# ---- block 1 ----
block_1/logic_types.png
Bar = 20 um.
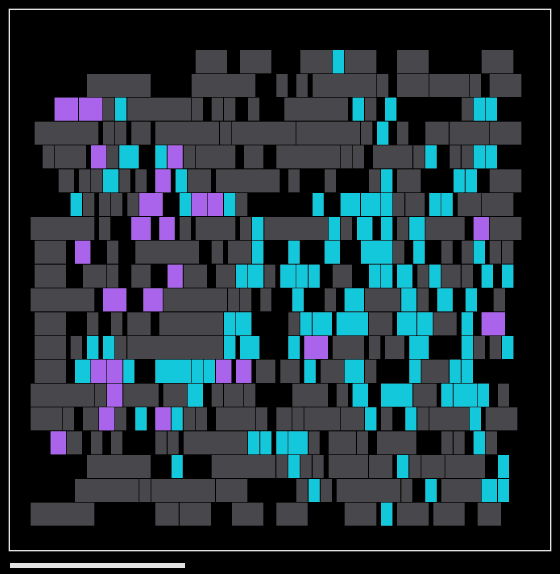
### config.mk
export PLATFORM = sky130hd
export DESIGN_NAME = vend_dispense_ctrl_flat
export DESIGN_NICKNAME = d
export VERILOG_FILES = /design/src/rtl/vend_pkg.sv /design/src/rtl/vend_dispense_ctrl_if.sv /design/src/rtl/vend_stock_counter.sv /design/src/rtl/vend_dispense_ctrl.sv /design/src/flat_wrapper.sv
export SDC_FILE = /design/constraint.sdc
export NUM_CORES = 1
export LEC_CHECK = 0
export ABC_AREA = 1
export ABC_CLOCK_PERIOD_IN_PS = 3300
export CAP_MARGIN = 20
export CORE_MARGIN = 2
export CORE_UTILIZATION = 54
export DETAILED_ROUTE_END_ITERATION = 8
export PLACE_DENSITY = 0.8
export SYNTH_ARGS = -nofsm -noshare
export SYNTH_HDL_FRONTEND = slang
export SYNTH_SLANG_ARGS = --single-unit
### constraint.sdc
create_clock -name clk -period 3.3 [get_ports clk]
set_clock_uncertainty 0.15 [all_clocks]
set_input_delay 0.66 -clock clk [delete_from_list [all_inputs] [get_ports clk]]
set_output_delay 0.66 -clock clk [all_outputs]
set_load 0.02 [all_outputs]
### src/rtl/vend_pkg.sv
// Shared types and default timing for the vend dispense controller.
package vend_pkg;

  localparam int unsigned VEND_DISPENSE_CYCLES = 8;
  localparam int unsigned VEND_CHANGE_CYCLES   = 4;
  localparam int unsigned VEND_STOCK_W         = 8;
  localparam int unsigned VEND_STOCK_INIT      = 10;

  typedef enum logic [2:0] {
    IDLE     = 3'd0,
    DISPENSE = 3'd1,
    CHANGE   = 3'd2,
    REFUND   = 3'd3,
    DONE     = 3'd4
  } vend_disp_state_t;

  // One held sale: the vend itself plus whether change is owed.
  typedef struct packed {
    logic vend;
    logic chg;
  } vend_req_t;

  // Bits needed for a down-counter that is loaded with n-1 (at least 1).
  function automatic int unsigned vend_cnt_w(input int unsigned n);
    return (n <= 1) ? 1 : $clog2(n);
  endfunction

endpackage

### src/rtl/vend_dispense_ctrl_if.sv
// Request / actuator bundle between the coin recogniser side and the controller.
interface vend_dispense_ctrl_if #(
  parameter int unsigned STOCK_W = 8
);

  logic               vend_req;
  logic               change_req;
  logic               restock;
  logic [STOCK_W-1:0] restock_qty;

  logic               motor_en;
  logic               change_en;
  logic               refund_en;
  logic               busy;
  logic               done;
  logic               sold_out;
  logic               overrun;
  logic [STOCK_W-1:0] stock;

  modport master (
    output vend_req, change_req, restock, restock_qty,
    input  motor_en, change_en, refund_en, busy, done, sold_out, overrun, stock
  );

  modport slave (
    input  vend_req, change_req, restock, restock_qty,
    output motor_en, change_en, refund_en, busy, done, sold_out, overrun, stock
  );

endinterface

### src/rtl/vend_stock_counter.sv
// Product stock counter: saturating restock add plus a decrement that never
// goes below zero. sold_out is registered from the same next value as stock.
module vend_stock_counter #(
  parameter int unsigned STOCK_W    = 8,
  parameter int unsigned STOCK_INIT = 10
) (
  input  logic               clk,
  input  logic               rst,
  input  logic               add,
  input  logic [STOCK_W-1:0] add_qty,
  input  logic               dec,
  output logic [STOCK_W-1:0] stock,
  output logic               sold_out
);

  localparam int unsigned SUM_W = STOCK_W + 1;
  localparam logic [SUM_W-1:0] STOCK_MAX = {1'b0, {STOCK_W{1'b1}}};

  logic [SUM_W-1:0] sum_c;
  logic [SUM_W-1:0] sat_c;
  logic [SUM_W-1:0] nxt_c;

  // Next stock: saturate the restock first, then take one off for a sale.
  always_comb begin
    sum_c = {1'b0, stock} + (add ? {1'b0, add_qty} : SUM_W'(0));
    sat_c = (sum_c > STOCK_MAX) ? STOCK_MAX : sum_c;
    nxt_c = (dec && (stock != '0)) ? (sat_c - SUM_W'(1)) : sat_c;
  end

  // Stock register and its empty flag.
  always_ff @(posedge clk) begin
    if (rst) begin
      stock    <= STOCK_W'(STOCK_INIT);
      sold_out <= (STOCK_INIT == 0);
    end else begin
      stock    <= nxt_c[STOCK_W-1:0];
      sold_out <= (nxt_c == '0);
    end
  end

endmodule

### src/rtl/vend_dispense_ctrl.sv
// Turns accepted sales into timed motor / change / refund drives, keeps one
// sale in reserve while busy and tracks stock through vend_stock_counter.
module vend_dispense_ctrl
  import vend_pkg::*;
#(
  parameter int unsigned DISPENSE_CYCLES = VEND_DISPENSE_CYCLES,
  parameter int unsigned CHANGE_CYCLES   = VEND_CHANGE_CYCLES,
  parameter int unsigned STOCK_W         = VEND_STOCK_W,
  parameter int unsigned STOCK_INIT      = VEND_STOCK_INIT
) (
  input logic                 clk,
  input logic                 rst,
  vend_dispense_ctrl_if.slave bus
);

  localparam int unsigned TMR_MAX =
    (DISPENSE_CYCLES > CHANGE_CYCLES) ? DISPENSE_CYCLES : CHANGE_CYCLES;
  localparam int unsigned TMR_W = vend_cnt_w(TMR_MAX);
  localparam logic [TMR_W-1:0] DISP_LOAD = TMR_W'(DISPENSE_CYCLES - 1);
  localparam logic [TMR_W-1:0] CHG_LOAD  = TMR_W'(CHANGE_CYCLES - 1);

  vend_disp_state_t state_q, state_d;
  logic [TMR_W-1:0] timer_q, timer_d;
  logic             chg_q, chg_d;
  vend_req_t        pend_q, pend_d;
  logic             overrun_d;
  logic             dec_c;
  logic             start_c;
  logic             start_chg_c;
  logic             take_new_c;

  // Next state, timer, pending slot and stock decrement.
  always_comb begin
    state_d     = state_q;
    timer_d     = timer_q;
    chg_d       = chg_q;
    pend_d      = pend_q;
    overrun_d   = 1'b0;
    dec_c       = 1'b0;
    start_c     = 1'b0;
    start_chg_c = 1'b0;
    take_new_c  = 1'b0;

    case (state_q)
      IDLE: begin
        // The held sale goes first; a simultaneous new one refills the slot.
        if (pend_q.vend) begin
          start_c     = 1'b1;
          start_chg_c = pend_q.chg;
          pend_d      = '0;
        end else if (bus.vend_req) begin
          start_c     = 1'b1;
          start_chg_c = bus.change_req;
          take_new_c  = 1'b1;
        end
        if (start_c) begin
          if (!bus.sold_out) begin
            state_d = DISPENSE;
            timer_d = DISP_LOAD;
            chg_d   = start_chg_c;
            dec_c   = 1'b1;
          end else begin
            state_d = REFUND;
            timer_d = CHG_LOAD;
            chg_d   = 1'b0;
          end
        end
      end
      DISPENSE: begin
        if (timer_q == '0) begin
          if (chg_q) begin
            state_d = CHANGE;
            timer_d = CHG_LOAD;
          end else begin
            state_d = DONE;
          end
        end else begin
          timer_d = timer_q - TMR_W'(1);
        end
      end
      CHANGE, REFUND: begin
        if (timer_q == '0) begin
          state_d = DONE;
        end else begin
          timer_d = timer_q - TMR_W'(1);
        end
      end
      DONE: begin
        state_d = IDLE;
      end
      default: begin
        state_d = IDLE;
      end
    endcase

    // A request that did not start a sale is held, or dropped if the slot is full.
    if (bus.vend_req && !take_new_c) begin
      if (!pend_d.vend) begin
        pend_d = '{vend: 1'b1, chg: bus.change_req};
      end else begin
        overrun_d = 1'b1;
      end
    end
  end

  // State, timer, pending slot and registered outputs decoded from next state.
  always_ff @(posedge clk) begin
    if (rst) begin
      state_q       <= IDLE;
      timer_q       <= '0;
      chg_q         <= 1'b0;
      pend_q        <= '0;
      bus.motor_en  <= 1'b0;
      bus.change_en <= 1'b0;
      bus.refund_en <= 1'b0;
      bus.busy      <= 1'b0;
      bus.done      <= 1'b0;
      bus.overrun   <= 1'b0;
    end else begin
      state_q       <= state_d;
      timer_q       <= timer_d;
      chg_q         <= chg_d;
      pend_q        <= pend_d;
      bus.motor_en  <= (state_d == DISPENSE);
      bus.change_en <= (state_d == CHANGE);
      bus.refund_en <= (state_d == REFUND);
      bus.busy      <= (state_d != IDLE);
      bus.done      <= (state_d == DONE);
      bus.overrun   <= overrun_d;
    end
  end

  vend_stock_counter #(
    .STOCK_W    (STOCK_W),
    .STOCK_INIT (STOCK_INIT)
  ) u_stock (
    .clk      (clk),
    .rst      (rst),
    .add      (bus.restock),
    .add_qty  (bus.restock_qty),
    .dec      (dec_c),
    .stock    (bus.stock),
    .sold_out (bus.sold_out)
  );

endmodule

### src/flat_wrapper.sv
// flat-port wrapper written by rule: the top's interface ports become plain ports
module vend_dispense_ctrl_flat import vend_pkg::*;
#(
  parameter int unsigned DISPENSE_CYCLES = VEND_DISPENSE_CYCLES,
  parameter int unsigned CHANGE_CYCLES   = VEND_CHANGE_CYCLES,
  parameter int unsigned STOCK_W         = VEND_STOCK_W,
  parameter int unsigned STOCK_INIT      = VEND_STOCK_INIT
)
  (clk, rst, bus_vend_req, bus_change_req, bus_restock, bus_restock_qty, bus_motor_en, bus_change_en, bus_refund_en, bus_busy, bus_done, bus_sold_out, bus_overrun, bus_stock);
  vend_dispense_ctrl_if #(.STOCK_W(STOCK_W)) bus_i ();
  input logic clk;
  input logic rst;
  input wire logic [$bits(bus_i.vend_req)-1:0] bus_vend_req;
  input wire logic [$bits(bus_i.change_req)-1:0] bus_change_req;
  input wire logic [$bits(bus_i.restock)-1:0] bus_restock;
  input wire logic [$bits(bus_i.restock_qty)-1:0] bus_restock_qty;
  output wire logic [$bits(bus_i.motor_en)-1:0] bus_motor_en;
  output wire logic [$bits(bus_i.change_en)-1:0] bus_change_en;
  output wire logic [$bits(bus_i.refund_en)-1:0] bus_refund_en;
  output wire logic [$bits(bus_i.busy)-1:0] bus_busy;
  output wire logic [$bits(bus_i.done)-1:0] bus_done;
  output wire logic [$bits(bus_i.sold_out)-1:0] bus_sold_out;
  output wire logic [$bits(bus_i.overrun)-1:0] bus_overrun;
  output wire logic [$bits(bus_i.stock)-1:0] bus_stock;
  assign bus_i.vend_req = bus_vend_req;
  assign bus_i.change_req = bus_change_req;
  assign bus_i.restock = bus_restock;
  assign bus_i.restock_qty = bus_restock_qty;
  assign bus_motor_en = bus_i.motor_en;
  assign bus_change_en = bus_i.change_en;
  assign bus_refund_en = bus_i.refund_en;
  assign bus_busy = bus_i.busy;
  assign bus_done = bus_i.done;
  assign bus_sold_out = bus_i.sold_out;
  assign bus_overrun = bus_i.overrun;
  assign bus_stock = bus_i.stock;
  vend_dispense_ctrl #(.DISPENSE_CYCLES(DISPENSE_CYCLES), .CHANGE_CYCLES(CHANGE_CYCLES), .STOCK_W(STOCK_W), .STOCK_INIT(STOCK_INIT)) u_core (.clk(clk), .rst(rst), .bus(bus_i));
endmodule
==> Implementation_results.wiki <==
== Metrics ==
{| class="wikitable"
! Metric !! Value
|-
| Max-slew violation count || 0
|-
| Final tally of setup violations || 0
|-
| Tap cell count || 44
|-
| Pre-CTS setup slack || -109 ps
|-
| Share of synthesized cell area in and-or and or-and compound cells || 7.94%
|-
| Clock tree from TritonCTS || done
|-
| XOR/XNOR Fraction of Synth Area || 0.488%
|-
| First-pass GRT wire length || 6.42 mm
|-
| MUX area fraction || 0%
|-
| Status || complete, no violations
|-
| Combined global-route utilization of all metal layers || 22.4%
|-
| Height of the die || 61.7 um
|-
| Critical path endpoint category || flop
|-
| Max Buffers Root-to-Sink || 2
|-
| Worst Hold End || u_core.chg_q
|-
| Buf+Inv Stages, Crit Path || 4
|-
| Reported leakage power || 1.23 nW
|-
| Clock-pin transition on the worst setup and hold timing paths || 130 ps
|-
| Insertion delay to the later sink of the worst-skew pair || 310 ps
|-
| Flop count || 24
|-
| Number of buffers inserted for hold repair after clock tree synthesis || 0
|-
| Fraction of area in clock buffers and inverters || 2.31%
|-
| Leading power group || combinational cells
|-
| Post-synth seq share || 26.8%
|-
| Count of instances resized after the clock tree is built || 0
|-
| Core region area || 0.00310 mm2
|-
| Signal arrival time at the worst endpoint || 3160 ps
|-
| Remaining DRCs || 0
|-
| Unrepaired setup endpoints after global routing || no
|-
| Switching share of power || 45.3%
|-
| Number of hold-slack violations in the final timing report || 0
|-
| Power attributed to sequential cells || 0.412 mW
|-
| Number of gates on the worst path with buffers counted || 19
|-
| Synthesized-area fraction occupied by adder cells || 8.78%
|-
| Synthesized-area fraction occupied by and/or/nand/nor cells || 41.1%
|-
| Logic gate share of total power || 62.7%
|-
| Count of distinct cell types in the synthesized netlist || 28
|-
| Clock root buffer || clkbuf_4
|-
| Largest net degree at the start of global routing || 16
|-
| Fill cell count || 278
|-
| List of cells traversed by the critical path || clkdlybuf4s50_1 -> nand2_1 -> inv_1 -> ha_1 -> fa_1 -> nand2_1 -> nand2_1 -> nand3_2 -> nand2_2 -> nor2_4 -> ha_1 -> inv_1 -> nor2_2 -> nand3_1 -> inv_1 -> nand3_1 -> nand2_1 -> nand2_1 -> nor2_2
|-
| Post-synth area hogs || dfxtp_1 (27%), nand2_1 (15%), inv_1 (14%), ha_1 (7.7%), nor2_1 (6.5%)
|-
| Async SR Flop Fraction || 0%
|-
| Clock group share of total power || 12.5%
|-
| Register ranked first by flip-flop count || u_core.u_stock.stock
|-
| Type of the worst min-delay path || flop to flop
|-
| Layout clock buffer count || 3
|-
| RePlAce Congestion || 0.840
|-
| Mean cell area of the mapped netlist || 6.21 um2
|-
| Final hold slack || 325 ps
|-
| Die X-Extent || 61.7 um
|-
| CP Capture Point || u_core.u_stock.sold_out
|-
| Total of plain and repair buffers excluding clock buffers || 42
|-
| Inserted Clock Buffers || 3
|-
| Post-synthesis chip area from yosys || 0.00180 mm2
|-
| Peak supply drop || 0.385 mV
|}
Notes on block_1/logic_types.png above:
cyan -> nand cells  # cells 104
purple -> aoi and oai cells  # cells 25
final instance count without filler cells: 376
most frequent logic cell in the layout: nand2_1
combinational fraction of the cell area: 46.0%

layer usage:
| metal | track usage, % | share of wire, % |
|---|---|---|
| met5 | 0 | 0 |
| met4 | 5.47 | 0.94 |
| met3 | 1.89 | 2.1 |
| met2 | 44.4 | 51 |
| met1 | 25.4 | 46 |
stage by stage:
| step | utilization (%) | power, mW |
|---|---|---|
| after floorplan | - | 1.11 |
| after global placement | 71.6 | 1.44 |
| after detailed placement | 71.6 | 1.46 |
| after CTS | 73.3 | 1.68 |
| after global routing | 73.4 | 1.83 |
| final | 73.4 | 1.67 |

# ---- block 2 ----
File: src/rtl/writeback_scheduler_pkg.sv
// Shared widths and writeback records for the register-bank write port
// and the long-latency result path.
package writeback_scheduler_pkg;

  localparam int unsigned bREG  = 32;
  localparam int unsigned nREG  = 32;
  localparam int unsigned bSEL  = 5;
  localparam int unsigned DEPTH = 4;
  localparam int unsigned bCNT  = 3;
  localparam int unsigned bPTR  = $clog2(DEPTH);

  localparam logic [bSEL-1:0] REG_ZERO = '0;

  // Writeback request as produced by the WB stage or a mul/div unit
  typedef struct packed {
    logic            valid;
    logic [bSEL-1:0] sel;
    logic [bREG-1:0] data;
  } wb_req_t;

  typedef struct packed {
    logic [bSEL-1:0] sel;
    logic [bREG-1:0] data;
  } fifo_entry_t;

endpackage

File: src/rtl/writeback_scheduler_if.sv
// Bundle of WB, long-op result, decode hazard and register-bank write signals.
interface writeback_scheduler_if;
  import writeback_scheduler_pkg::*;

  logic            wbValid;
  logic [bSEL-1:0] wbReg;
  logic [bREG-1:0] wbData;
  logic            wbStall;
  logic            enqValid;
  logic [bSEL-1:0] enqReg;
  logic [bREG-1:0] enqData;
  logic            enqReady;
  logic            issueValid;
  logic [bSEL-1:0] issueReg;
  logic [bSEL-1:0] chkReg1;
  logic [bSEL-1:0] chkReg2;
  logic [bSEL-1:0] chkRegD;
  logic            hazard;
  logic            enWriteReg;
  logic [bSEL-1:0] selWriteReg;
  logic [bREG-1:0] WriteData;

  modport master (
    output wbValid, wbReg, wbData, enqValid, enqReg, enqData,
           issueValid, issueReg, chkReg1, chkReg2, chkRegD,
    input  wbStall, enqReady, hazard, enWriteReg, selWriteReg, WriteData
  );

  modport slave (
    input  wbValid, wbReg, wbData, enqValid, enqReg, enqData,
           issueValid, issueReg, chkReg1, chkReg2, chkRegD,
    output wbStall, enqReady, hazard, enWriteReg, selWriteReg, WriteData
  );

endinterface

File: src/rtl/writeback_scheduler_wb_result_fifo.sv
// Small in-order result FIFO holding {dest, data} from long-latency units.
module wb_result_fifo
  import writeback_scheduler_pkg::*;
(
  input  logic        clk,
  input  logic        rst_n,
  input  logic        push_i,
  input  fifo_entry_t push_data_i,
  input  logic        pop_i,
  output fifo_entry_t head_o,
  output logic        full_c_o,
  output logic        empty_c_o
);

  fifo_entry_t     mem_q [DEPTH];
  logic [bPTR-1:0] wr_ptr_q, wr_ptr_d;
  logic [bPTR-1:0] rd_ptr_q, rd_ptr_d;
  logic [bCNT-1:0] count_q, count_d;
  logic            push_ok, pop_ok;

  assign full_c_o  = (count_q == bCNT'(DEPTH));
  assign empty_c_o = (count_q == '0);
  assign push_ok   = push_i && !full_c_o;
  assign pop_ok    = pop_i && !empty_c_o;
  assign head_o    = mem_q[rd_ptr_q];

  always_comb begin
    wr_ptr_d = wr_ptr_q;
    rd_ptr_d = rd_ptr_q;
    count_d  = count_q;
    if (push_ok) wr_ptr_d = wr_ptr_q + bPTR'(1);
    if (pop_ok)  rd_ptr_d = rd_ptr_q + bPTR'(1);
    if (push_ok && !pop_ok)      count_d = count_q + bCNT'(1);
    else if (!push_ok && pop_ok) count_d = count_q - bCNT'(1);
  end

  always_ff @(posedge clk) begin
    if (!rst_n) begin
      wr_ptr_q <= '0;
      rd_ptr_q <= '0;
      count_q  <= '0;
    end else begin
      wr_ptr_q <= wr_ptr_d;
      rd_ptr_q <= rd_ptr_d;
      count_q  <= count_d;
    end
  end

  // Storage needs no reset: entries are only read once counted valid
  always_ff @(posedge clk) begin
    if (push_ok) mem_q[wr_ptr_q] <= push_data_i;
  end

endmodule

File: src/rtl/writeback_scheduler.sv
// Single register-bank write port arbiter: merges WB-stage results with queued
// long-latency results and tracks pending long-op destinations for decode.
module writeback_scheduler
  import writeback_scheduler_pkg::*;
(
  input  logic                  clock,
  input  logic                  reset,
  writeback_scheduler_if.slave  bus
);

  fifo_entry_t     head;
  fifo_entry_t     push_data;
  logic            full_c, empty_c;
  logic            push_c, pop_c;
  wb_req_t         wr_q, wr_d;
  logic [nREG-1:0] pending_q, pending_d;

  assign push_c         = bus.enqValid && !full_c;
  assign push_data.sel  = bus.enqReg;
  assign push_data.data = bus.enqData;

  wb_result_fifo u_fifo (
    .clk         (clock),
    .rst_n       (reset),
    .push_i      (push_c),
    .push_data_i (push_data),
    .pop_i       (pop_c),
    .head_o      (head),
    .full_c_o    (full_c),
    .empty_c_o   (empty_c)
  );

  // Arbitration: a full FIFO beats WB, WB beats a non-full FIFO
  always_comb begin
    pop_c      = 1'b0;
    wr_d       = wr_q;
    wr_d.valid = 1'b0;
    if (full_c || (!bus.wbValid && !empty_c)) begin
      pop_c      = 1'b1;
      wr_d.valid = (head.sel != REG_ZERO);
      wr_d.sel   = head.sel;
      wr_d.data  = head.data;
    end else if (bus.wbValid) begin
      wr_d.valid = (bus.wbReg != REG_ZERO);
      wr_d.sel   = bus.wbReg;
      wr_d.data  = bus.wbData;
    end
  end

  // Scoreboard: the issue set is applied after the pop clear so it wins
  always_comb begin
    pending_d = pending_q;
    if (pop_c) pending_d[head.sel] = 1'b0;
    if (bus.issueValid && (bus.issueReg != REG_ZERO)) pending_d[bus.issueReg] = 1'b1;
  end

  always_ff @(posedge clock) begin
    if (!reset) begin
      wr_q      <= '0;
      pending_q <= '0;
    end else begin
      wr_q      <= wr_d;
      pending_q <= pending_d;
    end
  end

  assign bus.wbStall     = full_c;
  assign bus.enqReady    = !full_c;
  assign bus.hazard      = pending_q[bus.chkReg1] | pending_q[bus.chkReg2] | pending_q[bus.chkRegD];
  assign bus.enWriteReg  = wr_q.valid;
  assign bus.selWriteReg = wr_q.sel;
  assign bus.WriteData   = wr_q.data;

endmodule

File: src/flat_wrapper.sv
// flat-port wrapper written by rule: the top's interface ports become plain ports
module writeback_scheduler_flat import writeback_scheduler_pkg::*;
  (clock, reset, bus_wbValid, bus_wbReg, bus_wbData, bus_enqValid, bus_enqReg, bus_enqData, bus_issueValid, bus_issueReg, bus_chkReg1, bus_chkReg2, bus_chkRegD, bus_wbStall, bus_enqReady, bus_hazard, bus_enWriteReg, bus_selWriteReg, bus_WriteData);
  writeback_scheduler_if bus_i ();
  input  logic clock;
  input  logic reset;
  input wire logic [$bits(bus_i.wbValid)-1:0] bus_wbValid;
  input wire logic [$bits(bus_i.wbReg)-1:0] bus_wbReg;
  input wire logic [$bits(bus_i.wbData)-1:0] bus_wbData;
  input wire logic [$bits(bus_i.enqValid)-1:0] bus_enqValid;
  input wire logic [$bits(bus_i.enqReg)-1:0] bus_enqReg;
  input wire logic [$bits(bus_i.enqData)-1:0] bus_enqData;
  input wire logic [$bits(bus_i.issueValid)-1:0] bus_issueValid;
  input wire logic [$bits(bus_i.issueReg)-1:0] bus_issueReg;
  input wire logic [$bits(bus_i.chkReg1)-1:0] bus_chkReg1;
  input wire logic [$bits(bus_i.chkReg2)-1:0] bus_chkReg2;
  input wire logic [$bits(bus_i.chkRegD)-1:0] bus_chkRegD;
  output wire logic [$bits(bus_i.wbStall)-1:0] bus_wbStall;
  output wire logic [$bits(bus_i.enqReady)-1:0] bus_enqReady;
  output wire logic [$bits(bus_i.hazard)-1:0] bus_hazard;
  output wire logic [$bits(bus_i.enWriteReg)-1:0] bus_enWriteReg;
  output wire logic [$bits(bus_i.selWriteReg)-1:0] bus_selWriteReg;
  output wire logic [$bits(bus_i.WriteData)-1:0] bus_WriteData;
  assign bus_i.wbValid = bus_wbValid;
  assign bus_i.wbReg = bus_wbReg;
  assign bus_i.wbData = bus_wbData;
  assign bus_i.enqValid = bus_enqValid;
  assign bus_i.enqReg = bus_enqReg;
  assign bus_i.enqData = bus_enqData;
  assign bus_i.issueValid = bus_issueValid;
  assign bus_i.issueReg = bus_issueReg;
  assign bus_i.chkReg1 = bus_chkReg1;
  assign bus_i.chkReg2 = bus_chkReg2;
  assign bus_i.chkRegD = bus_chkRegD;
  assign bus_wbStall = bus_i.wbStall;
  assign bus_enqReady = bus_i.enqReady;
  assign bus_hazard = bus_i.hazard;
  assign bus_enWriteReg = bus_i.enWriteReg;
  assign bus_selWriteReg = bus_i.selWriteReg;
  assign bus_WriteData = bus_i.WriteData;
  writeback_scheduler u_core (.clock(clock), .reset(reset), .bus(bus_i));
endmodule
File: config.mk
export PLATFORM = sky130hd
export DESIGN_NAME = writeback_scheduler_flat
export DESIGN_NICKNAME = d
export VERILOG_FILES = /design/src/rtl/writeback_scheduler_pkg.sv /design/src/rtl/writeback_scheduler_if.sv /design/src/rtl/writeback_scheduler_wb_result_fifo.sv /design/src/rtl/writeback_scheduler.sv /design/src/flat_wrapper.sv
export SDC_FILE = /design/constraint.sdc
export NUM_CORES = 1
export LEC_CHECK = 0
export ABC_AREA = 1
export CAP_MARGIN = 30
export CORE_UTILIZATION = 55
export CTS_CLUSTER_DIAMETER = 40
export CTS_CLUSTER_SIZE = 12
export DETAILED_ROUTE_END_ITERATION = 7
export PLACE_DENSITY = 0.78
export SETUP_SLACK_MARGIN = 0.15
export SYNTH_ARGS = -nofsm -noshare
export SYNTH_HDL_FRONTEND = slang
export SYNTH_SLANG_ARGS = --single-unit
File: constraint.sdc
create_clock -name clock -period 3.85 [get_ports clock]
set_clock_uncertainty 0.2 [all_clocks]
set_input_delay 0.77 -clock clock [delete_from_list [all_inputs] [get_ports clock]]
set_output_delay 0.77 -clock clock [all_outputs]
set_load 0.01 [all_outputs]
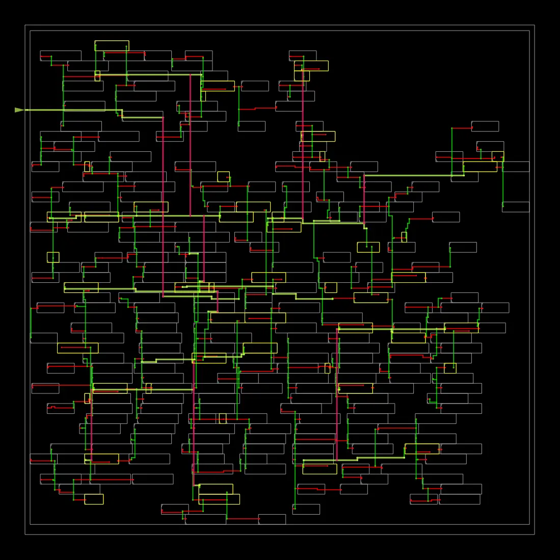
block_2/clocks.png
Clk power: 2.58 mW
layout clock buffer count: 36
CTS sink cnt: 227
flop count: 227
Inserted Clock Buffers: 28

==> Implementation_results.wiki <==
== Metrics ==
{| class="wikitable"
! Metric !! Value
|-
| Most frequently placed logic cells in the final layout || nand2_1 (320), edfxtp_1 (148), clkdlybuf4s50_1 (136), nand3_1 (84), nor2_1 (83)
|-
| Number of cells on the worst hold path || 2
|-
| Async SR Flop Fraction || 0%
|-
| Required time at the worst-slack endpoint || 2880 ps
|-
| FP Rows || 49
|-
| Number of buffers inserted for hold repair after clock tree synthesis || 0
|-
| Detailed route wirelength on metal2 || 12.6 mm
|-
| Placed inst area || 0.0117 mm2
|-
| Largest net degree at the start of global routing || 75
|-
| Number of diodes || 0
|-
| Yosys warns || 0
|-
| Antenna-violating nets left || 0
|-
| Logic cell area || 0.00353 mm2
|-
| Highest-delay cell along the critical path || clkdlybuf4s50_1
|-
| Status || complete, no violations
|-
| Length of routed met3 wiring || 2.06 mm
|-
| Final Instance Area || 0.0127 mm2
|}
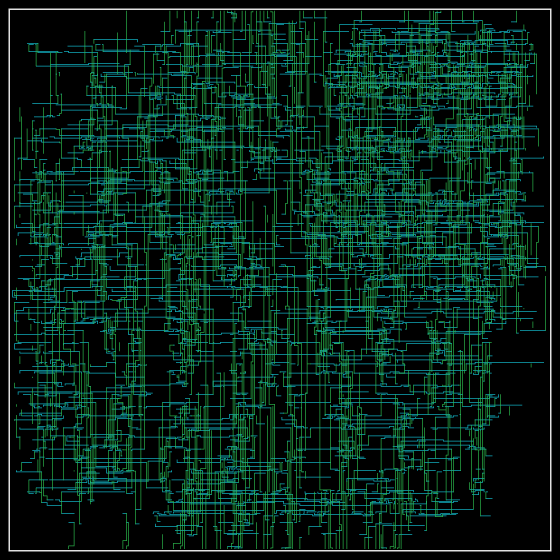
block_2/wires.png
Only two layers are drawn.
cyan -> metal 1  # wire length 10100 um
green -> metal 2  # wire length 12600 um
total wire length after detailed routing: 25.3 mm
detailed-route wire length per cell: 17.0 um
total number of vias: 8292
combined global-route utilization of all metal layers: 27.0%

==> report_power, final <==
group | switching, mW | total [mW] | internal, mW
combinational | 1.48 | 2.32 | 0.838
clock | 1.01 | 2.58 | 1.58
sequential | 0.132 | 3.07 | 2.94
total | 2.62 | 7.98 | 5.35
==> cells by family after synthesis <==
group / share of synthesized area (%)
flip-flops: 59.6
AND/OR/NAND/NOR: 21.9
AND-OR/OR-AND: 11.7
buffers and inverters: 5.82
XOR/XNOR: 0.0867
adder cells (fa/ha/maj): 0.817

# ---- block 3 ----
**src/rtl/param_updown_counter.sv**
```systemverilog
// Parametrised modulo-MOD up/down counter with load, enable and wrap/zero flags.
// Optional saturate mode (port sat) is built only when PUDC_SATURATE_EN is defined.
module param_updown_counter #(
   parameter int unsigned WIDTH   = 3,
   parameter int unsigned MOD     = 8,
   parameter int unsigned RST_VAL = MOD - 1
) (
   input  logic             c,
   input  logic             r,
   input  logic             en,
   input  logic             up,
   input  logic             ld,
   input  logic [WIDTH-1:0] din,
`ifdef PUDC_SATURATE_EN
   input  logic             sat,
`endif
   output logic [WIDTH-1:0] c0,
   output logic             tc,
   output logic             zero
);

   localparam int unsigned     XW    = WIDTH + 1;
   localparam logic [XW-1:0]   MOD_X = XW'(MOD);
   localparam logic [WIDTH-1:0] MAX_V = WIDTH'(MOD - 1);
   localparam logic [WIDTH-1:0] RST_V = WIDTH'(RST_VAL);

   // Elaboration-time guard against an illegal modulus or reset value
   if (WIDTH < 1 || MOD < 2 || 64'(MOD) > (64'd1 << WIDTH) || RST_VAL >= MOD) begin : g_param_err
      $error("param_updown_counter: illegal WIDTH/MOD/RST_VAL combination");
   end

   logic [WIDTH-1:0] cnt_q, cnt_d;
   logic             tc_q, tc_d;
   logic [XW-1:0]    inc_x;
   logic [WIDTH-1:0] dec_v;

   // Next-state: load > count > hold; increment kept one bit wider so MOD = 2**WIDTH cannot overflow
   always_comb begin
      cnt_d = cnt_q;
      tc_d  = 1'b0;
      inc_x = {1'b0, cnt_q} + XW'(1);
      dec_v = cnt_q - WIDTH'(1);
      if (ld) begin
         cnt_d = ({1'b0, din} < MOD_X) ? din : MAX_V;
`ifdef PUDC_SATURATE_EN
      end else if (en && sat) begin
         if (up) begin
            if (cnt_q != MAX_V) begin
               cnt_d = inc_x[WIDTH-1:0];
               tc_d  = (inc_x[WIDTH-1:0] == MAX_V);
            end
         end else begin
            if (cnt_q != '0) begin
               cnt_d = dec_v;
               tc_d  = (dec_v == '0);
            end
         end
`endif
      end else if (en) begin
         if (up) begin
            tc_d  = (inc_x == MOD_X);
            cnt_d = tc_d ? '0 : inc_x[WIDTH-1:0];
         end else begin
            tc_d  = (cnt_q == '0);
            cnt_d = tc_d ? MAX_V : dec_v;
         end
      end
   end

   always_ff @(posedge c) begin
      if (r) begin
         cnt_q <= RST_V;
         tc_q  <= 1'b0;
      end else begin
         cnt_q <= cnt_d;
         tc_q  <= tc_d;
      end
   end

   assign c0   = cnt_q;
   assign tc   = tc_q;
   assign zero = (cnt_q == '0);

endmodule

```
**config.mk**
```make
export PLATFORM = sky130hd
export DESIGN_NAME = param_updown_counter
export DESIGN_NICKNAME = d
export VERILOG_FILES = /design/src/rtl/param_updown_counter.sv
export SDC_FILE = /design/constraint.sdc
export NUM_CORES = 1
export LEC_CHECK = 0
export CORE_AREA = 2 2 39 41
export CTS_CLUSTER_DIAMETER = 200
export CTS_CLUSTER_SIZE = 12
export DETAILED_ROUTE_END_ITERATION = 12
export DIE_AREA = 0 0 41 43
export PLACE_DENSITY_LB_ADDON = 0.05
export SLEW_MARGIN = 20
export SYNTH_ARGS = -nofsm -noshare
export SYNTH_HDL_FRONTEND = slang
export SYNTH_SLANG_ARGS = --single-unit
export TNS_END_PERCENT = 5
```
**constraint.sdc**
```tcl
create_clock -name c -period 2.2 [get_ports c]
set_input_delay 0.44 -clock c [delete_from_list [all_inputs] [get_ports c]]
set_output_delay 0.44 -clock c [all_outputs]
set_load 0.05 [all_outputs]
```
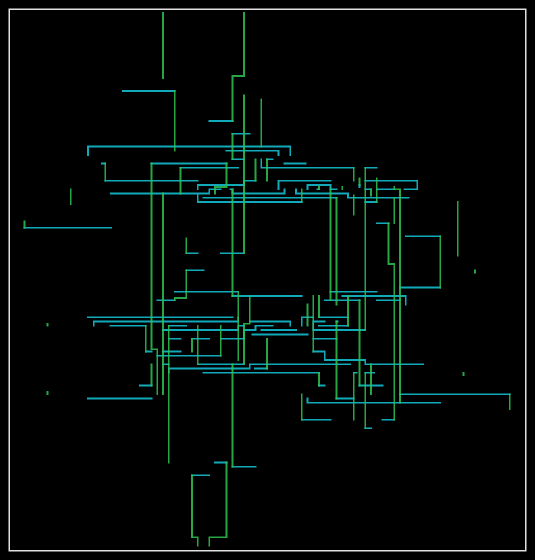
block_3/wires.png
Only two layers are drawn.
green -> metal 2  # wire length 274 um
cyan -> metal 1  # wire length 319 um
detailed-route wire length per cell: 10.4 um
total number of vias: 279
combined global-route utilization of all metal layers: 9.65%
total wire length after detailed routing: 647 um

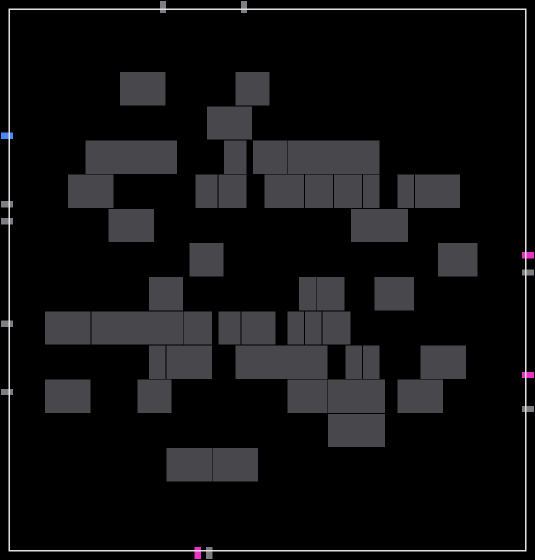
block_3/io_placement.png
Pins as bars across the die edge, other pins in gray.
blue -> `c`  # pins 1, direction input, edge left
magenta -> `c0`  # pins 3, direction output, edge 2 right, 1 bottom
all pins by edge = 5 left, 4 right, 2 bottom, 2 top
Die X-Extent: 41 um
height of the die: 43 um
count of input and output buffers: 12

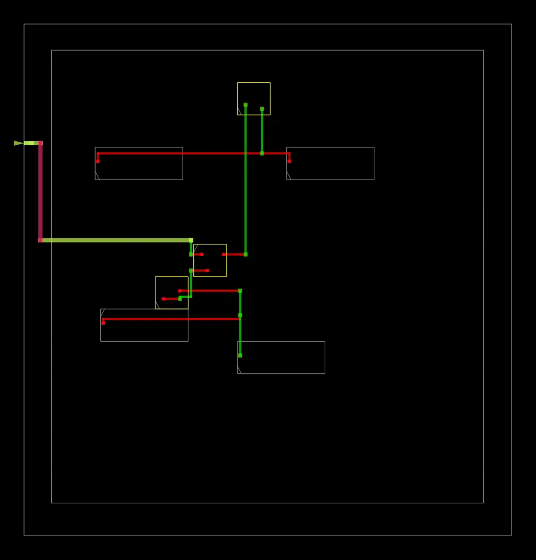
block_3/clocks.png
layout clock buffer count: 3
insertion delay to the later sink of the worst-skew pair: 230 ps
Inserted Clock Buffers: 3

==> Implementation_results.wiki <==
== Metrics ==
{| class="wikitable"
! Metric !! Value
|-
| DRT iter0 DRCs || 6
|-
| Post-synth area hogs || dfxtp_1 (31%), ha_1 (14%), nor2_1 (5.8%), a31oi_1 (4.8%), nand2b_1 (4.8%)
|-
| Fraction of area in clock buffers and inverters || 5.36%
|-
| Final Instance Area || 420 um2
|-
| Clock root buffer || clkbuf_4
|-
| Core utilization of the finished layout || 30.4%
|-
| Fp util || 18.7%
|-
| Count of distinct cell types in the synthesized netlist || 18
|-
| CTS sink cnt || 4
|-
| Cell type with the highest aggregate area in the netlist || dfxtp_1
|-
| Number of hold-slack violations in the final timing report || 0
|-
| Synthesized flop and latch total || 4
|-
| Average via count per standard cell || 4.50
|-
| Max-slew violation count || 0
|-
| Clock tree from TritonCTS || done
|-
| Mean cell area of the mapped netlist || 8.35 um2
|-
| Number of cells on the worst hold path || 2
|-
| Worst slew pin tran || 492 ps
|-
| Type of the worst min-delay path || flop to flop
|-
| Max Clock Skew || 0.820 ps
|-
| Vias in the first global route || 229
|-
| Setup Crit Path Kind || flop to primary output
|-
| Synthesized-area fraction occupied by and/or/nand/nor cells || 25.1%
|-
| Status || complete, no violations
|-
| Shortest clock period the worst path allows after layout || 1940 ps
|}
-- tightest hold or removal path: stages, from the launching register on --
cell and delay [ps]:
dfxtp_1 340, nor2_1 120, o31ai_1 60
-- power breakdown --
group          internal [mW]  switching, mW
clock network         0.0612         0.0328
logic                 0.0357         0.0418
registers             0.0779        0.00513
total                  0.175         0.0797
-- timing repair --
| action | 4_1_cts | 5_1_grt |
|---|---|---|
| gates resized | 1 | 0 |
| endpoints found under the setup margin | 1 | 0 |
| hold buffers | 0 | 0 |
| setup buffers | 0 | 0 |
-- registers in the layout, indices dropped and copies added, names as in the netlist --
name and cells:
c0 3, tc 1

# ---- block 4 ----
block_4/logic_types.png
Bar = 50 um.
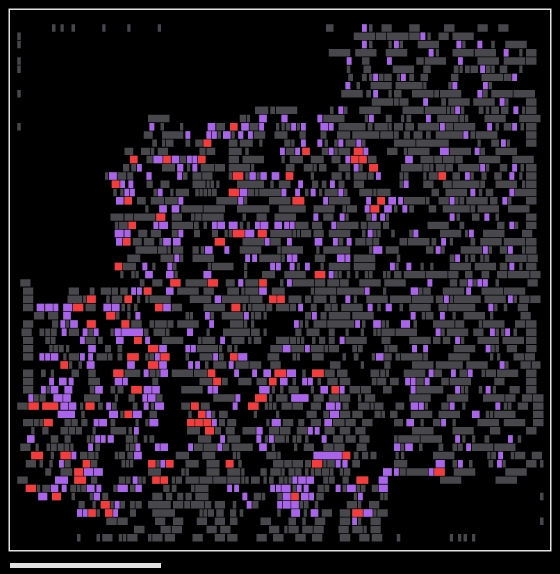
block_4/flops_by_reg.png
Bar = 50 um.
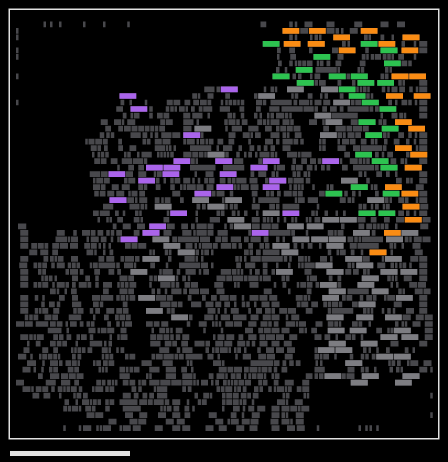
[src/rtl/riscv_pkg.sv]
// rtl/riscv_pkg.sv - shared FP types, rounding-mode codes and constants
package riscv_pkg;

    typedef struct packed {
        logic nv;
        logic dz;
        logic of;
        logic uf;
        logic nx;
    } fp_flags_t;

    localparam logic [2:0] FRM_RNE = 3'b000;
    localparam logic [2:0] FRM_RTZ = 3'b001;
    localparam logic [2:0] FRM_RDN = 3'b010;
    localparam logic [2:0] FRM_RUP = 3'b011;
    localparam logic [2:0] FRM_RMM = 3'b100;
    localparam logic [2:0] FRM_DYN = 3'b111;

    localparam logic [31:0] FP_CANONICAL_NAN = 32'h7FC0_0000;

endpackage

[src/rtl/fp_unpack.sv]
// rtl/fp_unpack.sv - classify an IEEE single and normalize its significand
module fp_unpack (
    input  logic        [31:0] operand,
    output logic               is_zero,
    output logic               is_inf,
    output logic               is_nan,
    output logic               is_snan,
    output logic        [23:0] mant,
    output logic signed [9:0]  exp
);

    logic [7:0]  exp_field;
    logic [22:0] frac;
    logic [23:0] sig;
    logic [4:0]  lz;
    logic        is_sub;

    assign exp_field = operand[30:23];
    assign frac      = operand[22:0];
    assign sig       = {(exp_field != 8'd0), frac};

    assign is_zero = (exp_field == 8'd0) && (frac == 23'd0);
    assign is_sub  = (exp_field == 8'd0) && (frac != 23'd0);
    assign is_inf  = (exp_field == 8'hFF) && (frac == 23'd0);
    assign is_nan  = (exp_field == 8'hFF) && (frac != 23'd0);
    assign is_snan = is_nan && !frac[22];

    // highest set bit wins, so lz ends as the distance of the MSB from bit 23
    always_comb begin
        lz = 5'd0;
        for (int i = 0; i < 24; i++) begin
            if (sig[i]) begin
                lz = 5'(23 - i);
            end
        end
    end

    assign mant = sig << lz;
    assign exp  = is_sub ? (10'sd1 - $signed({5'd0, lz}))
                         : $signed({2'b00, exp_field});

endmodule

[src/rtl/fp_div_iter.sv]
// rtl/fp_div_iter.sv - iterative radix-2 restoring single-precision divider
module fp_div_iter
    import riscv_pkg::*;
(
    input  logic               i_clk,
    input  logic               i_rst,
    input  logic               i_valid,
    output logic               o_ready,
    input  logic               i_flush,
    input  logic        [31:0] i_operand_a,
    input  logic        [31:0] i_operand_b,
    input  logic        [2:0]  i_rounding_mode,
    output logic               o_valid,
    output logic               o_sign,
    output logic signed [9:0]  o_exponent,
    output logic        [24:0] o_mantissa,
    output logic               o_guard,
    output logic               o_round,
    output logic               o_sticky,
    output logic               o_is_zero,
    output logic        [2:0]  o_rounding_mode,
    output logic               o_special,
    output logic        [31:0] o_special_result,
    output fp_flags_t          o_special_flags
);

    typedef enum logic [1:0] {IDLE, DIV, DONE} state_t;

    state_t            state;
    logic              sign_q;
    logic [2:0]        frm_q;
    logic signed [9:0] exp_q;
    logic [23:0]       divisor_q;
    logic [25:0]       rem_q;
    logic [26:0]       quo_q;
    logic [4:0]        cnt_q;
    logic              spec_q;
    logic [31:0]       spec_result_q;
    fp_flags_t         spec_flags_q;

    logic              a_zero, a_inf, a_nan, a_snan;
    logic              b_zero, b_inf, b_nan, b_snan;
    logic [23:0]       a_mant, b_mant;
    logic signed [9:0] a_exp, b_exp;

    fp_unpack u_unpack_a (
        .operand (i_operand_a),
        .is_zero (a_zero),
        .is_inf  (a_inf),
        .is_nan  (a_nan),
        .is_snan (a_snan),
        .mant    (a_mant),
        .exp     (a_exp)
    );

    fp_unpack u_unpack_b (
        .operand (i_operand_b),
        .is_zero (b_zero),
        .is_inf  (b_inf),
        .is_nan  (b_nan),
        .is_snan (b_snan),
        .mant    (b_mant),
        .exp     (b_exp)
    );

    logic              sign_in;
    logic              pre_shift;
    logic signed [9:0] exp_raw;
    logic signed [9:0] exp_start;
    logic              spec_hit;
    logic [31:0]       spec_res;
    fp_flags_t         spec_flg;

    assign sign_in   = i_operand_a[31] ^ i_operand_b[31];
    assign pre_shift = (a_mant < b_mant);
    assign exp_raw   = a_exp - b_exp + 10'sd127;
    assign exp_start = pre_shift ? (exp_raw - 10'sd1) : exp_raw;

    always_comb begin
        spec_hit = 1'b1;
        spec_res = 32'd0;
        spec_flg = '0;
        if (a_nan || b_nan) begin
            spec_res    = FP_CANONICAL_NAN;
            spec_flg.nv = a_snan || b_snan;
        end else if ((a_zero && b_zero) || (a_inf && b_inf)) begin
            spec_res    = FP_CANONICAL_NAN;
            spec_flg.nv = 1'b1;
        end else if (a_inf) begin
            spec_res = {sign_in, 8'hFF, 23'd0};
        end else if (b_zero) begin
            spec_res    = {sign_in, 8'hFF, 23'd0};
            spec_flg.dz = 1'b1;
        end else if (a_zero || b_inf) begin
            spec_res = {sign_in, 31'd0};
        end else begin
            spec_hit = 1'b0;
        end
    end

    // the partial remainder stays below twice the divisor, so 26 bits suffice
    logic        rem_ge;
    logic [25:0] rem_diff;

    assign rem_ge   = (rem_q >= {2'b00, divisor_q});
    assign rem_diff = rem_q - {2'b00, divisor_q};

    assign o_ready = (state == IDLE);

    always_ff @(posedge i_clk) begin
        if (i_rst) begin
            state            <= IDLE;
            sign_q           <= 1'b0;
            frm_q            <= 3'd0;
            exp_q            <= '0;
            divisor_q        <= '0;
            rem_q            <= '0;
            quo_q            <= '0;
            cnt_q            <= '0;
            spec_q           <= 1'b0;
            spec_result_q    <= '0;
            spec_flags_q     <= '0;
            o_valid          <= 1'b0;
            o_sign           <= 1'b0;
            o_exponent       <= '0;
            o_mantissa       <= '0;
            o_guard          <= 1'b0;
            o_round          <= 1'b0;
            o_sticky         <= 1'b0;
            o_is_zero        <= 1'b0;
            o_rounding_mode  <= 3'd0;
            o_special        <= 1'b0;
            o_special_result <= '0;
            o_special_flags  <= '0;
        end else if (i_flush) begin
            state   <= IDLE;
            o_valid <= 1'b0;
        end else begin
            o_valid <= 1'b0;
            case (state)
                IDLE: begin
                    if (i_valid) begin
                        sign_q        <= sign_in;
                        frm_q         <= i_rounding_mode;
                        exp_q         <= exp_start;
                        divisor_q     <= b_mant;
                        rem_q         <= pre_shift ? {1'b0, a_mant, 1'b0} : {2'b00, a_mant};
                        quo_q         <= '0;
                        cnt_q         <= '0;
                        spec_q        <= spec_hit;
                        spec_result_q <= spec_res;
                        spec_flags_q  <= spec_flg;
                        state         <= spec_hit ? DONE : DIV;
                    end
                end
                DIV: begin
                    if (rem_ge) begin
                        quo_q <= {quo_q[25:0], 1'b1};
                        rem_q <= {rem_diff[24:0], 1'b0};
                    end else begin
                        quo_q <= {quo_q[25:0], 1'b0};
                        rem_q <= {rem_q[24:0], 1'b0};
                    end
                    cnt_q <= cnt_q + 5'd1;
                    if (cnt_q == 5'd26) begin
                        state <= DONE;
                    end
                end
                DONE: begin
                    o_valid         <= 1'b1;
                    o_sign          <= sign_q;
                    o_rounding_mode <= frm_q;
                    if (spec_q) begin
                        o_special        <= 1'b1;
                        o_special_result <= spec_result_q;
                        o_special_flags  <= spec_flags_q;
                        o_exponent       <= '0;
                        o_mantissa       <= '0;
                        o_guard          <= 1'b0;
                        o_round          <= 1'b0;
                        o_sticky         <= 1'b0;
                        o_is_zero        <= (spec_result_q[30:0] == 31'd0);
                    end else begin
                        o_special        <= 1'b0;
                        o_special_result <= '0;
                        o_special_flags  <= '0;
                        o_exponent       <= exp_q;
                        o_mantissa       <= quo_q[26:2];
                        o_guard          <= quo_q[1];
                        o_round          <= quo_q[0];
                        o_sticky         <= (rem_q != 26'd0);
                        o_is_zero        <= 1'b0;
                    end
                    state <= IDLE;
                end
                default: state <= IDLE;
            endcase
        end
    end

endmodule

[config.mk]
export PLATFORM = sky130hd
export DESIGN_NAME = fp_div_iter
export DESIGN_NICKNAME = d
export VERILOG_FILES = /design/src/rtl/riscv_pkg.sv /design/src/rtl/fp_unpack.sv /design/src/rtl/fp_div_iter.sv
export SDC_FILE = /design/constraint.sdc
export NUM_CORES = 1
export LEC_CHECK = 0
export CORE_MARGIN = 2
export CORE_UTILIZATION = 40
export DETAILED_ROUTE_END_ITERATION = 8
export GPL_ROUTABILITY_DRIVEN = 0
export HOLD_SLACK_MARGIN = 0.02
export PLACE_DENSITY = 0.63
export SYNTH_ARGS = -nofsm -noshare
export SYNTH_HDL_FRONTEND = slang
export SYNTH_SLANG_ARGS = --single-unit
[constraint.sdc]
create_clock -name i_clk -period 9.9 [get_ports i_clk]
set_clock_uncertainty 0.2 [all_clocks]
set_input_delay 2.475 -clock i_clk [delete_from_list [all_inputs] [get_ports i_clk]]
set_output_delay 2.475 -clock i_clk [all_outputs]
set_load 0.02 [all_outputs]
==> Implementation_results.wiki <==
== Metrics ==
{| class="wikitable"
! Metric !! Value
|-
| Status || complete, no violations
|-
| Shortest clock period the worst path allows after layout || 8920 ps
|-
| Worst Hold End || o_rounding_mode[2]
|-
| Remaining DRCs || 0
|-
| Met1 Routed Length || 17.1 mm
|-
| Fp util || 40.9%
|-
| Layout Nets || 1826
|-
| Reported leakage power || 5.54 nW
|-
| Signal arrival time at the worst endpoint || 9040 ps
|-
| Height of the die || 179 um
|-
| Total wire length after detailed routing || 38.8 mm
|-
| H-tree levels || 4
|-
| Final hold slack || 250 ps
|-
| Critical path endpoint category || flop
|-
| Total number of warnings across the stage logs || 27
|-
| Hpwl dp || 28.8 mm
|-
| Final tally of setup violations || 0
|-
| Post-synthesis cell count || 1623
|-
| Die Size || 0.0319 mm2
|-
| Final Instance Area || 0.0142 mm2
|-
| Required time at the worst-slack endpoint || 10020 ps
|-
| CP Capture Point || rem_q[1]
|-
| Area growth syn-to-layout || 16.4%
|-
| Total number of vias || 12400
|-
| Number of buffers inserted for hold repair after clock tree synthesis || 0
|-
| Type of the worst min-delay path || flop to flop
|-
| Final worst-path setup slack || 980 ps
|-
| Average via count per standard cell || 5.93
|-
| Slack of the worst reg-to-reg path || 6120 ps
|-
| Count of distinct cell types in the synthesized netlist || 93
|-
| Clk power || 0.677 mW
|-
| FP Rows || 63
|-
| Peak supply drop || 0.0973 mV
|-
| Logic gate share of total power || 28.6%
|-
| Pwr Density || 132 mW/mm2
|-
| CP startpoint kind || input port
|-
| Biggest combinational cell group after synthesis || AND-OR/OR-AND gates
|-
| Buf+Inv Stages, Crit Path || 2
|-
| Inserted Clock Buffers || 17
|-
| Detailed-route wire length per cell || 18.6 um
|-
| Async SR Flop Fraction || 0%
|-
| Number of synthesized flops with an enable pin || 0
|-
| Post-synth seq share || 25.3%
|-
| First-pass GRT wire length || 61.4 mm
|-
| Mean cell area of the mapped netlist || 7.52 um2
|-
| Clock group share of total power || 36.1%
|-
| Post-route setup TNS || 0 ps
|-
| DRT iter0 DRCs || 1138
|-
| Number of flip-flops under the largest register name || 27
|-
| Number of cells on the worst hold path || 2
|-
| Placed inst area || 0.0136 mm2
|-
| Post-synth area hogs || dfxtp_1 (25%), a21oi_1 (7.5%), ha_1 (7.1%), mux2i_1 (6.1%), nand2_1 (5.8%)
|-
| Logic power comb || 0.538 mW
|-
| XOR/XNOR Fraction of Synth Area || 2.65%
|-
| Number of gates on the worst path with buffers counted || 22
|-
| Number of hold-slack violations in the final timing report || 0
|-
| Count of instances resized after the clock tree is built || 0
|-
| Clock root buffer || clkbuf_16
|-
| Highest achievable clock rate || 0.112 GHz
|}
## Picture notes: block_4/logic_types.png
purple -> aoi and oai cells  # cells 400, where spread over the die
red -> non-inverting ao/oa cells  # cells 90
most frequent logic cell in the layout: nand2_1
combinational fraction of the cell area: 58.7%
final instance count without filler cells: 2086

## Picture notes: block_4/flops_by_reg.png
purple -> `rem_q`  # flops 26
orange -> `o_mantissa`  # flops 25
green -> `quo_q`  # flops 27, where upper right
not colored = 76
Reg area: 0.00308 mm2
fraction of standard cell area that is sequential: 21.7%
core utilization of the finished layout: 47.6%
power attributed to sequential cells: 0.663 mW

metal layers:
layer / GRT usage (%) / vias to the layer above
li1: - / 6009
met1: 31.4 / 5740
met2: 40.2 / 542
met3: 3.92 / 85
met4: 8.23 / 0
met5: 0 / -
area by class of cell:
| type | instances | area [um2] |
|---|---|---|
| multi-input combinational | 1297 | 8340 |
| inverter | 65 | 244 |
| clock inverter | 14 | 175 |
| tap | 390 | 488 |
| sequential | 154 | 3080 |
| timing repair buffer | 149 | 1450 |
| fill | 2988 | 15700 |
| clock buffer | 17 | 425 |

# ---- block 5 ----
block_5/flops_by_reg.png
Bar = 100 um.
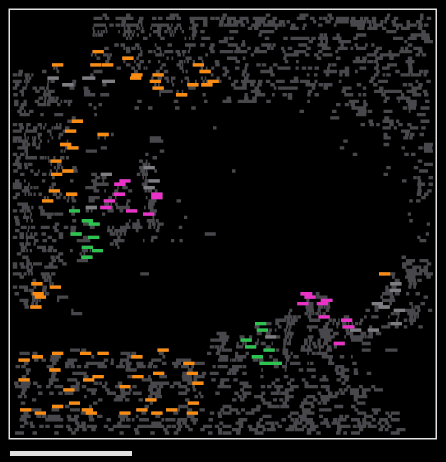
$ cat src/rtl/axi4_mgr_sched.sv
// Round-robin scheduler that shares one axi4_mgr between NUM_REQ clients.
// The write and read channels each run their own IDLE->ISSUE->BUSY->DONE sequencer.
module axi4_mgr_sched #(
  parameter int NUM_REQ          = 4,
  parameter int AXI_ADDR_WIDTH   = 32,
  parameter int AXI_DATA_WIDTH   = 64,
  parameter int DATA_COUNT_WIDTH = 8
) (
  input  logic                                clk_i,
  input  logic                                rstn_i,
  input  logic [NUM_REQ-1:0]                  wr_req_i,
  input  logic [NUM_REQ*AXI_ADDR_WIDTH-1:0]   wr_addr_i,
  input  logic [NUM_REQ*DATA_COUNT_WIDTH-1:0] wr_count_i,
  input  logic [NUM_REQ*AXI_DATA_WIDTH-1:0]   wr_data_i,
  output logic [NUM_REQ-1:0]                  wr_gnt_o,
  output logic [NUM_REQ-1:0]                  wr_done_o,
  output logic [1:0]                          wr_err_o,
  input  logic [NUM_REQ-1:0]                  rd_req_i,
  input  logic [NUM_REQ*AXI_ADDR_WIDTH-1:0]   rd_addr_i,
  input  logic [NUM_REQ*DATA_COUNT_WIDTH-1:0] rd_count_i,
  output logic [NUM_REQ-1:0]                  rd_valid_o,
  output logic [AXI_DATA_WIDTH-1:0]           rd_data_o,
  output logic [NUM_REQ-1:0]                  rd_done_o,
  output logic [1:0]                          rd_err_o,
  output logic [1:0]                          mgr_req_o,
  output logic [AXI_ADDR_WIDTH-1:0]           mgr_wr_addr_o,
  output logic [AXI_ADDR_WIDTH-1:0]           mgr_rd_addr_o,
  output logic [AXI_DATA_WIDTH-1:0]           mgr_data_o,
  output logic [DATA_COUNT_WIDTH-1:0]         mgr_wr_count_o,
  output logic [DATA_COUNT_WIDTH-1:0]         mgr_rd_count_o,
  input  logic [1:0]                          mgr_rsp_i,
  input  logic [1:0]                          mgr_wr_err_i,
  input  logic [1:0]                          mgr_rd_err_i,
  input  logic [AXI_DATA_WIDTH-1:0]           mgr_data_i
);
  localparam int N   = NUM_REQ;
  localparam int AW  = AXI_ADDR_WIDTH;
  localparam int DW  = AXI_DATA_WIDTH;
  localparam int CW  = DATA_COUNT_WIDTH;
  localparam int IW  = (N > 1) ? $clog2(N) : 1;
  localparam int CNW = CW + 1;

  typedef enum logic [1:0] {IDLE = 2'd0, ISSUE = 2'd1, BUSY = 2'd2, DONE = 2'd3} state_e;

  // Channel 0 is write, channel 1 is read; per-client buses viewed as packed arrays.
  logic [1:0][N-1:0]         ch_req;
  logic [1:0][N-1:0][AW-1:0] ch_addr_in;
  logic [1:0][N-1:0][CW-1:0] ch_count_in;
  logic [1:0][1:0]           ch_err_in;
  logic [1:0]                ch_issue;
  logic [1:0][AW-1:0]        ch_addr;
  logic [1:0][CW-1:0]        ch_count;
  logic [1:0][N-1:0]         ch_gnt;
  logic [1:0][N-1:0]         ch_done;
  logic [1:0][1:0]           ch_err;
  logic [N-1:0][DW-1:0]      wr_data_arr;
  logic                      rd_beat;

  assign ch_req      = {rd_req_i, wr_req_i};
  assign ch_addr_in  = {rd_addr_i, wr_addr_i};
  assign ch_count_in = {rd_count_i, wr_count_i};
  assign ch_err_in   = {mgr_rd_err_i, mgr_wr_err_i};
  assign wr_data_arr = wr_data_i;

  for (genvar gi = 0; gi < 2; gi++) begin : g_ch
    state_e         state_q, state_d;
    logic [IW-1:0]  ptr_q, ptr_d, idx_q, idx_d, sel, cand;
    logic [AW-1:0]  addr_q, addr_d, addr_out;
    logic [CW-1:0]  count_q, count_d, count_out;
    logic [CNW-1:0] cnt_q, cnt_d, exp_cnt;
    logic           pend_q, pend_d, pow2, sample_en, issue;
    logic [1:0]     err_q, err_d, err_out;
    logic [N-1:0]   idx_oh, gnt_out, done_out;

    always_ff @(posedge clk_i or negedge rstn_i) begin
      if (!rstn_i) begin
        state_q <= IDLE;
        ptr_q   <= '0;
        idx_q   <= '0;
        addr_q  <= '0;
        count_q <= '0;
        cnt_q   <= '0;
        pend_q  <= 1'b0;
        err_q   <= 2'b00;
      end else begin
        state_q <= state_d;
        ptr_q   <= ptr_d;
        idx_q   <= idx_d;
        addr_q  <= addr_d;
        count_q <= count_d;
        cnt_q   <= cnt_d;
        pend_q  <= pend_d;
        err_q   <= err_d;
      end
    end

    // Scan offsets from the far end so the requester closest to ptr_q wins.
    always_comb begin
      sel  = ptr_q;
      cand = ptr_q;
      for (int k = N - 1; k >= 0; k--) begin
        cand = IW'((int'(ptr_q) + k) % N);
        if (ch_req[gi][cand]) sel = cand;
      end
    end

    // Power-of-two writes go out as one burst (one B); reads carry one extra trailing R beat.
    assign pow2      = (count_q != '0) && ((count_q & (count_q - 1'b1)) == '0);
    assign sample_en = (gi == 0) || !(pow2 && (cnt_q < {1'b0, count_q}));
    assign exp_cnt   = (gi == 1) ? {1'b0, count_q} + 1'b1
                                 : (pow2 ? CNW'(1) : {1'b0, count_q});
    assign idx_oh    = N'(1) << idx_q;

    always_comb begin
      state_d = state_q;
      ptr_d   = ptr_q;
      idx_d   = idx_q;
      addr_d  = addr_q;
      count_d = count_q;
      cnt_d   = cnt_q;
      pend_d  = 1'b0;
      err_d   = err_q;
      case (state_q)
        IDLE: begin
          if (|ch_req[gi]) begin
            idx_d   = sel;
            ptr_d   = (sel == IW'(N - 1)) ? '0 : sel + 1'b1;
            addr_d  = ch_addr_in[gi][sel];
            count_d = ch_count_in[gi][sel];
            cnt_d   = '0;
            err_d   = 2'b00;
            state_d = (ch_count_in[gi][sel] == '0) ? DONE : ISSUE;
          end
        end
        ISSUE: state_d = BUSY;
        BUSY: begin
          if (mgr_rsp_i[gi]) begin
            cnt_d  = cnt_q + 1'b1;
            pend_d = 1'b1;
          end
          if (pend_q) begin
            if (sample_en) err_d = ch_err_in[gi];
            if ((sample_en && (ch_err_in[gi] != 2'b00)) || (cnt_q == exp_cnt)) state_d = DONE;
          end
        end
        default: state_d = IDLE;
      endcase
    end

    always_comb begin
      issue     = 1'b0;
      addr_out  = '0;
      count_out = '0;
      gnt_out   = '0;
      done_out  = '0;
      err_out   = 2'b00;
      if (state_q != IDLE) begin
        addr_out  = addr_q;
        count_out = count_q;
        gnt_out   = idx_oh;
      end
      if (state_q == ISSUE) issue = 1'b1;
      if (state_q == DONE) begin
        done_out = idx_oh;
        err_out  = err_q;
      end
    end

    assign ch_issue[gi] = issue;
    assign ch_addr[gi]  = addr_out;
    assign ch_count[gi] = count_out;
    assign ch_gnt[gi]   = gnt_out;
    assign ch_done[gi]  = done_out;
    assign ch_err[gi]   = err_out;

    // Beats 1..count are forwarded; the trailing beat count+1 is swallowed.
    if (gi == 1) begin : g_rd
      assign rd_beat = (state_q == BUSY) && pend_q && (cnt_q <= {1'b0, count_q});
    end
  end

  always_comb begin
    mgr_data_o = '0;
    for (int i = 0; i < N; i++) begin
      if (ch_gnt[0][i]) mgr_data_o = wr_data_arr[i];
    end
  end

  assign mgr_req_o      = ch_issue;
  assign mgr_wr_addr_o  = ch_addr[0];
  assign mgr_rd_addr_o  = ch_addr[1];
  assign mgr_wr_count_o = ch_count[0];
  assign mgr_rd_count_o = ch_count[1];
  assign wr_gnt_o       = ch_gnt[0];
  assign wr_done_o      = ch_done[0];
  assign wr_err_o       = ch_err[0];
  assign rd_done_o      = ch_done[1];
  assign rd_err_o       = ch_err[1];
  assign rd_valid_o     = rd_beat ? ch_gnt[1] : '0;
  assign rd_data_o      = rd_beat ? mgr_data_i : '0;
endmodule

$ cat config.mk
export PLATFORM = sky130hd
export DESIGN_NAME = axi4_mgr_sched
export DESIGN_NICKNAME = d
export VERILOG_FILES = /design/src/rtl/axi4_mgr_sched.sv
export SDC_FILE = /design/constraint.sdc
export NUM_CORES = 1
export LEC_CHECK = 0
export CAP_MARGIN = 15
export CORE_AREA = 2 2 347 349
export CTS_CLUSTER_SIZE = 10
export DETAILED_ROUTE_END_ITERATION = 10
export DIE_AREA = 0 0 349 351
export HOLD_SLACK_MARGIN = 0.12
export PLACE_DENSITY = 0.32
export SLEW_MARGIN = 20
export SYNTH_ARGS = -nofsm -noshare
export SYNTH_HDL_FRONTEND = slang
export SYNTH_SLANG_ARGS = --single-unit
$ cat constraint.sdc
create_clock -name clk_i -period 3.4 [get_ports clk_i]
set_clock_uncertainty 0.05 [all_clocks]
set_input_delay 0.68 -clock clk_i [delete_from_list [all_inputs] [get_ports clk_i]]
set_output_delay 0.68 -clock clk_i [all_outputs]
set_load 0.05 [all_outputs]
==> Implementation_results.wiki <==
== Metrics ==
{| class="wikitable"
! Metric !! Value
|-
| Final hold slack || 127 ps
|-
| Logic power comb || 16.0 mW
|-
| Switching share of power || 52.8%
|-
| Post-synthesis cell count || 1226
|-
| Inserted Clock Buffers || 17
|-
| Router iterations before antenna repair || 7
|-
| Max layer used || met5
|-
| Post-synthesis chip area from yosys || 0.0110 mm2
|-
| Post-synth area hogs || dfrtp_1 (26%), mux4_2 (20%), nand2_1 (8.2%), nor2b_1 (7.4%), mux2_2 (5.1%)
|-
| Initial antenna violation count || 43
|-
| Setup Fix Bufs, Post-CTS || 9
|-
| Area growth syn-to-layout || 120%
|-
| Placed insts || 3632
|-
| Largest net degree at the start of global routing || 63
|-
| Total Power Consumption || 20.6 mW
|-
| Mean cell area of the mapped netlist || 8.94 um2
|-
| Number of synthesized flops with an enable pin || 0
|-
| Leading power group || combinational cells
|-
| Power dissipated by switching net loads || 10.9 mW
|-
| Int Pwr || 9.74 mW
|-
| XOR/XNOR Fraction of Synth Area || 2.08%
|-
| DRT iter0 DRCs || 735
|-
| Remaining DRCs || 0
|-
| Post-synth seq share || 26.5%
|-
| Critical path endpoint category || primary output
|-
| Insertion delay to the later sink of the worst-skew pair || 490 ps
|-
| Clock tree from TritonCTS || done
|-
| Average via count per standard cell || 3.66
|-
| Shortest clock period the worst path allows after layout || 3480 ps
|-
| Post-route setup TNS || -3050 ps
|-
| Synthesized-area fraction occupied by adder cells || 2.40%
|-
| Final instance count without filler cells || 3698
|-
| Clock-pin transition on the worst setup and hold timing paths || 60 ps
|-
| Count of instances resized after the clock tree is built || 60
|-
| CP Max Fanout || 32
|-
| Regs by FF count || g_ch.addr_q x64, g_ch.cnt_q x18, g_ch.count_q x16
|-
| Synthesized flop and latch total || 116
|-
| Detailed route wirelength on metal2 || 41.0 mm
|-
| Core utilization of the finished layout || 20.2%
|-
| Pre-CTS setup slack || -53.0 ps
|-
| Logic gate share of total power || 77.8%
|-
| Max-slew violation count || 0
|-
| Final tally of setup violations || 68
|-
| Met1 Routed Length || 39.2 mm
|-
| Status || complete, but fails checks
|-
| Cell count of the worst reg-to-reg path || 11
|-
| Type of the worst min-delay path || input port to asynchronous set/reset pin
|-
| Number of flip-flops under the largest register name || 64
|-
| Register ranked first by flip-flop count || g_ch.addr_q
|-
| Buf+Inv Stages, Crit Path || 3
|-
| Violated checks || negative setup slack
|-
| Total cells reported by yosys after synthesis || 1226
|-
| Slack of the worst reg-to-reg path || 660 ps
|-
| Share of synthesized cell area in and-or and or-and compound cells || 10.0%
|-
| Final worst-path setup slack || -82.4 ps
|-
| Final cycle utilization of the critical path || 102%
|-
| I/O pin total || 886
|-
| CP Capture Point || rd_data_o[39]
|-
| Clock group share of total power || 9.6%
|}
Notes on block_5/flops_by_reg.png above:
magenta -> `g_ch.cnt_q`  # flops 18
green -> `g_ch.count_q`  # flops 16
orange -> `g_ch.addr_q`  # flops 64
not colored = 18
power attributed to sequential cells: 2.61 mW
fraction of standard cell area that is sequential: 12.1%
Reg area: 0.00291 mm2

==> cell usage after synthesis (all sizes together) (8+ instances only) <==
master and n:
nand2 240, nor2b 130, dfrtp 116, mux4 95, o21ai 91, and2 72, clkbuf 61, mux2 50
nor2 43, nand3 42, buf 40, inv 31, mux2i 22, ha 21, a22oi 19, xor2 16
a21oi 14, nor3 14, xnor2 10, nand4 8
==> cell type report <==
cell class	instances	area (um2)
Antenna cell	7	17.5
Clock buffer	21	470
Clock inverter	11	150
Fill cell	13100	95000
Inverter	31	116
Multi-Input combinational cell	978	7840
Sequential cell	116	2910
Tap cell	1548	1940
Timing Repair Buffer	986	10600

# ---- block 6 ----
--- config.mk ---
export PLATFORM = sky130hd
export DESIGN_NAME = next_line_prefetcher
export DESIGN_NICKNAME = d
export VERILOG_FILES = /design/src/rtl/prefetch_pkg.sv /design/src/rtl/pf_addr_fifo.sv /design/src/rtl/next_line_prefetcher.sv
export SDC_FILE = /design/constraint.sdc
export NUM_CORES = 1
export LEC_CHECK = 0
export ABC_CLOCK_PERIOD_IN_PS = 4200
export CAP_MARGIN = 20
export CORE_AREA = 10 10 233 235
export DETAILED_ROUTE_END_ITERATION = 7
export DIE_AREA = 0 0 243 245
export PLACE_DENSITY = 0.61
export SETUP_SLACK_MARGIN = 0.1
export SYNTH_ARGS = -nofsm -noshare
export SYNTH_HDL_FRONTEND = slang
export SYNTH_SLANG_ARGS = --single-unit
--- constraint.sdc ---
create_clock -name clk -period 4.2 [get_ports clk]
set_input_delay 0.42 -clock clk [delete_from_list [all_inputs] [get_ports clk]]
set_output_delay 0.42 -clock clk [all_outputs]
set_load 0.02 [all_outputs]
--- src/rtl/prefetch_pkg.sv ---
// Shared types for the next-line prefetcher: line-address type, FSM states
// and the line-address to byte-address helper.
package prefetch_pkg;

    localparam int LINE_BYTES = 32;
    localparam int S_OFFSET   = $clog2(LINE_BYTES);

    typedef logic [31-S_OFFSET:0] line_addr_t;

    typedef enum logic [1:0] {
        PF_IDLE,
        PF_FETCH,
        PF_HOLD
    } pf_state_t;

    function automatic logic [31:0] line_to_byte(input line_addr_t line);
        return {line, {S_OFFSET{1'b0}}};
    endfunction

endpackage

--- src/rtl/pf_addr_fifo.sv ---
// Candidate line-address FIFO. A push while full is accepted only when a pop
// happens in the same cycle; otherwise the new entry is discarded.
module pf_addr_fifo
    import prefetch_pkg::*;
#(
    parameter int DEPTH = 2
) (
    input  logic       clk,
    input  logic       rst,
    input  logic       push_i,
    input  line_addr_t push_data_i,
    input  logic       pop_i,
    output logic       full_o,
    output logic       empty_o,
    output line_addr_t head_o
);

    localparam int PW = $clog2(DEPTH);
    localparam logic [PW:0] FULL_CNT = (PW + 1)'(DEPTH);

    line_addr_t    mem_q [DEPTH];
    logic [PW-1:0] wr_ptr_q;
    logic [PW-1:0] rd_ptr_q;
    logic [PW:0]   count_q;
    logic [PW:0]   count_d;
    logic          push_ok;
    logic          pop_ok;

    assign full_o  = (count_q == FULL_CNT);
    assign empty_o = (count_q == '0);
    assign head_o  = mem_q[rd_ptr_q];

    assign pop_ok  = pop_i && !empty_o;
    assign push_ok = push_i && (!full_o || pop_ok);

    always_comb begin
        count_d = count_q;
        case ({push_ok, pop_ok})
            2'b10:   count_d = count_q + 1'b1;
            2'b01:   count_d = count_q - 1'b1;
            default: count_d = count_q;
        endcase
    end

    // DEPTH is a power of two, so the pointers wrap naturally.
    always_ff @(posedge clk) begin
        if (rst) begin
            wr_ptr_q <= '0;
            rd_ptr_q <= '0;
            count_q  <= '0;
            for (int i = 0; i < DEPTH; i++) begin
                mem_q[i] <= '0;
            end
        end else begin
            count_q <= count_d;
            if (push_ok) begin
                mem_q[wr_ptr_q] <= push_data_i;
                wr_ptr_q        <= wr_ptr_q + 1'b1;
            end
            if (pop_ok) begin
                rd_ptr_q <= rd_ptr_q + 1'b1;
            end
        end
    end

endmodule

--- src/rtl/next_line_prefetcher.sv ---
// Next-line prefetcher: demand miss -> candidate FIFO -> private memory fetch
// -> one-line buffer offered to the cache. Define PF_FILTER_EN for the recent-fetch filter.
module next_line_prefetcher
    import prefetch_pkg::*;
#(
    parameter int QUEUE_DEPTH = 2,
    parameter int FILTER_SIZE = 4
) (
    input  logic         clk,
    input  logic         rst,
    input  logic         demand_miss_valid,
    input  logic [31:0]  demand_miss_addr,
    output logic         pf_pmem_read,
    output logic [31:0]  pf_pmem_address,
    input  logic [255:0] pf_pmem_rdata,
    input  logic         pf_pmem_resp,
    output logic         prefetch_ready,
    output logic [31:0]  pf_cline_address,
    output logic [255:0] prefetch_rdata,
    input  logic         pf_ack,
    input  logic         pf_drop,
    output pf_state_t    dbg_state_o
);

    // Handshake: pf_pmem_read stays high with a stable address until the single-cycle
    // pf_pmem_resp; prefetch_ready stays high with stable line/data until pf_ack or pf_drop.

    pf_state_t    state_q;
    logic         read_q;
    logic         ready_q;
    line_addr_t   fetch_line_q;
    line_addr_t   cline_q;
    logic [255:0] rdata_q;

    line_addr_t miss_line;
    line_addr_t cand_line;
    logic       dup_head;
    logic       dup_flight;
    logic       dup_buf;
    logic       dup_filter;
    logic       cand_push;
    logic       fifo_pop;
    logic       fifo_full;
    logic       fifo_empty;
    line_addr_t fifo_head;
    logic       unused_addr_bits;

    assign unused_addr_bits = ^demand_miss_addr[S_OFFSET-1:0];

    assign miss_line  = demand_miss_addr[31:S_OFFSET];
    assign cand_line  = miss_line + line_addr_t'(1);
    assign dup_head   = !fifo_empty && (cand_line == fifo_head);
    assign dup_flight = (state_q == PF_FETCH) && (cand_line == fetch_line_q);
    assign dup_buf    = ready_q && (cand_line == cline_q);
    // The last line has no successor; the address space does not wrap.
    assign cand_push  = demand_miss_valid && (miss_line != '1) &&
                        !dup_head && !dup_flight && !dup_buf && !dup_filter;
    assign fifo_pop   = (state_q == PF_IDLE) && !ready_q && !fifo_empty;

    pf_addr_fifo #(
        .DEPTH (QUEUE_DEPTH)
    ) u_fifo (
        .clk         (clk),
        .rst         (rst),
        .push_i      (cand_push),
        .push_data_i (cand_line),
        .pop_i       (fifo_pop),
        .full_o      (fifo_full),
        .empty_o     (fifo_empty),
        .head_o      (fifo_head)
    );

`ifdef PF_FILTER_EN
    localparam int FILT_W = (FILTER_SIZE > 1) ? $clog2(FILTER_SIZE) : 1;

    logic [FILTER_SIZE-1:0] filt_valid_q;
    line_addr_t             filt_addr_q [FILTER_SIZE];
    logic [FILT_W-1:0]      filt_ptr_q;

    always_comb begin
        dup_filter = 1'b0;
        for (int i = 0; i < FILTER_SIZE; i++) begin
            if (filt_valid_q[i] && (filt_addr_q[i] == cand_line)) begin
                dup_filter = 1'b1;
            end
        end
    end

    always_ff @(posedge clk) begin
        if (rst) begin
            filt_valid_q <= '0;
            filt_ptr_q   <= '0;
            for (int i = 0; i < FILTER_SIZE; i++) begin
                filt_addr_q[i] <= '0;
            end
        end else if (fifo_pop) begin
            filt_valid_q[filt_ptr_q] <= 1'b1;
            filt_addr_q[filt_ptr_q]  <= fifo_head;
            filt_ptr_q <= (filt_ptr_q == FILT_W'(FILTER_SIZE - 1)) ? '0 : filt_ptr_q + 1'b1;
        end
    end
`else
    logic [31:0] unused_filter_size;
    assign unused_filter_size = FILTER_SIZE;
    assign dup_filter = 1'b0;
`endif

    always_ff @(posedge clk) begin
        if (rst) begin
            state_q      <= PF_IDLE;
            read_q       <= 1'b0;
            ready_q      <= 1'b0;
            fetch_line_q <= '0;
            cline_q      <= '0;
            rdata_q      <= '0;
        end else begin
            case (state_q)
                PF_IDLE: begin
                    if (fifo_pop) begin
                        fetch_line_q <= fifo_head;
                        read_q       <= 1'b1;
                        state_q      <= PF_FETCH;
                    end
                end
                PF_FETCH: begin
                    if (pf_pmem_resp) begin
                        rdata_q <= pf_pmem_rdata;
                        cline_q <= fetch_line_q;
                        read_q  <= 1'b0;
                        ready_q <= 1'b1;
                        state_q <= PF_HOLD;
                    end
                end
                PF_HOLD: begin
                    if (pf_ack || pf_drop) begin
                        ready_q <= 1'b0;
                        state_q <= PF_IDLE;
                    end
                end
                default: state_q <= PF_IDLE;
            endcase
        end
    end

    assign pf_pmem_read     = read_q;
    assign pf_pmem_address  = line_to_byte(fetch_line_q);
    assign prefetch_ready   = ready_q;
    assign pf_cline_address = line_to_byte(cline_q);
    assign prefetch_rdata   = rdata_q;
    assign dbg_state_o      = state_q;

endmodule
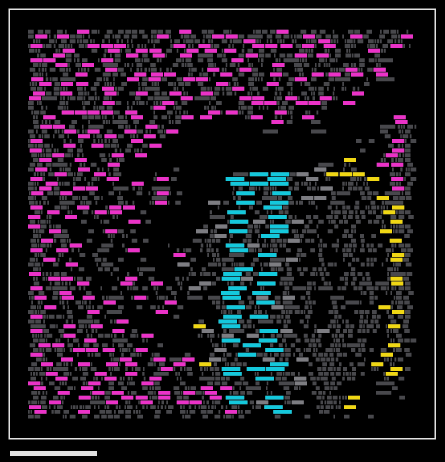
block_6/flops_by_reg.png
Bar = 50 um.
cyan -> `u_fifo.mem_q`  # flops 54
yellow -> `cline_q`  # flops 27
magenta -> `prefetch_rdata`  # flops 256, where spread over the die
not colored = 36
core utilization of the finished layout: 49.2%
power attributed to sequential cells: 4.10 mW
fraction of standard cell area that is sequential: 32.8%
Reg area: 0.00801 mm2

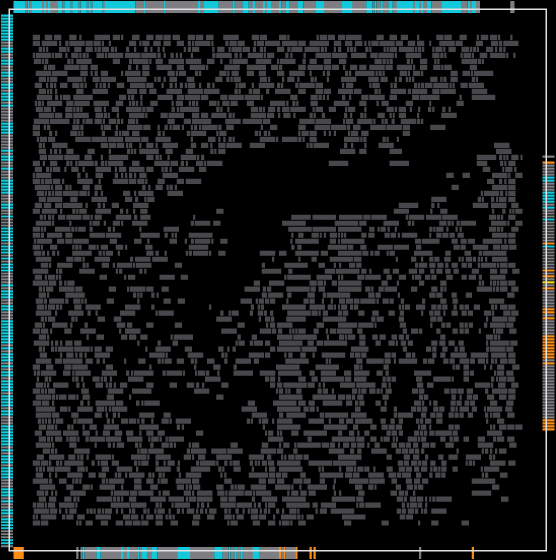
block_6/io_placement.png
Pins as bars across the die edge, other pins in gray.
yellow -> `demand_miss_valid`  # pins 1, direction input, edge right
cyan -> `pf_pmem_rdata`  # pins 256, direction input, edge 112 top, 107 left, 28 bottom, 9 right
orange -> `demand_miss_addr`  # pins 32, direction input, edge 21 right, 11 bottom
all pins by edge = 232 top, 178 left, 117 bottom, 91 right
height of the die: 245 um
count of input and output buffers: 602

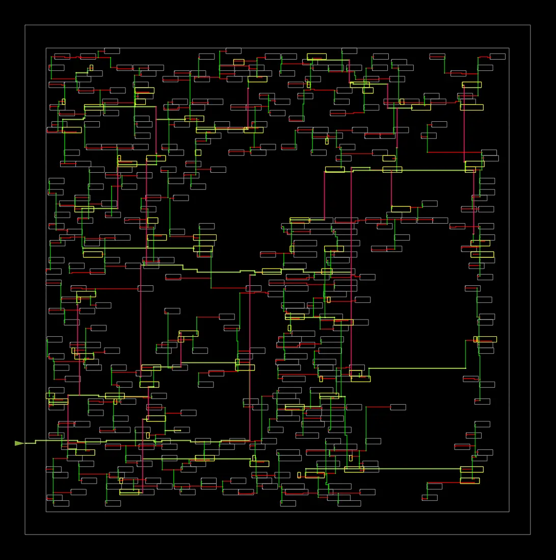
block_6/clocks.png
Max Clock Skew: 21.6 ps
insertion delay to the later sink of the worst-skew pair: 580 ps

==> Implementation_results.wiki <==
== Metrics ==
{| class="wikitable"
! Metric !! Value
|-
| Type of the worst min-delay path || input port to flop
|-
| Peak supply drop || 0.307 mV
|-
| Pwr Density || 422 mW/mm2
|-
| First-pass GRT wire length || 98.3 mm
|-
| Biggest cell delay along the critical path || 550 ps
|-
| Placed insts || 3104
|-
| Clock tree from TritonCTS || done
|-
| Int Pwr || 7.31 mW
|-
| Most frequently placed logic cells in the final layout || clkdlybuf4s50_1 (601), nand2_1 (579), dfxtp_1 (319), a21oi_1 (296), buf_4 (124)
|-
| Final cycle utilization of the critical path || 91.5%
|-
| Unrepaired setup endpoints after global routing || no
|-
| CP Max Fanout || 27
|-
| Number of cells on the worst hold path || 2
|-
| Pre-CTS setup slack || -153 ps
|-
| Detailed route wirelength on metal2 || 34.2 mm
|-
| Cell count of the worst reg-to-reg path || 13
|-
| Count of distinct cell types in the synthesized netlist || 75
|-
| Antenna-violating nets left || 0
|-
| Core region area || 0.0497 mm2
|-
| List of cells traversed by the critical path || clkdlybuf4s50_1 -> ha_1 -> nand4_2 -> buf_4 -> nor2_1 -> buf_4 -> and3_1 -> xor2_1 -> o2111ai_1 -> or4_1 -> nor4_1 -> buf_4 -> or3_1 -> or4_1 -> buf_12 -> nor2_1
|-
| Total cells reported by yosys after synthesis || 1838
|-
| Clock-pin transition on the worst setup and hold timing paths || 60 ps
|-
| Number of flip-flops under the largest register name || 256
|-
| Initial antenna violation count || 18
|-
| Most numerous cell on the critical path || buf_4
|-
| Yosys warns || 0
|-
| Sequential Power Share || 39.8%
|-
| Vias in the first global route || 14900
|-
| RePlAce Congestion || 0.917
|-
| Status || complete, no violations
|-
| Setup Fix Bufs, Post-CTS || 0
|-
| Final tally of setup violations || 0
|-
| Post-route setup TNS || 0 ps
|}
-- power groups by stage --
stage	sequential, mW	clock, mW	combinational (mW)
2_1_floorplan	4.36	0	0.883
3_3_place_gp	4.16	0	2.20
3_5_place_dp	4.17	0	2.22
4_1_cts	4.10	4.12	2.23
5_1_grt	4.13	4.24	2.36
6_report	4.10	4.00	2.21
-- area by class of cell --
type                            count  area (um2)
Fill cell                        4774       25200
Clock inverter                     16         210
Inverter                            9        33.8
Timing Repair Buffer              733        7100
Clock buffer                       66        1310
Sequential cell                   373        8010
Multi-Input combinational cell   1317        6890
Tap cell                          672         841
Antenna cell                        8        20.0

# ---- block 7 ----
File: src/rtl/buffer_demux_controller.sv
// Read-side link buffer controller: fetches one buffer word at a time and presents it
// to one of four output links, rotating round-robin except while a multi-width chain runs.
module buffer_demux_controller #(
    parameter int DATA_WIDTH = 40,
    parameter int MAX_CHAIN  = 4
) (
    input  logic                  clk,
    input  logic                  rst_n,
    input  logic                  in_empty,
    output logic                  rd_en,
    input  logic [DATA_WIDTH-1:0] rd_data,
    input  logic                  rd_multi,
    input  logic [3:0]            link_ready,
    output logic [3:0]            link_valid,
    output logic [DATA_WIDTH-1:0] link_data,
    output logic [1:0]            link_num,
    output logic                  out_empty,
    output logic                  chain_err,
    output logic [15:0]           sent_count
);

    typedef enum logic [1:0] {
        IDLE  = 2'd0,
        FETCH = 2'd1,
        SEND  = 2'd2
    } state_t;

    localparam logic [3:0] CHAIN_LAST = 4'(MAX_CHAIN - 1);

    state_t                state;
    logic [DATA_WIDTH-1:0] data_q;
    logic                  multi_q;
    logic [3:0]            chain_cnt;
    logic                  xfer;

    assign xfer      = (state == SEND) && link_ready[link_num];
    // Gated by rst_n so no read strobe escapes while reset is held with data waiting.
    assign rd_en     = rst_n && !in_empty && ((state == IDLE) || xfer);
    assign out_empty = in_empty && (state == IDLE);
    assign link_data = data_q;

    always_ff @(posedge clk or negedge rst_n) begin
        if (!rst_n) begin
            state      <= IDLE;
            link_num   <= 2'd0;
            link_valid <= 4'b0000;
            data_q     <= '0;
            multi_q    <= 1'b0;
            chain_cnt  <= 4'd0;
            chain_err  <= 1'b0;
            sent_count <= 16'd0;
        end else begin
            unique case (state)
                IDLE: begin
                    if (!in_empty) begin
                        state <= FETCH;
                    end
                end
                FETCH: begin
                    data_q     <= rd_data;
                    multi_q    <= rd_multi;
                    link_valid <= 4'b0001 << link_num;
                    state      <= SEND;
                end
                SEND: begin
                    if (xfer) begin
                        link_valid <= 4'b0000;
                        sent_count <= sent_count + 16'd1;
                        // A chain at its length limit is cut: move on and flag it.
                        if (multi_q && (chain_cnt < CHAIN_LAST)) begin
                            chain_cnt <= chain_cnt + 4'd1;
                        end else begin
                            link_num  <= link_num + 2'd1;
                            chain_cnt <= 4'd0;
                            if (multi_q) begin
                                chain_err <= 1'b1;
                            end
                        end
                        state <= in_empty ? IDLE : FETCH;
                    end
                end
                default: begin
                    state <= IDLE;
                end
            endcase
        end
    end

endmodule

File: config.mk
export PLATFORM = sky130hd
export DESIGN_NAME = buffer_demux_controller
export DESIGN_NICKNAME = d
export VERILOG_FILES = /design/src/rtl/buffer_demux_controller.sv
export SDC_FILE = /design/constraint.sdc
export NUM_CORES = 1
export LEC_CHECK = 0
export ABC_AREA = 1
export CORE_ASPECT_RATIO = 0.75
export CORE_MARGIN = 4
export CORE_UTILIZATION = 49
export DETAILED_ROUTE_END_ITERATION = 8
export PLACE_DENSITY = 0.93
export SYNTH_ARGS = -nofsm -noshare
export SYNTH_HDL_FRONTEND = slang
export SYNTH_SLANG_ARGS = --single-unit
File: constraint.sdc
create_clock -name clk -period 2.2 [get_ports clk]
set_input_delay 0.44 -clock clk [delete_from_list [all_inputs] [get_ports clk]]
set_output_delay 0.44 -clock clk [all_outputs]
set_load 0.005 [all_outputs]
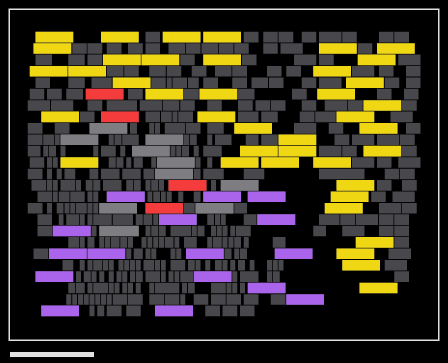
block_7/flops_by_reg.png
Bar = 20 um.
yellow -> `link_data`  # flops 40
red -> `link_valid`  # flops 4
purple -> `sent_count`  # flops 16
fraction of standard cell area that is sequential: 37.7%
core utilization of the finished layout: 72.8%
power attributed to sequential cells: 2.20 mW
Reg area: 0.00175 mm2

through the flow:
stage / instance area [um2] / utilization [%]
2_1_floorplan: 3250 / -
3_3_place_gp: 4430 / 69.4
3_5_place_dp: 4430 / 69.4
4_1_cts: 4650 / 72.8
5_1_grt: 4650 / 72.8
6_report: 4650 / 72.8
state kept, by name, indices dropped and copies added (netlist names):
signal and cells:
chain_cnt 4, link_valid 4, sent_count 16, multi_q 1
chain_err 1, state 2, link_num 2, link_data 40
where the power goes:
group | total (mW) | internal (mW) | switching (mW)
clock | 1.05 | 0.537 | 0.515
sequential | 2.20 | 1.81 | 0.390
combinational | 2.52 | 1.61 | 0.906
==> Implementation_results.wiki <==
== Metrics ==
{| class="wikitable"
! Metric !! Value
|-
| Area growth syn-to-layout || 42.9%
|-
| Synthesized flop and latch total || 70
|-
| Hpwl dp || 6.05 mm
|-
| Critical register-to-register path endpoint || link_num[1]
|-
| Clock root buffer || clkbuf_8
|-
| Largest net degree at the start of global routing || 71
|-
| Total number of warnings across the stage logs || 29
|-
| Height of the die || 78.5 um
|-
| Count of non-CTS inverters in the layout || 27
|-
| Shortest clock period the worst path allows after layout || 2090 ps
|-
| Most frequently placed logic cells in the final layout || clkdlybuf4s50_1 (110), nand2_1 (77), dfrtp_1 (69), inv_1 (24), mux2_4 (23)
|-
| Total standard cell area after synthesis || 0.00325 mm2
|-
| Buf+Inv Stages, Crit Path || 3
|-
| Combined global-route utilization of all metal layers || 21.2%
|-
| Total wire length after detailed routing || 8.09 mm
|-
| Most numerous cell on the critical path || clkdlybuf4s50_1
|-
| Detailed-route wire length per cell || 15.9 um
|-
| Count of distinct cell types in the synthesized netlist || 25
|-
| Met1 Routed Length || 3.20 mm
|-
| Most common library cells after synthesis || nand2_1 (77), dfrtp_1 (70), inv_1 (24)
|-
| CP startpoint kind || input port
|-
| Combinational gates || 196
|-
| Status || complete, no violations
|-
| Number of buffers inserted for hold repair after clock tree synthesis || 0
|-
| Count of instances resized after the clock tree is built || 2
|-
| Pwr Density || 1240 mW/mm2
|-
| Combinational fraction of the cell area || 28.0%
|-
| Placed insts || 492
|-
| Synthesized-area fraction occupied by and/or/nand/nor cells || 17.7%
|-
| Fill cell count || 445
|}


## Gallery

The clock network.
panel A
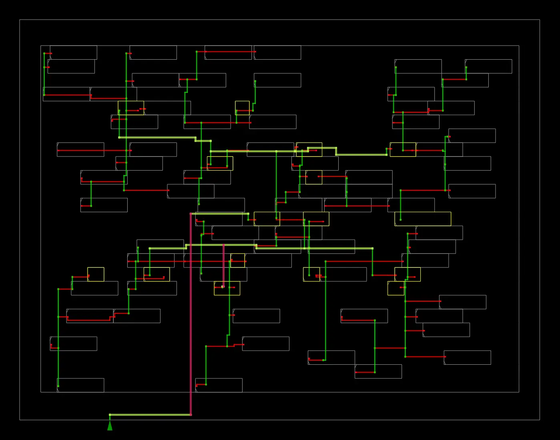
panel B
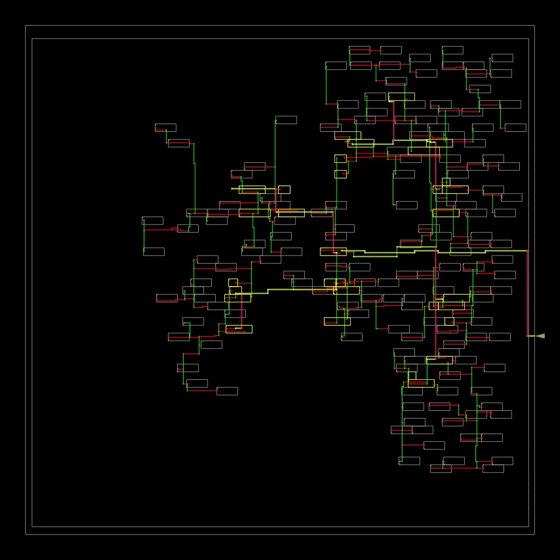
panel C
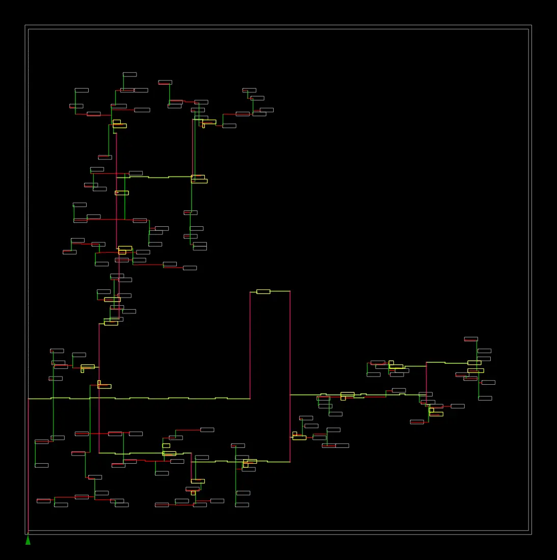
panel D
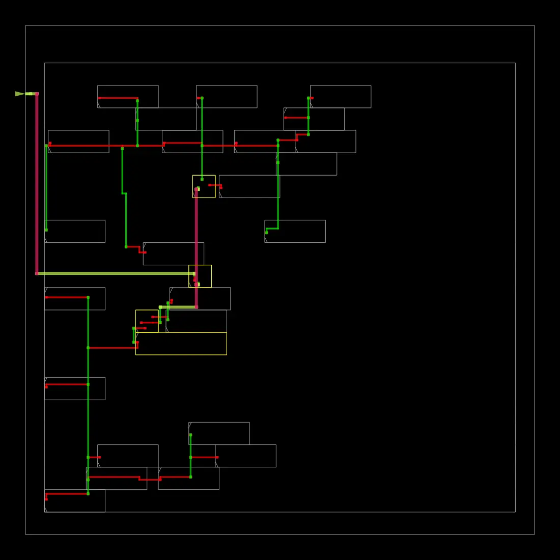
panel B -> block 4
panel D -> block 1
panel C -> block 5
panel A -> block 7
The one with the fewest sequential cells is panel D.
The one with the fewest clock buffers is panel D.


==> screenshots <==
Metal layers overlaid.
Only two layers are drawn.
shot_01.png
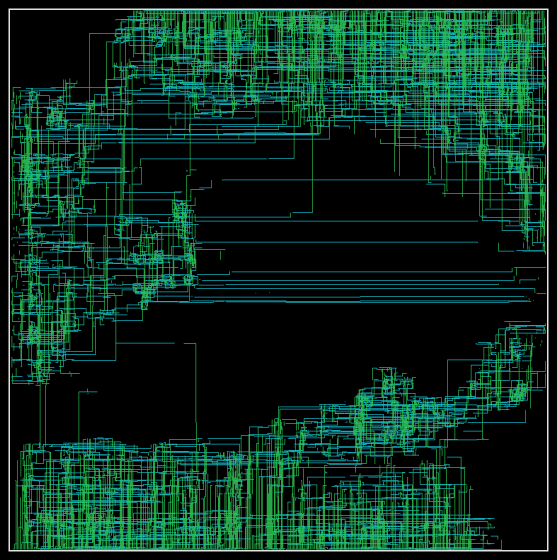
shot_02.png
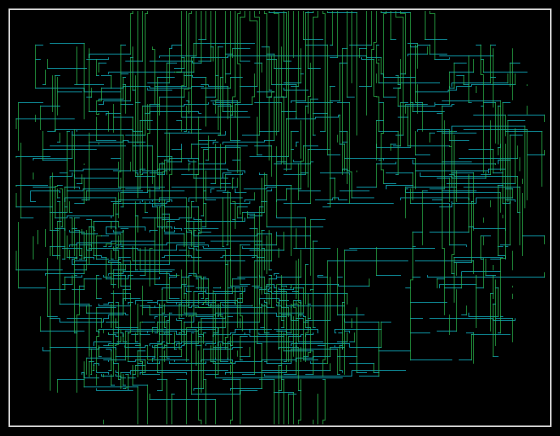
shot_03.png
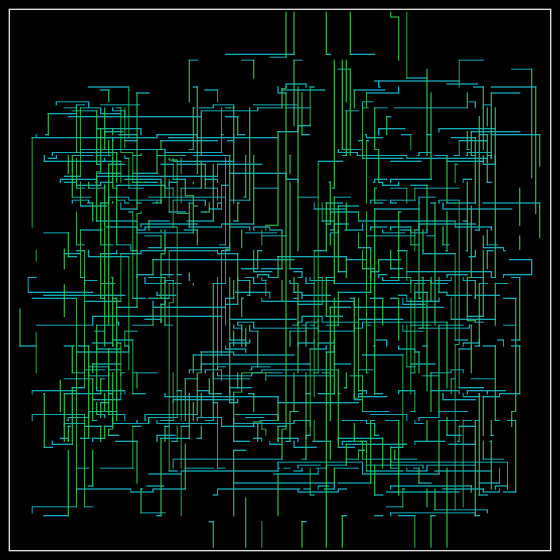
shot_04.png
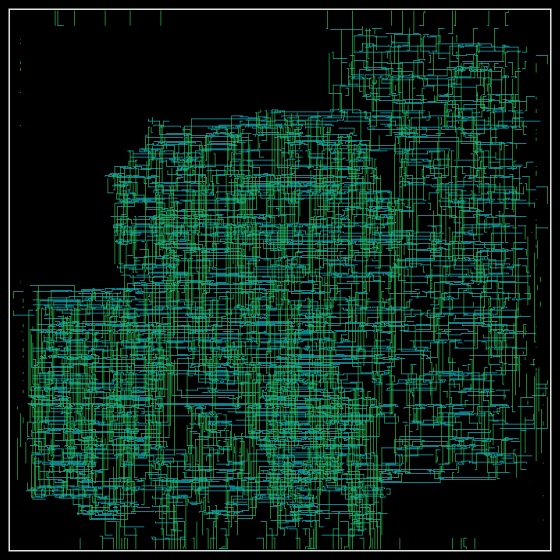
shot_05.png
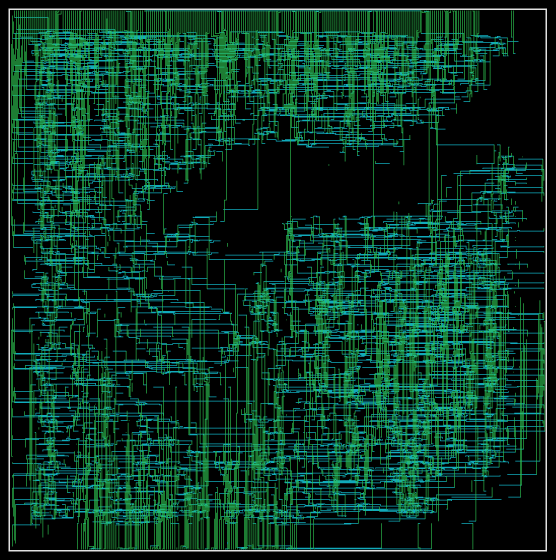
Block 1 is shot_03.png.
Block 7 is shot_02.png.
Block 4 is shot_04.png.
Block 5 is shot_01.png.
Block 6 is shot_05.png.
The one with the least wire is shot_03.png.
The one with the most wire is shot_01.png.

Key to shot_01.png:
cyan -> metal 1  # wire length 39.2 mm
green -> metal 2  # wire length 41.0 mm

No activity file was given, so power comes from the tool's default toggle rates.
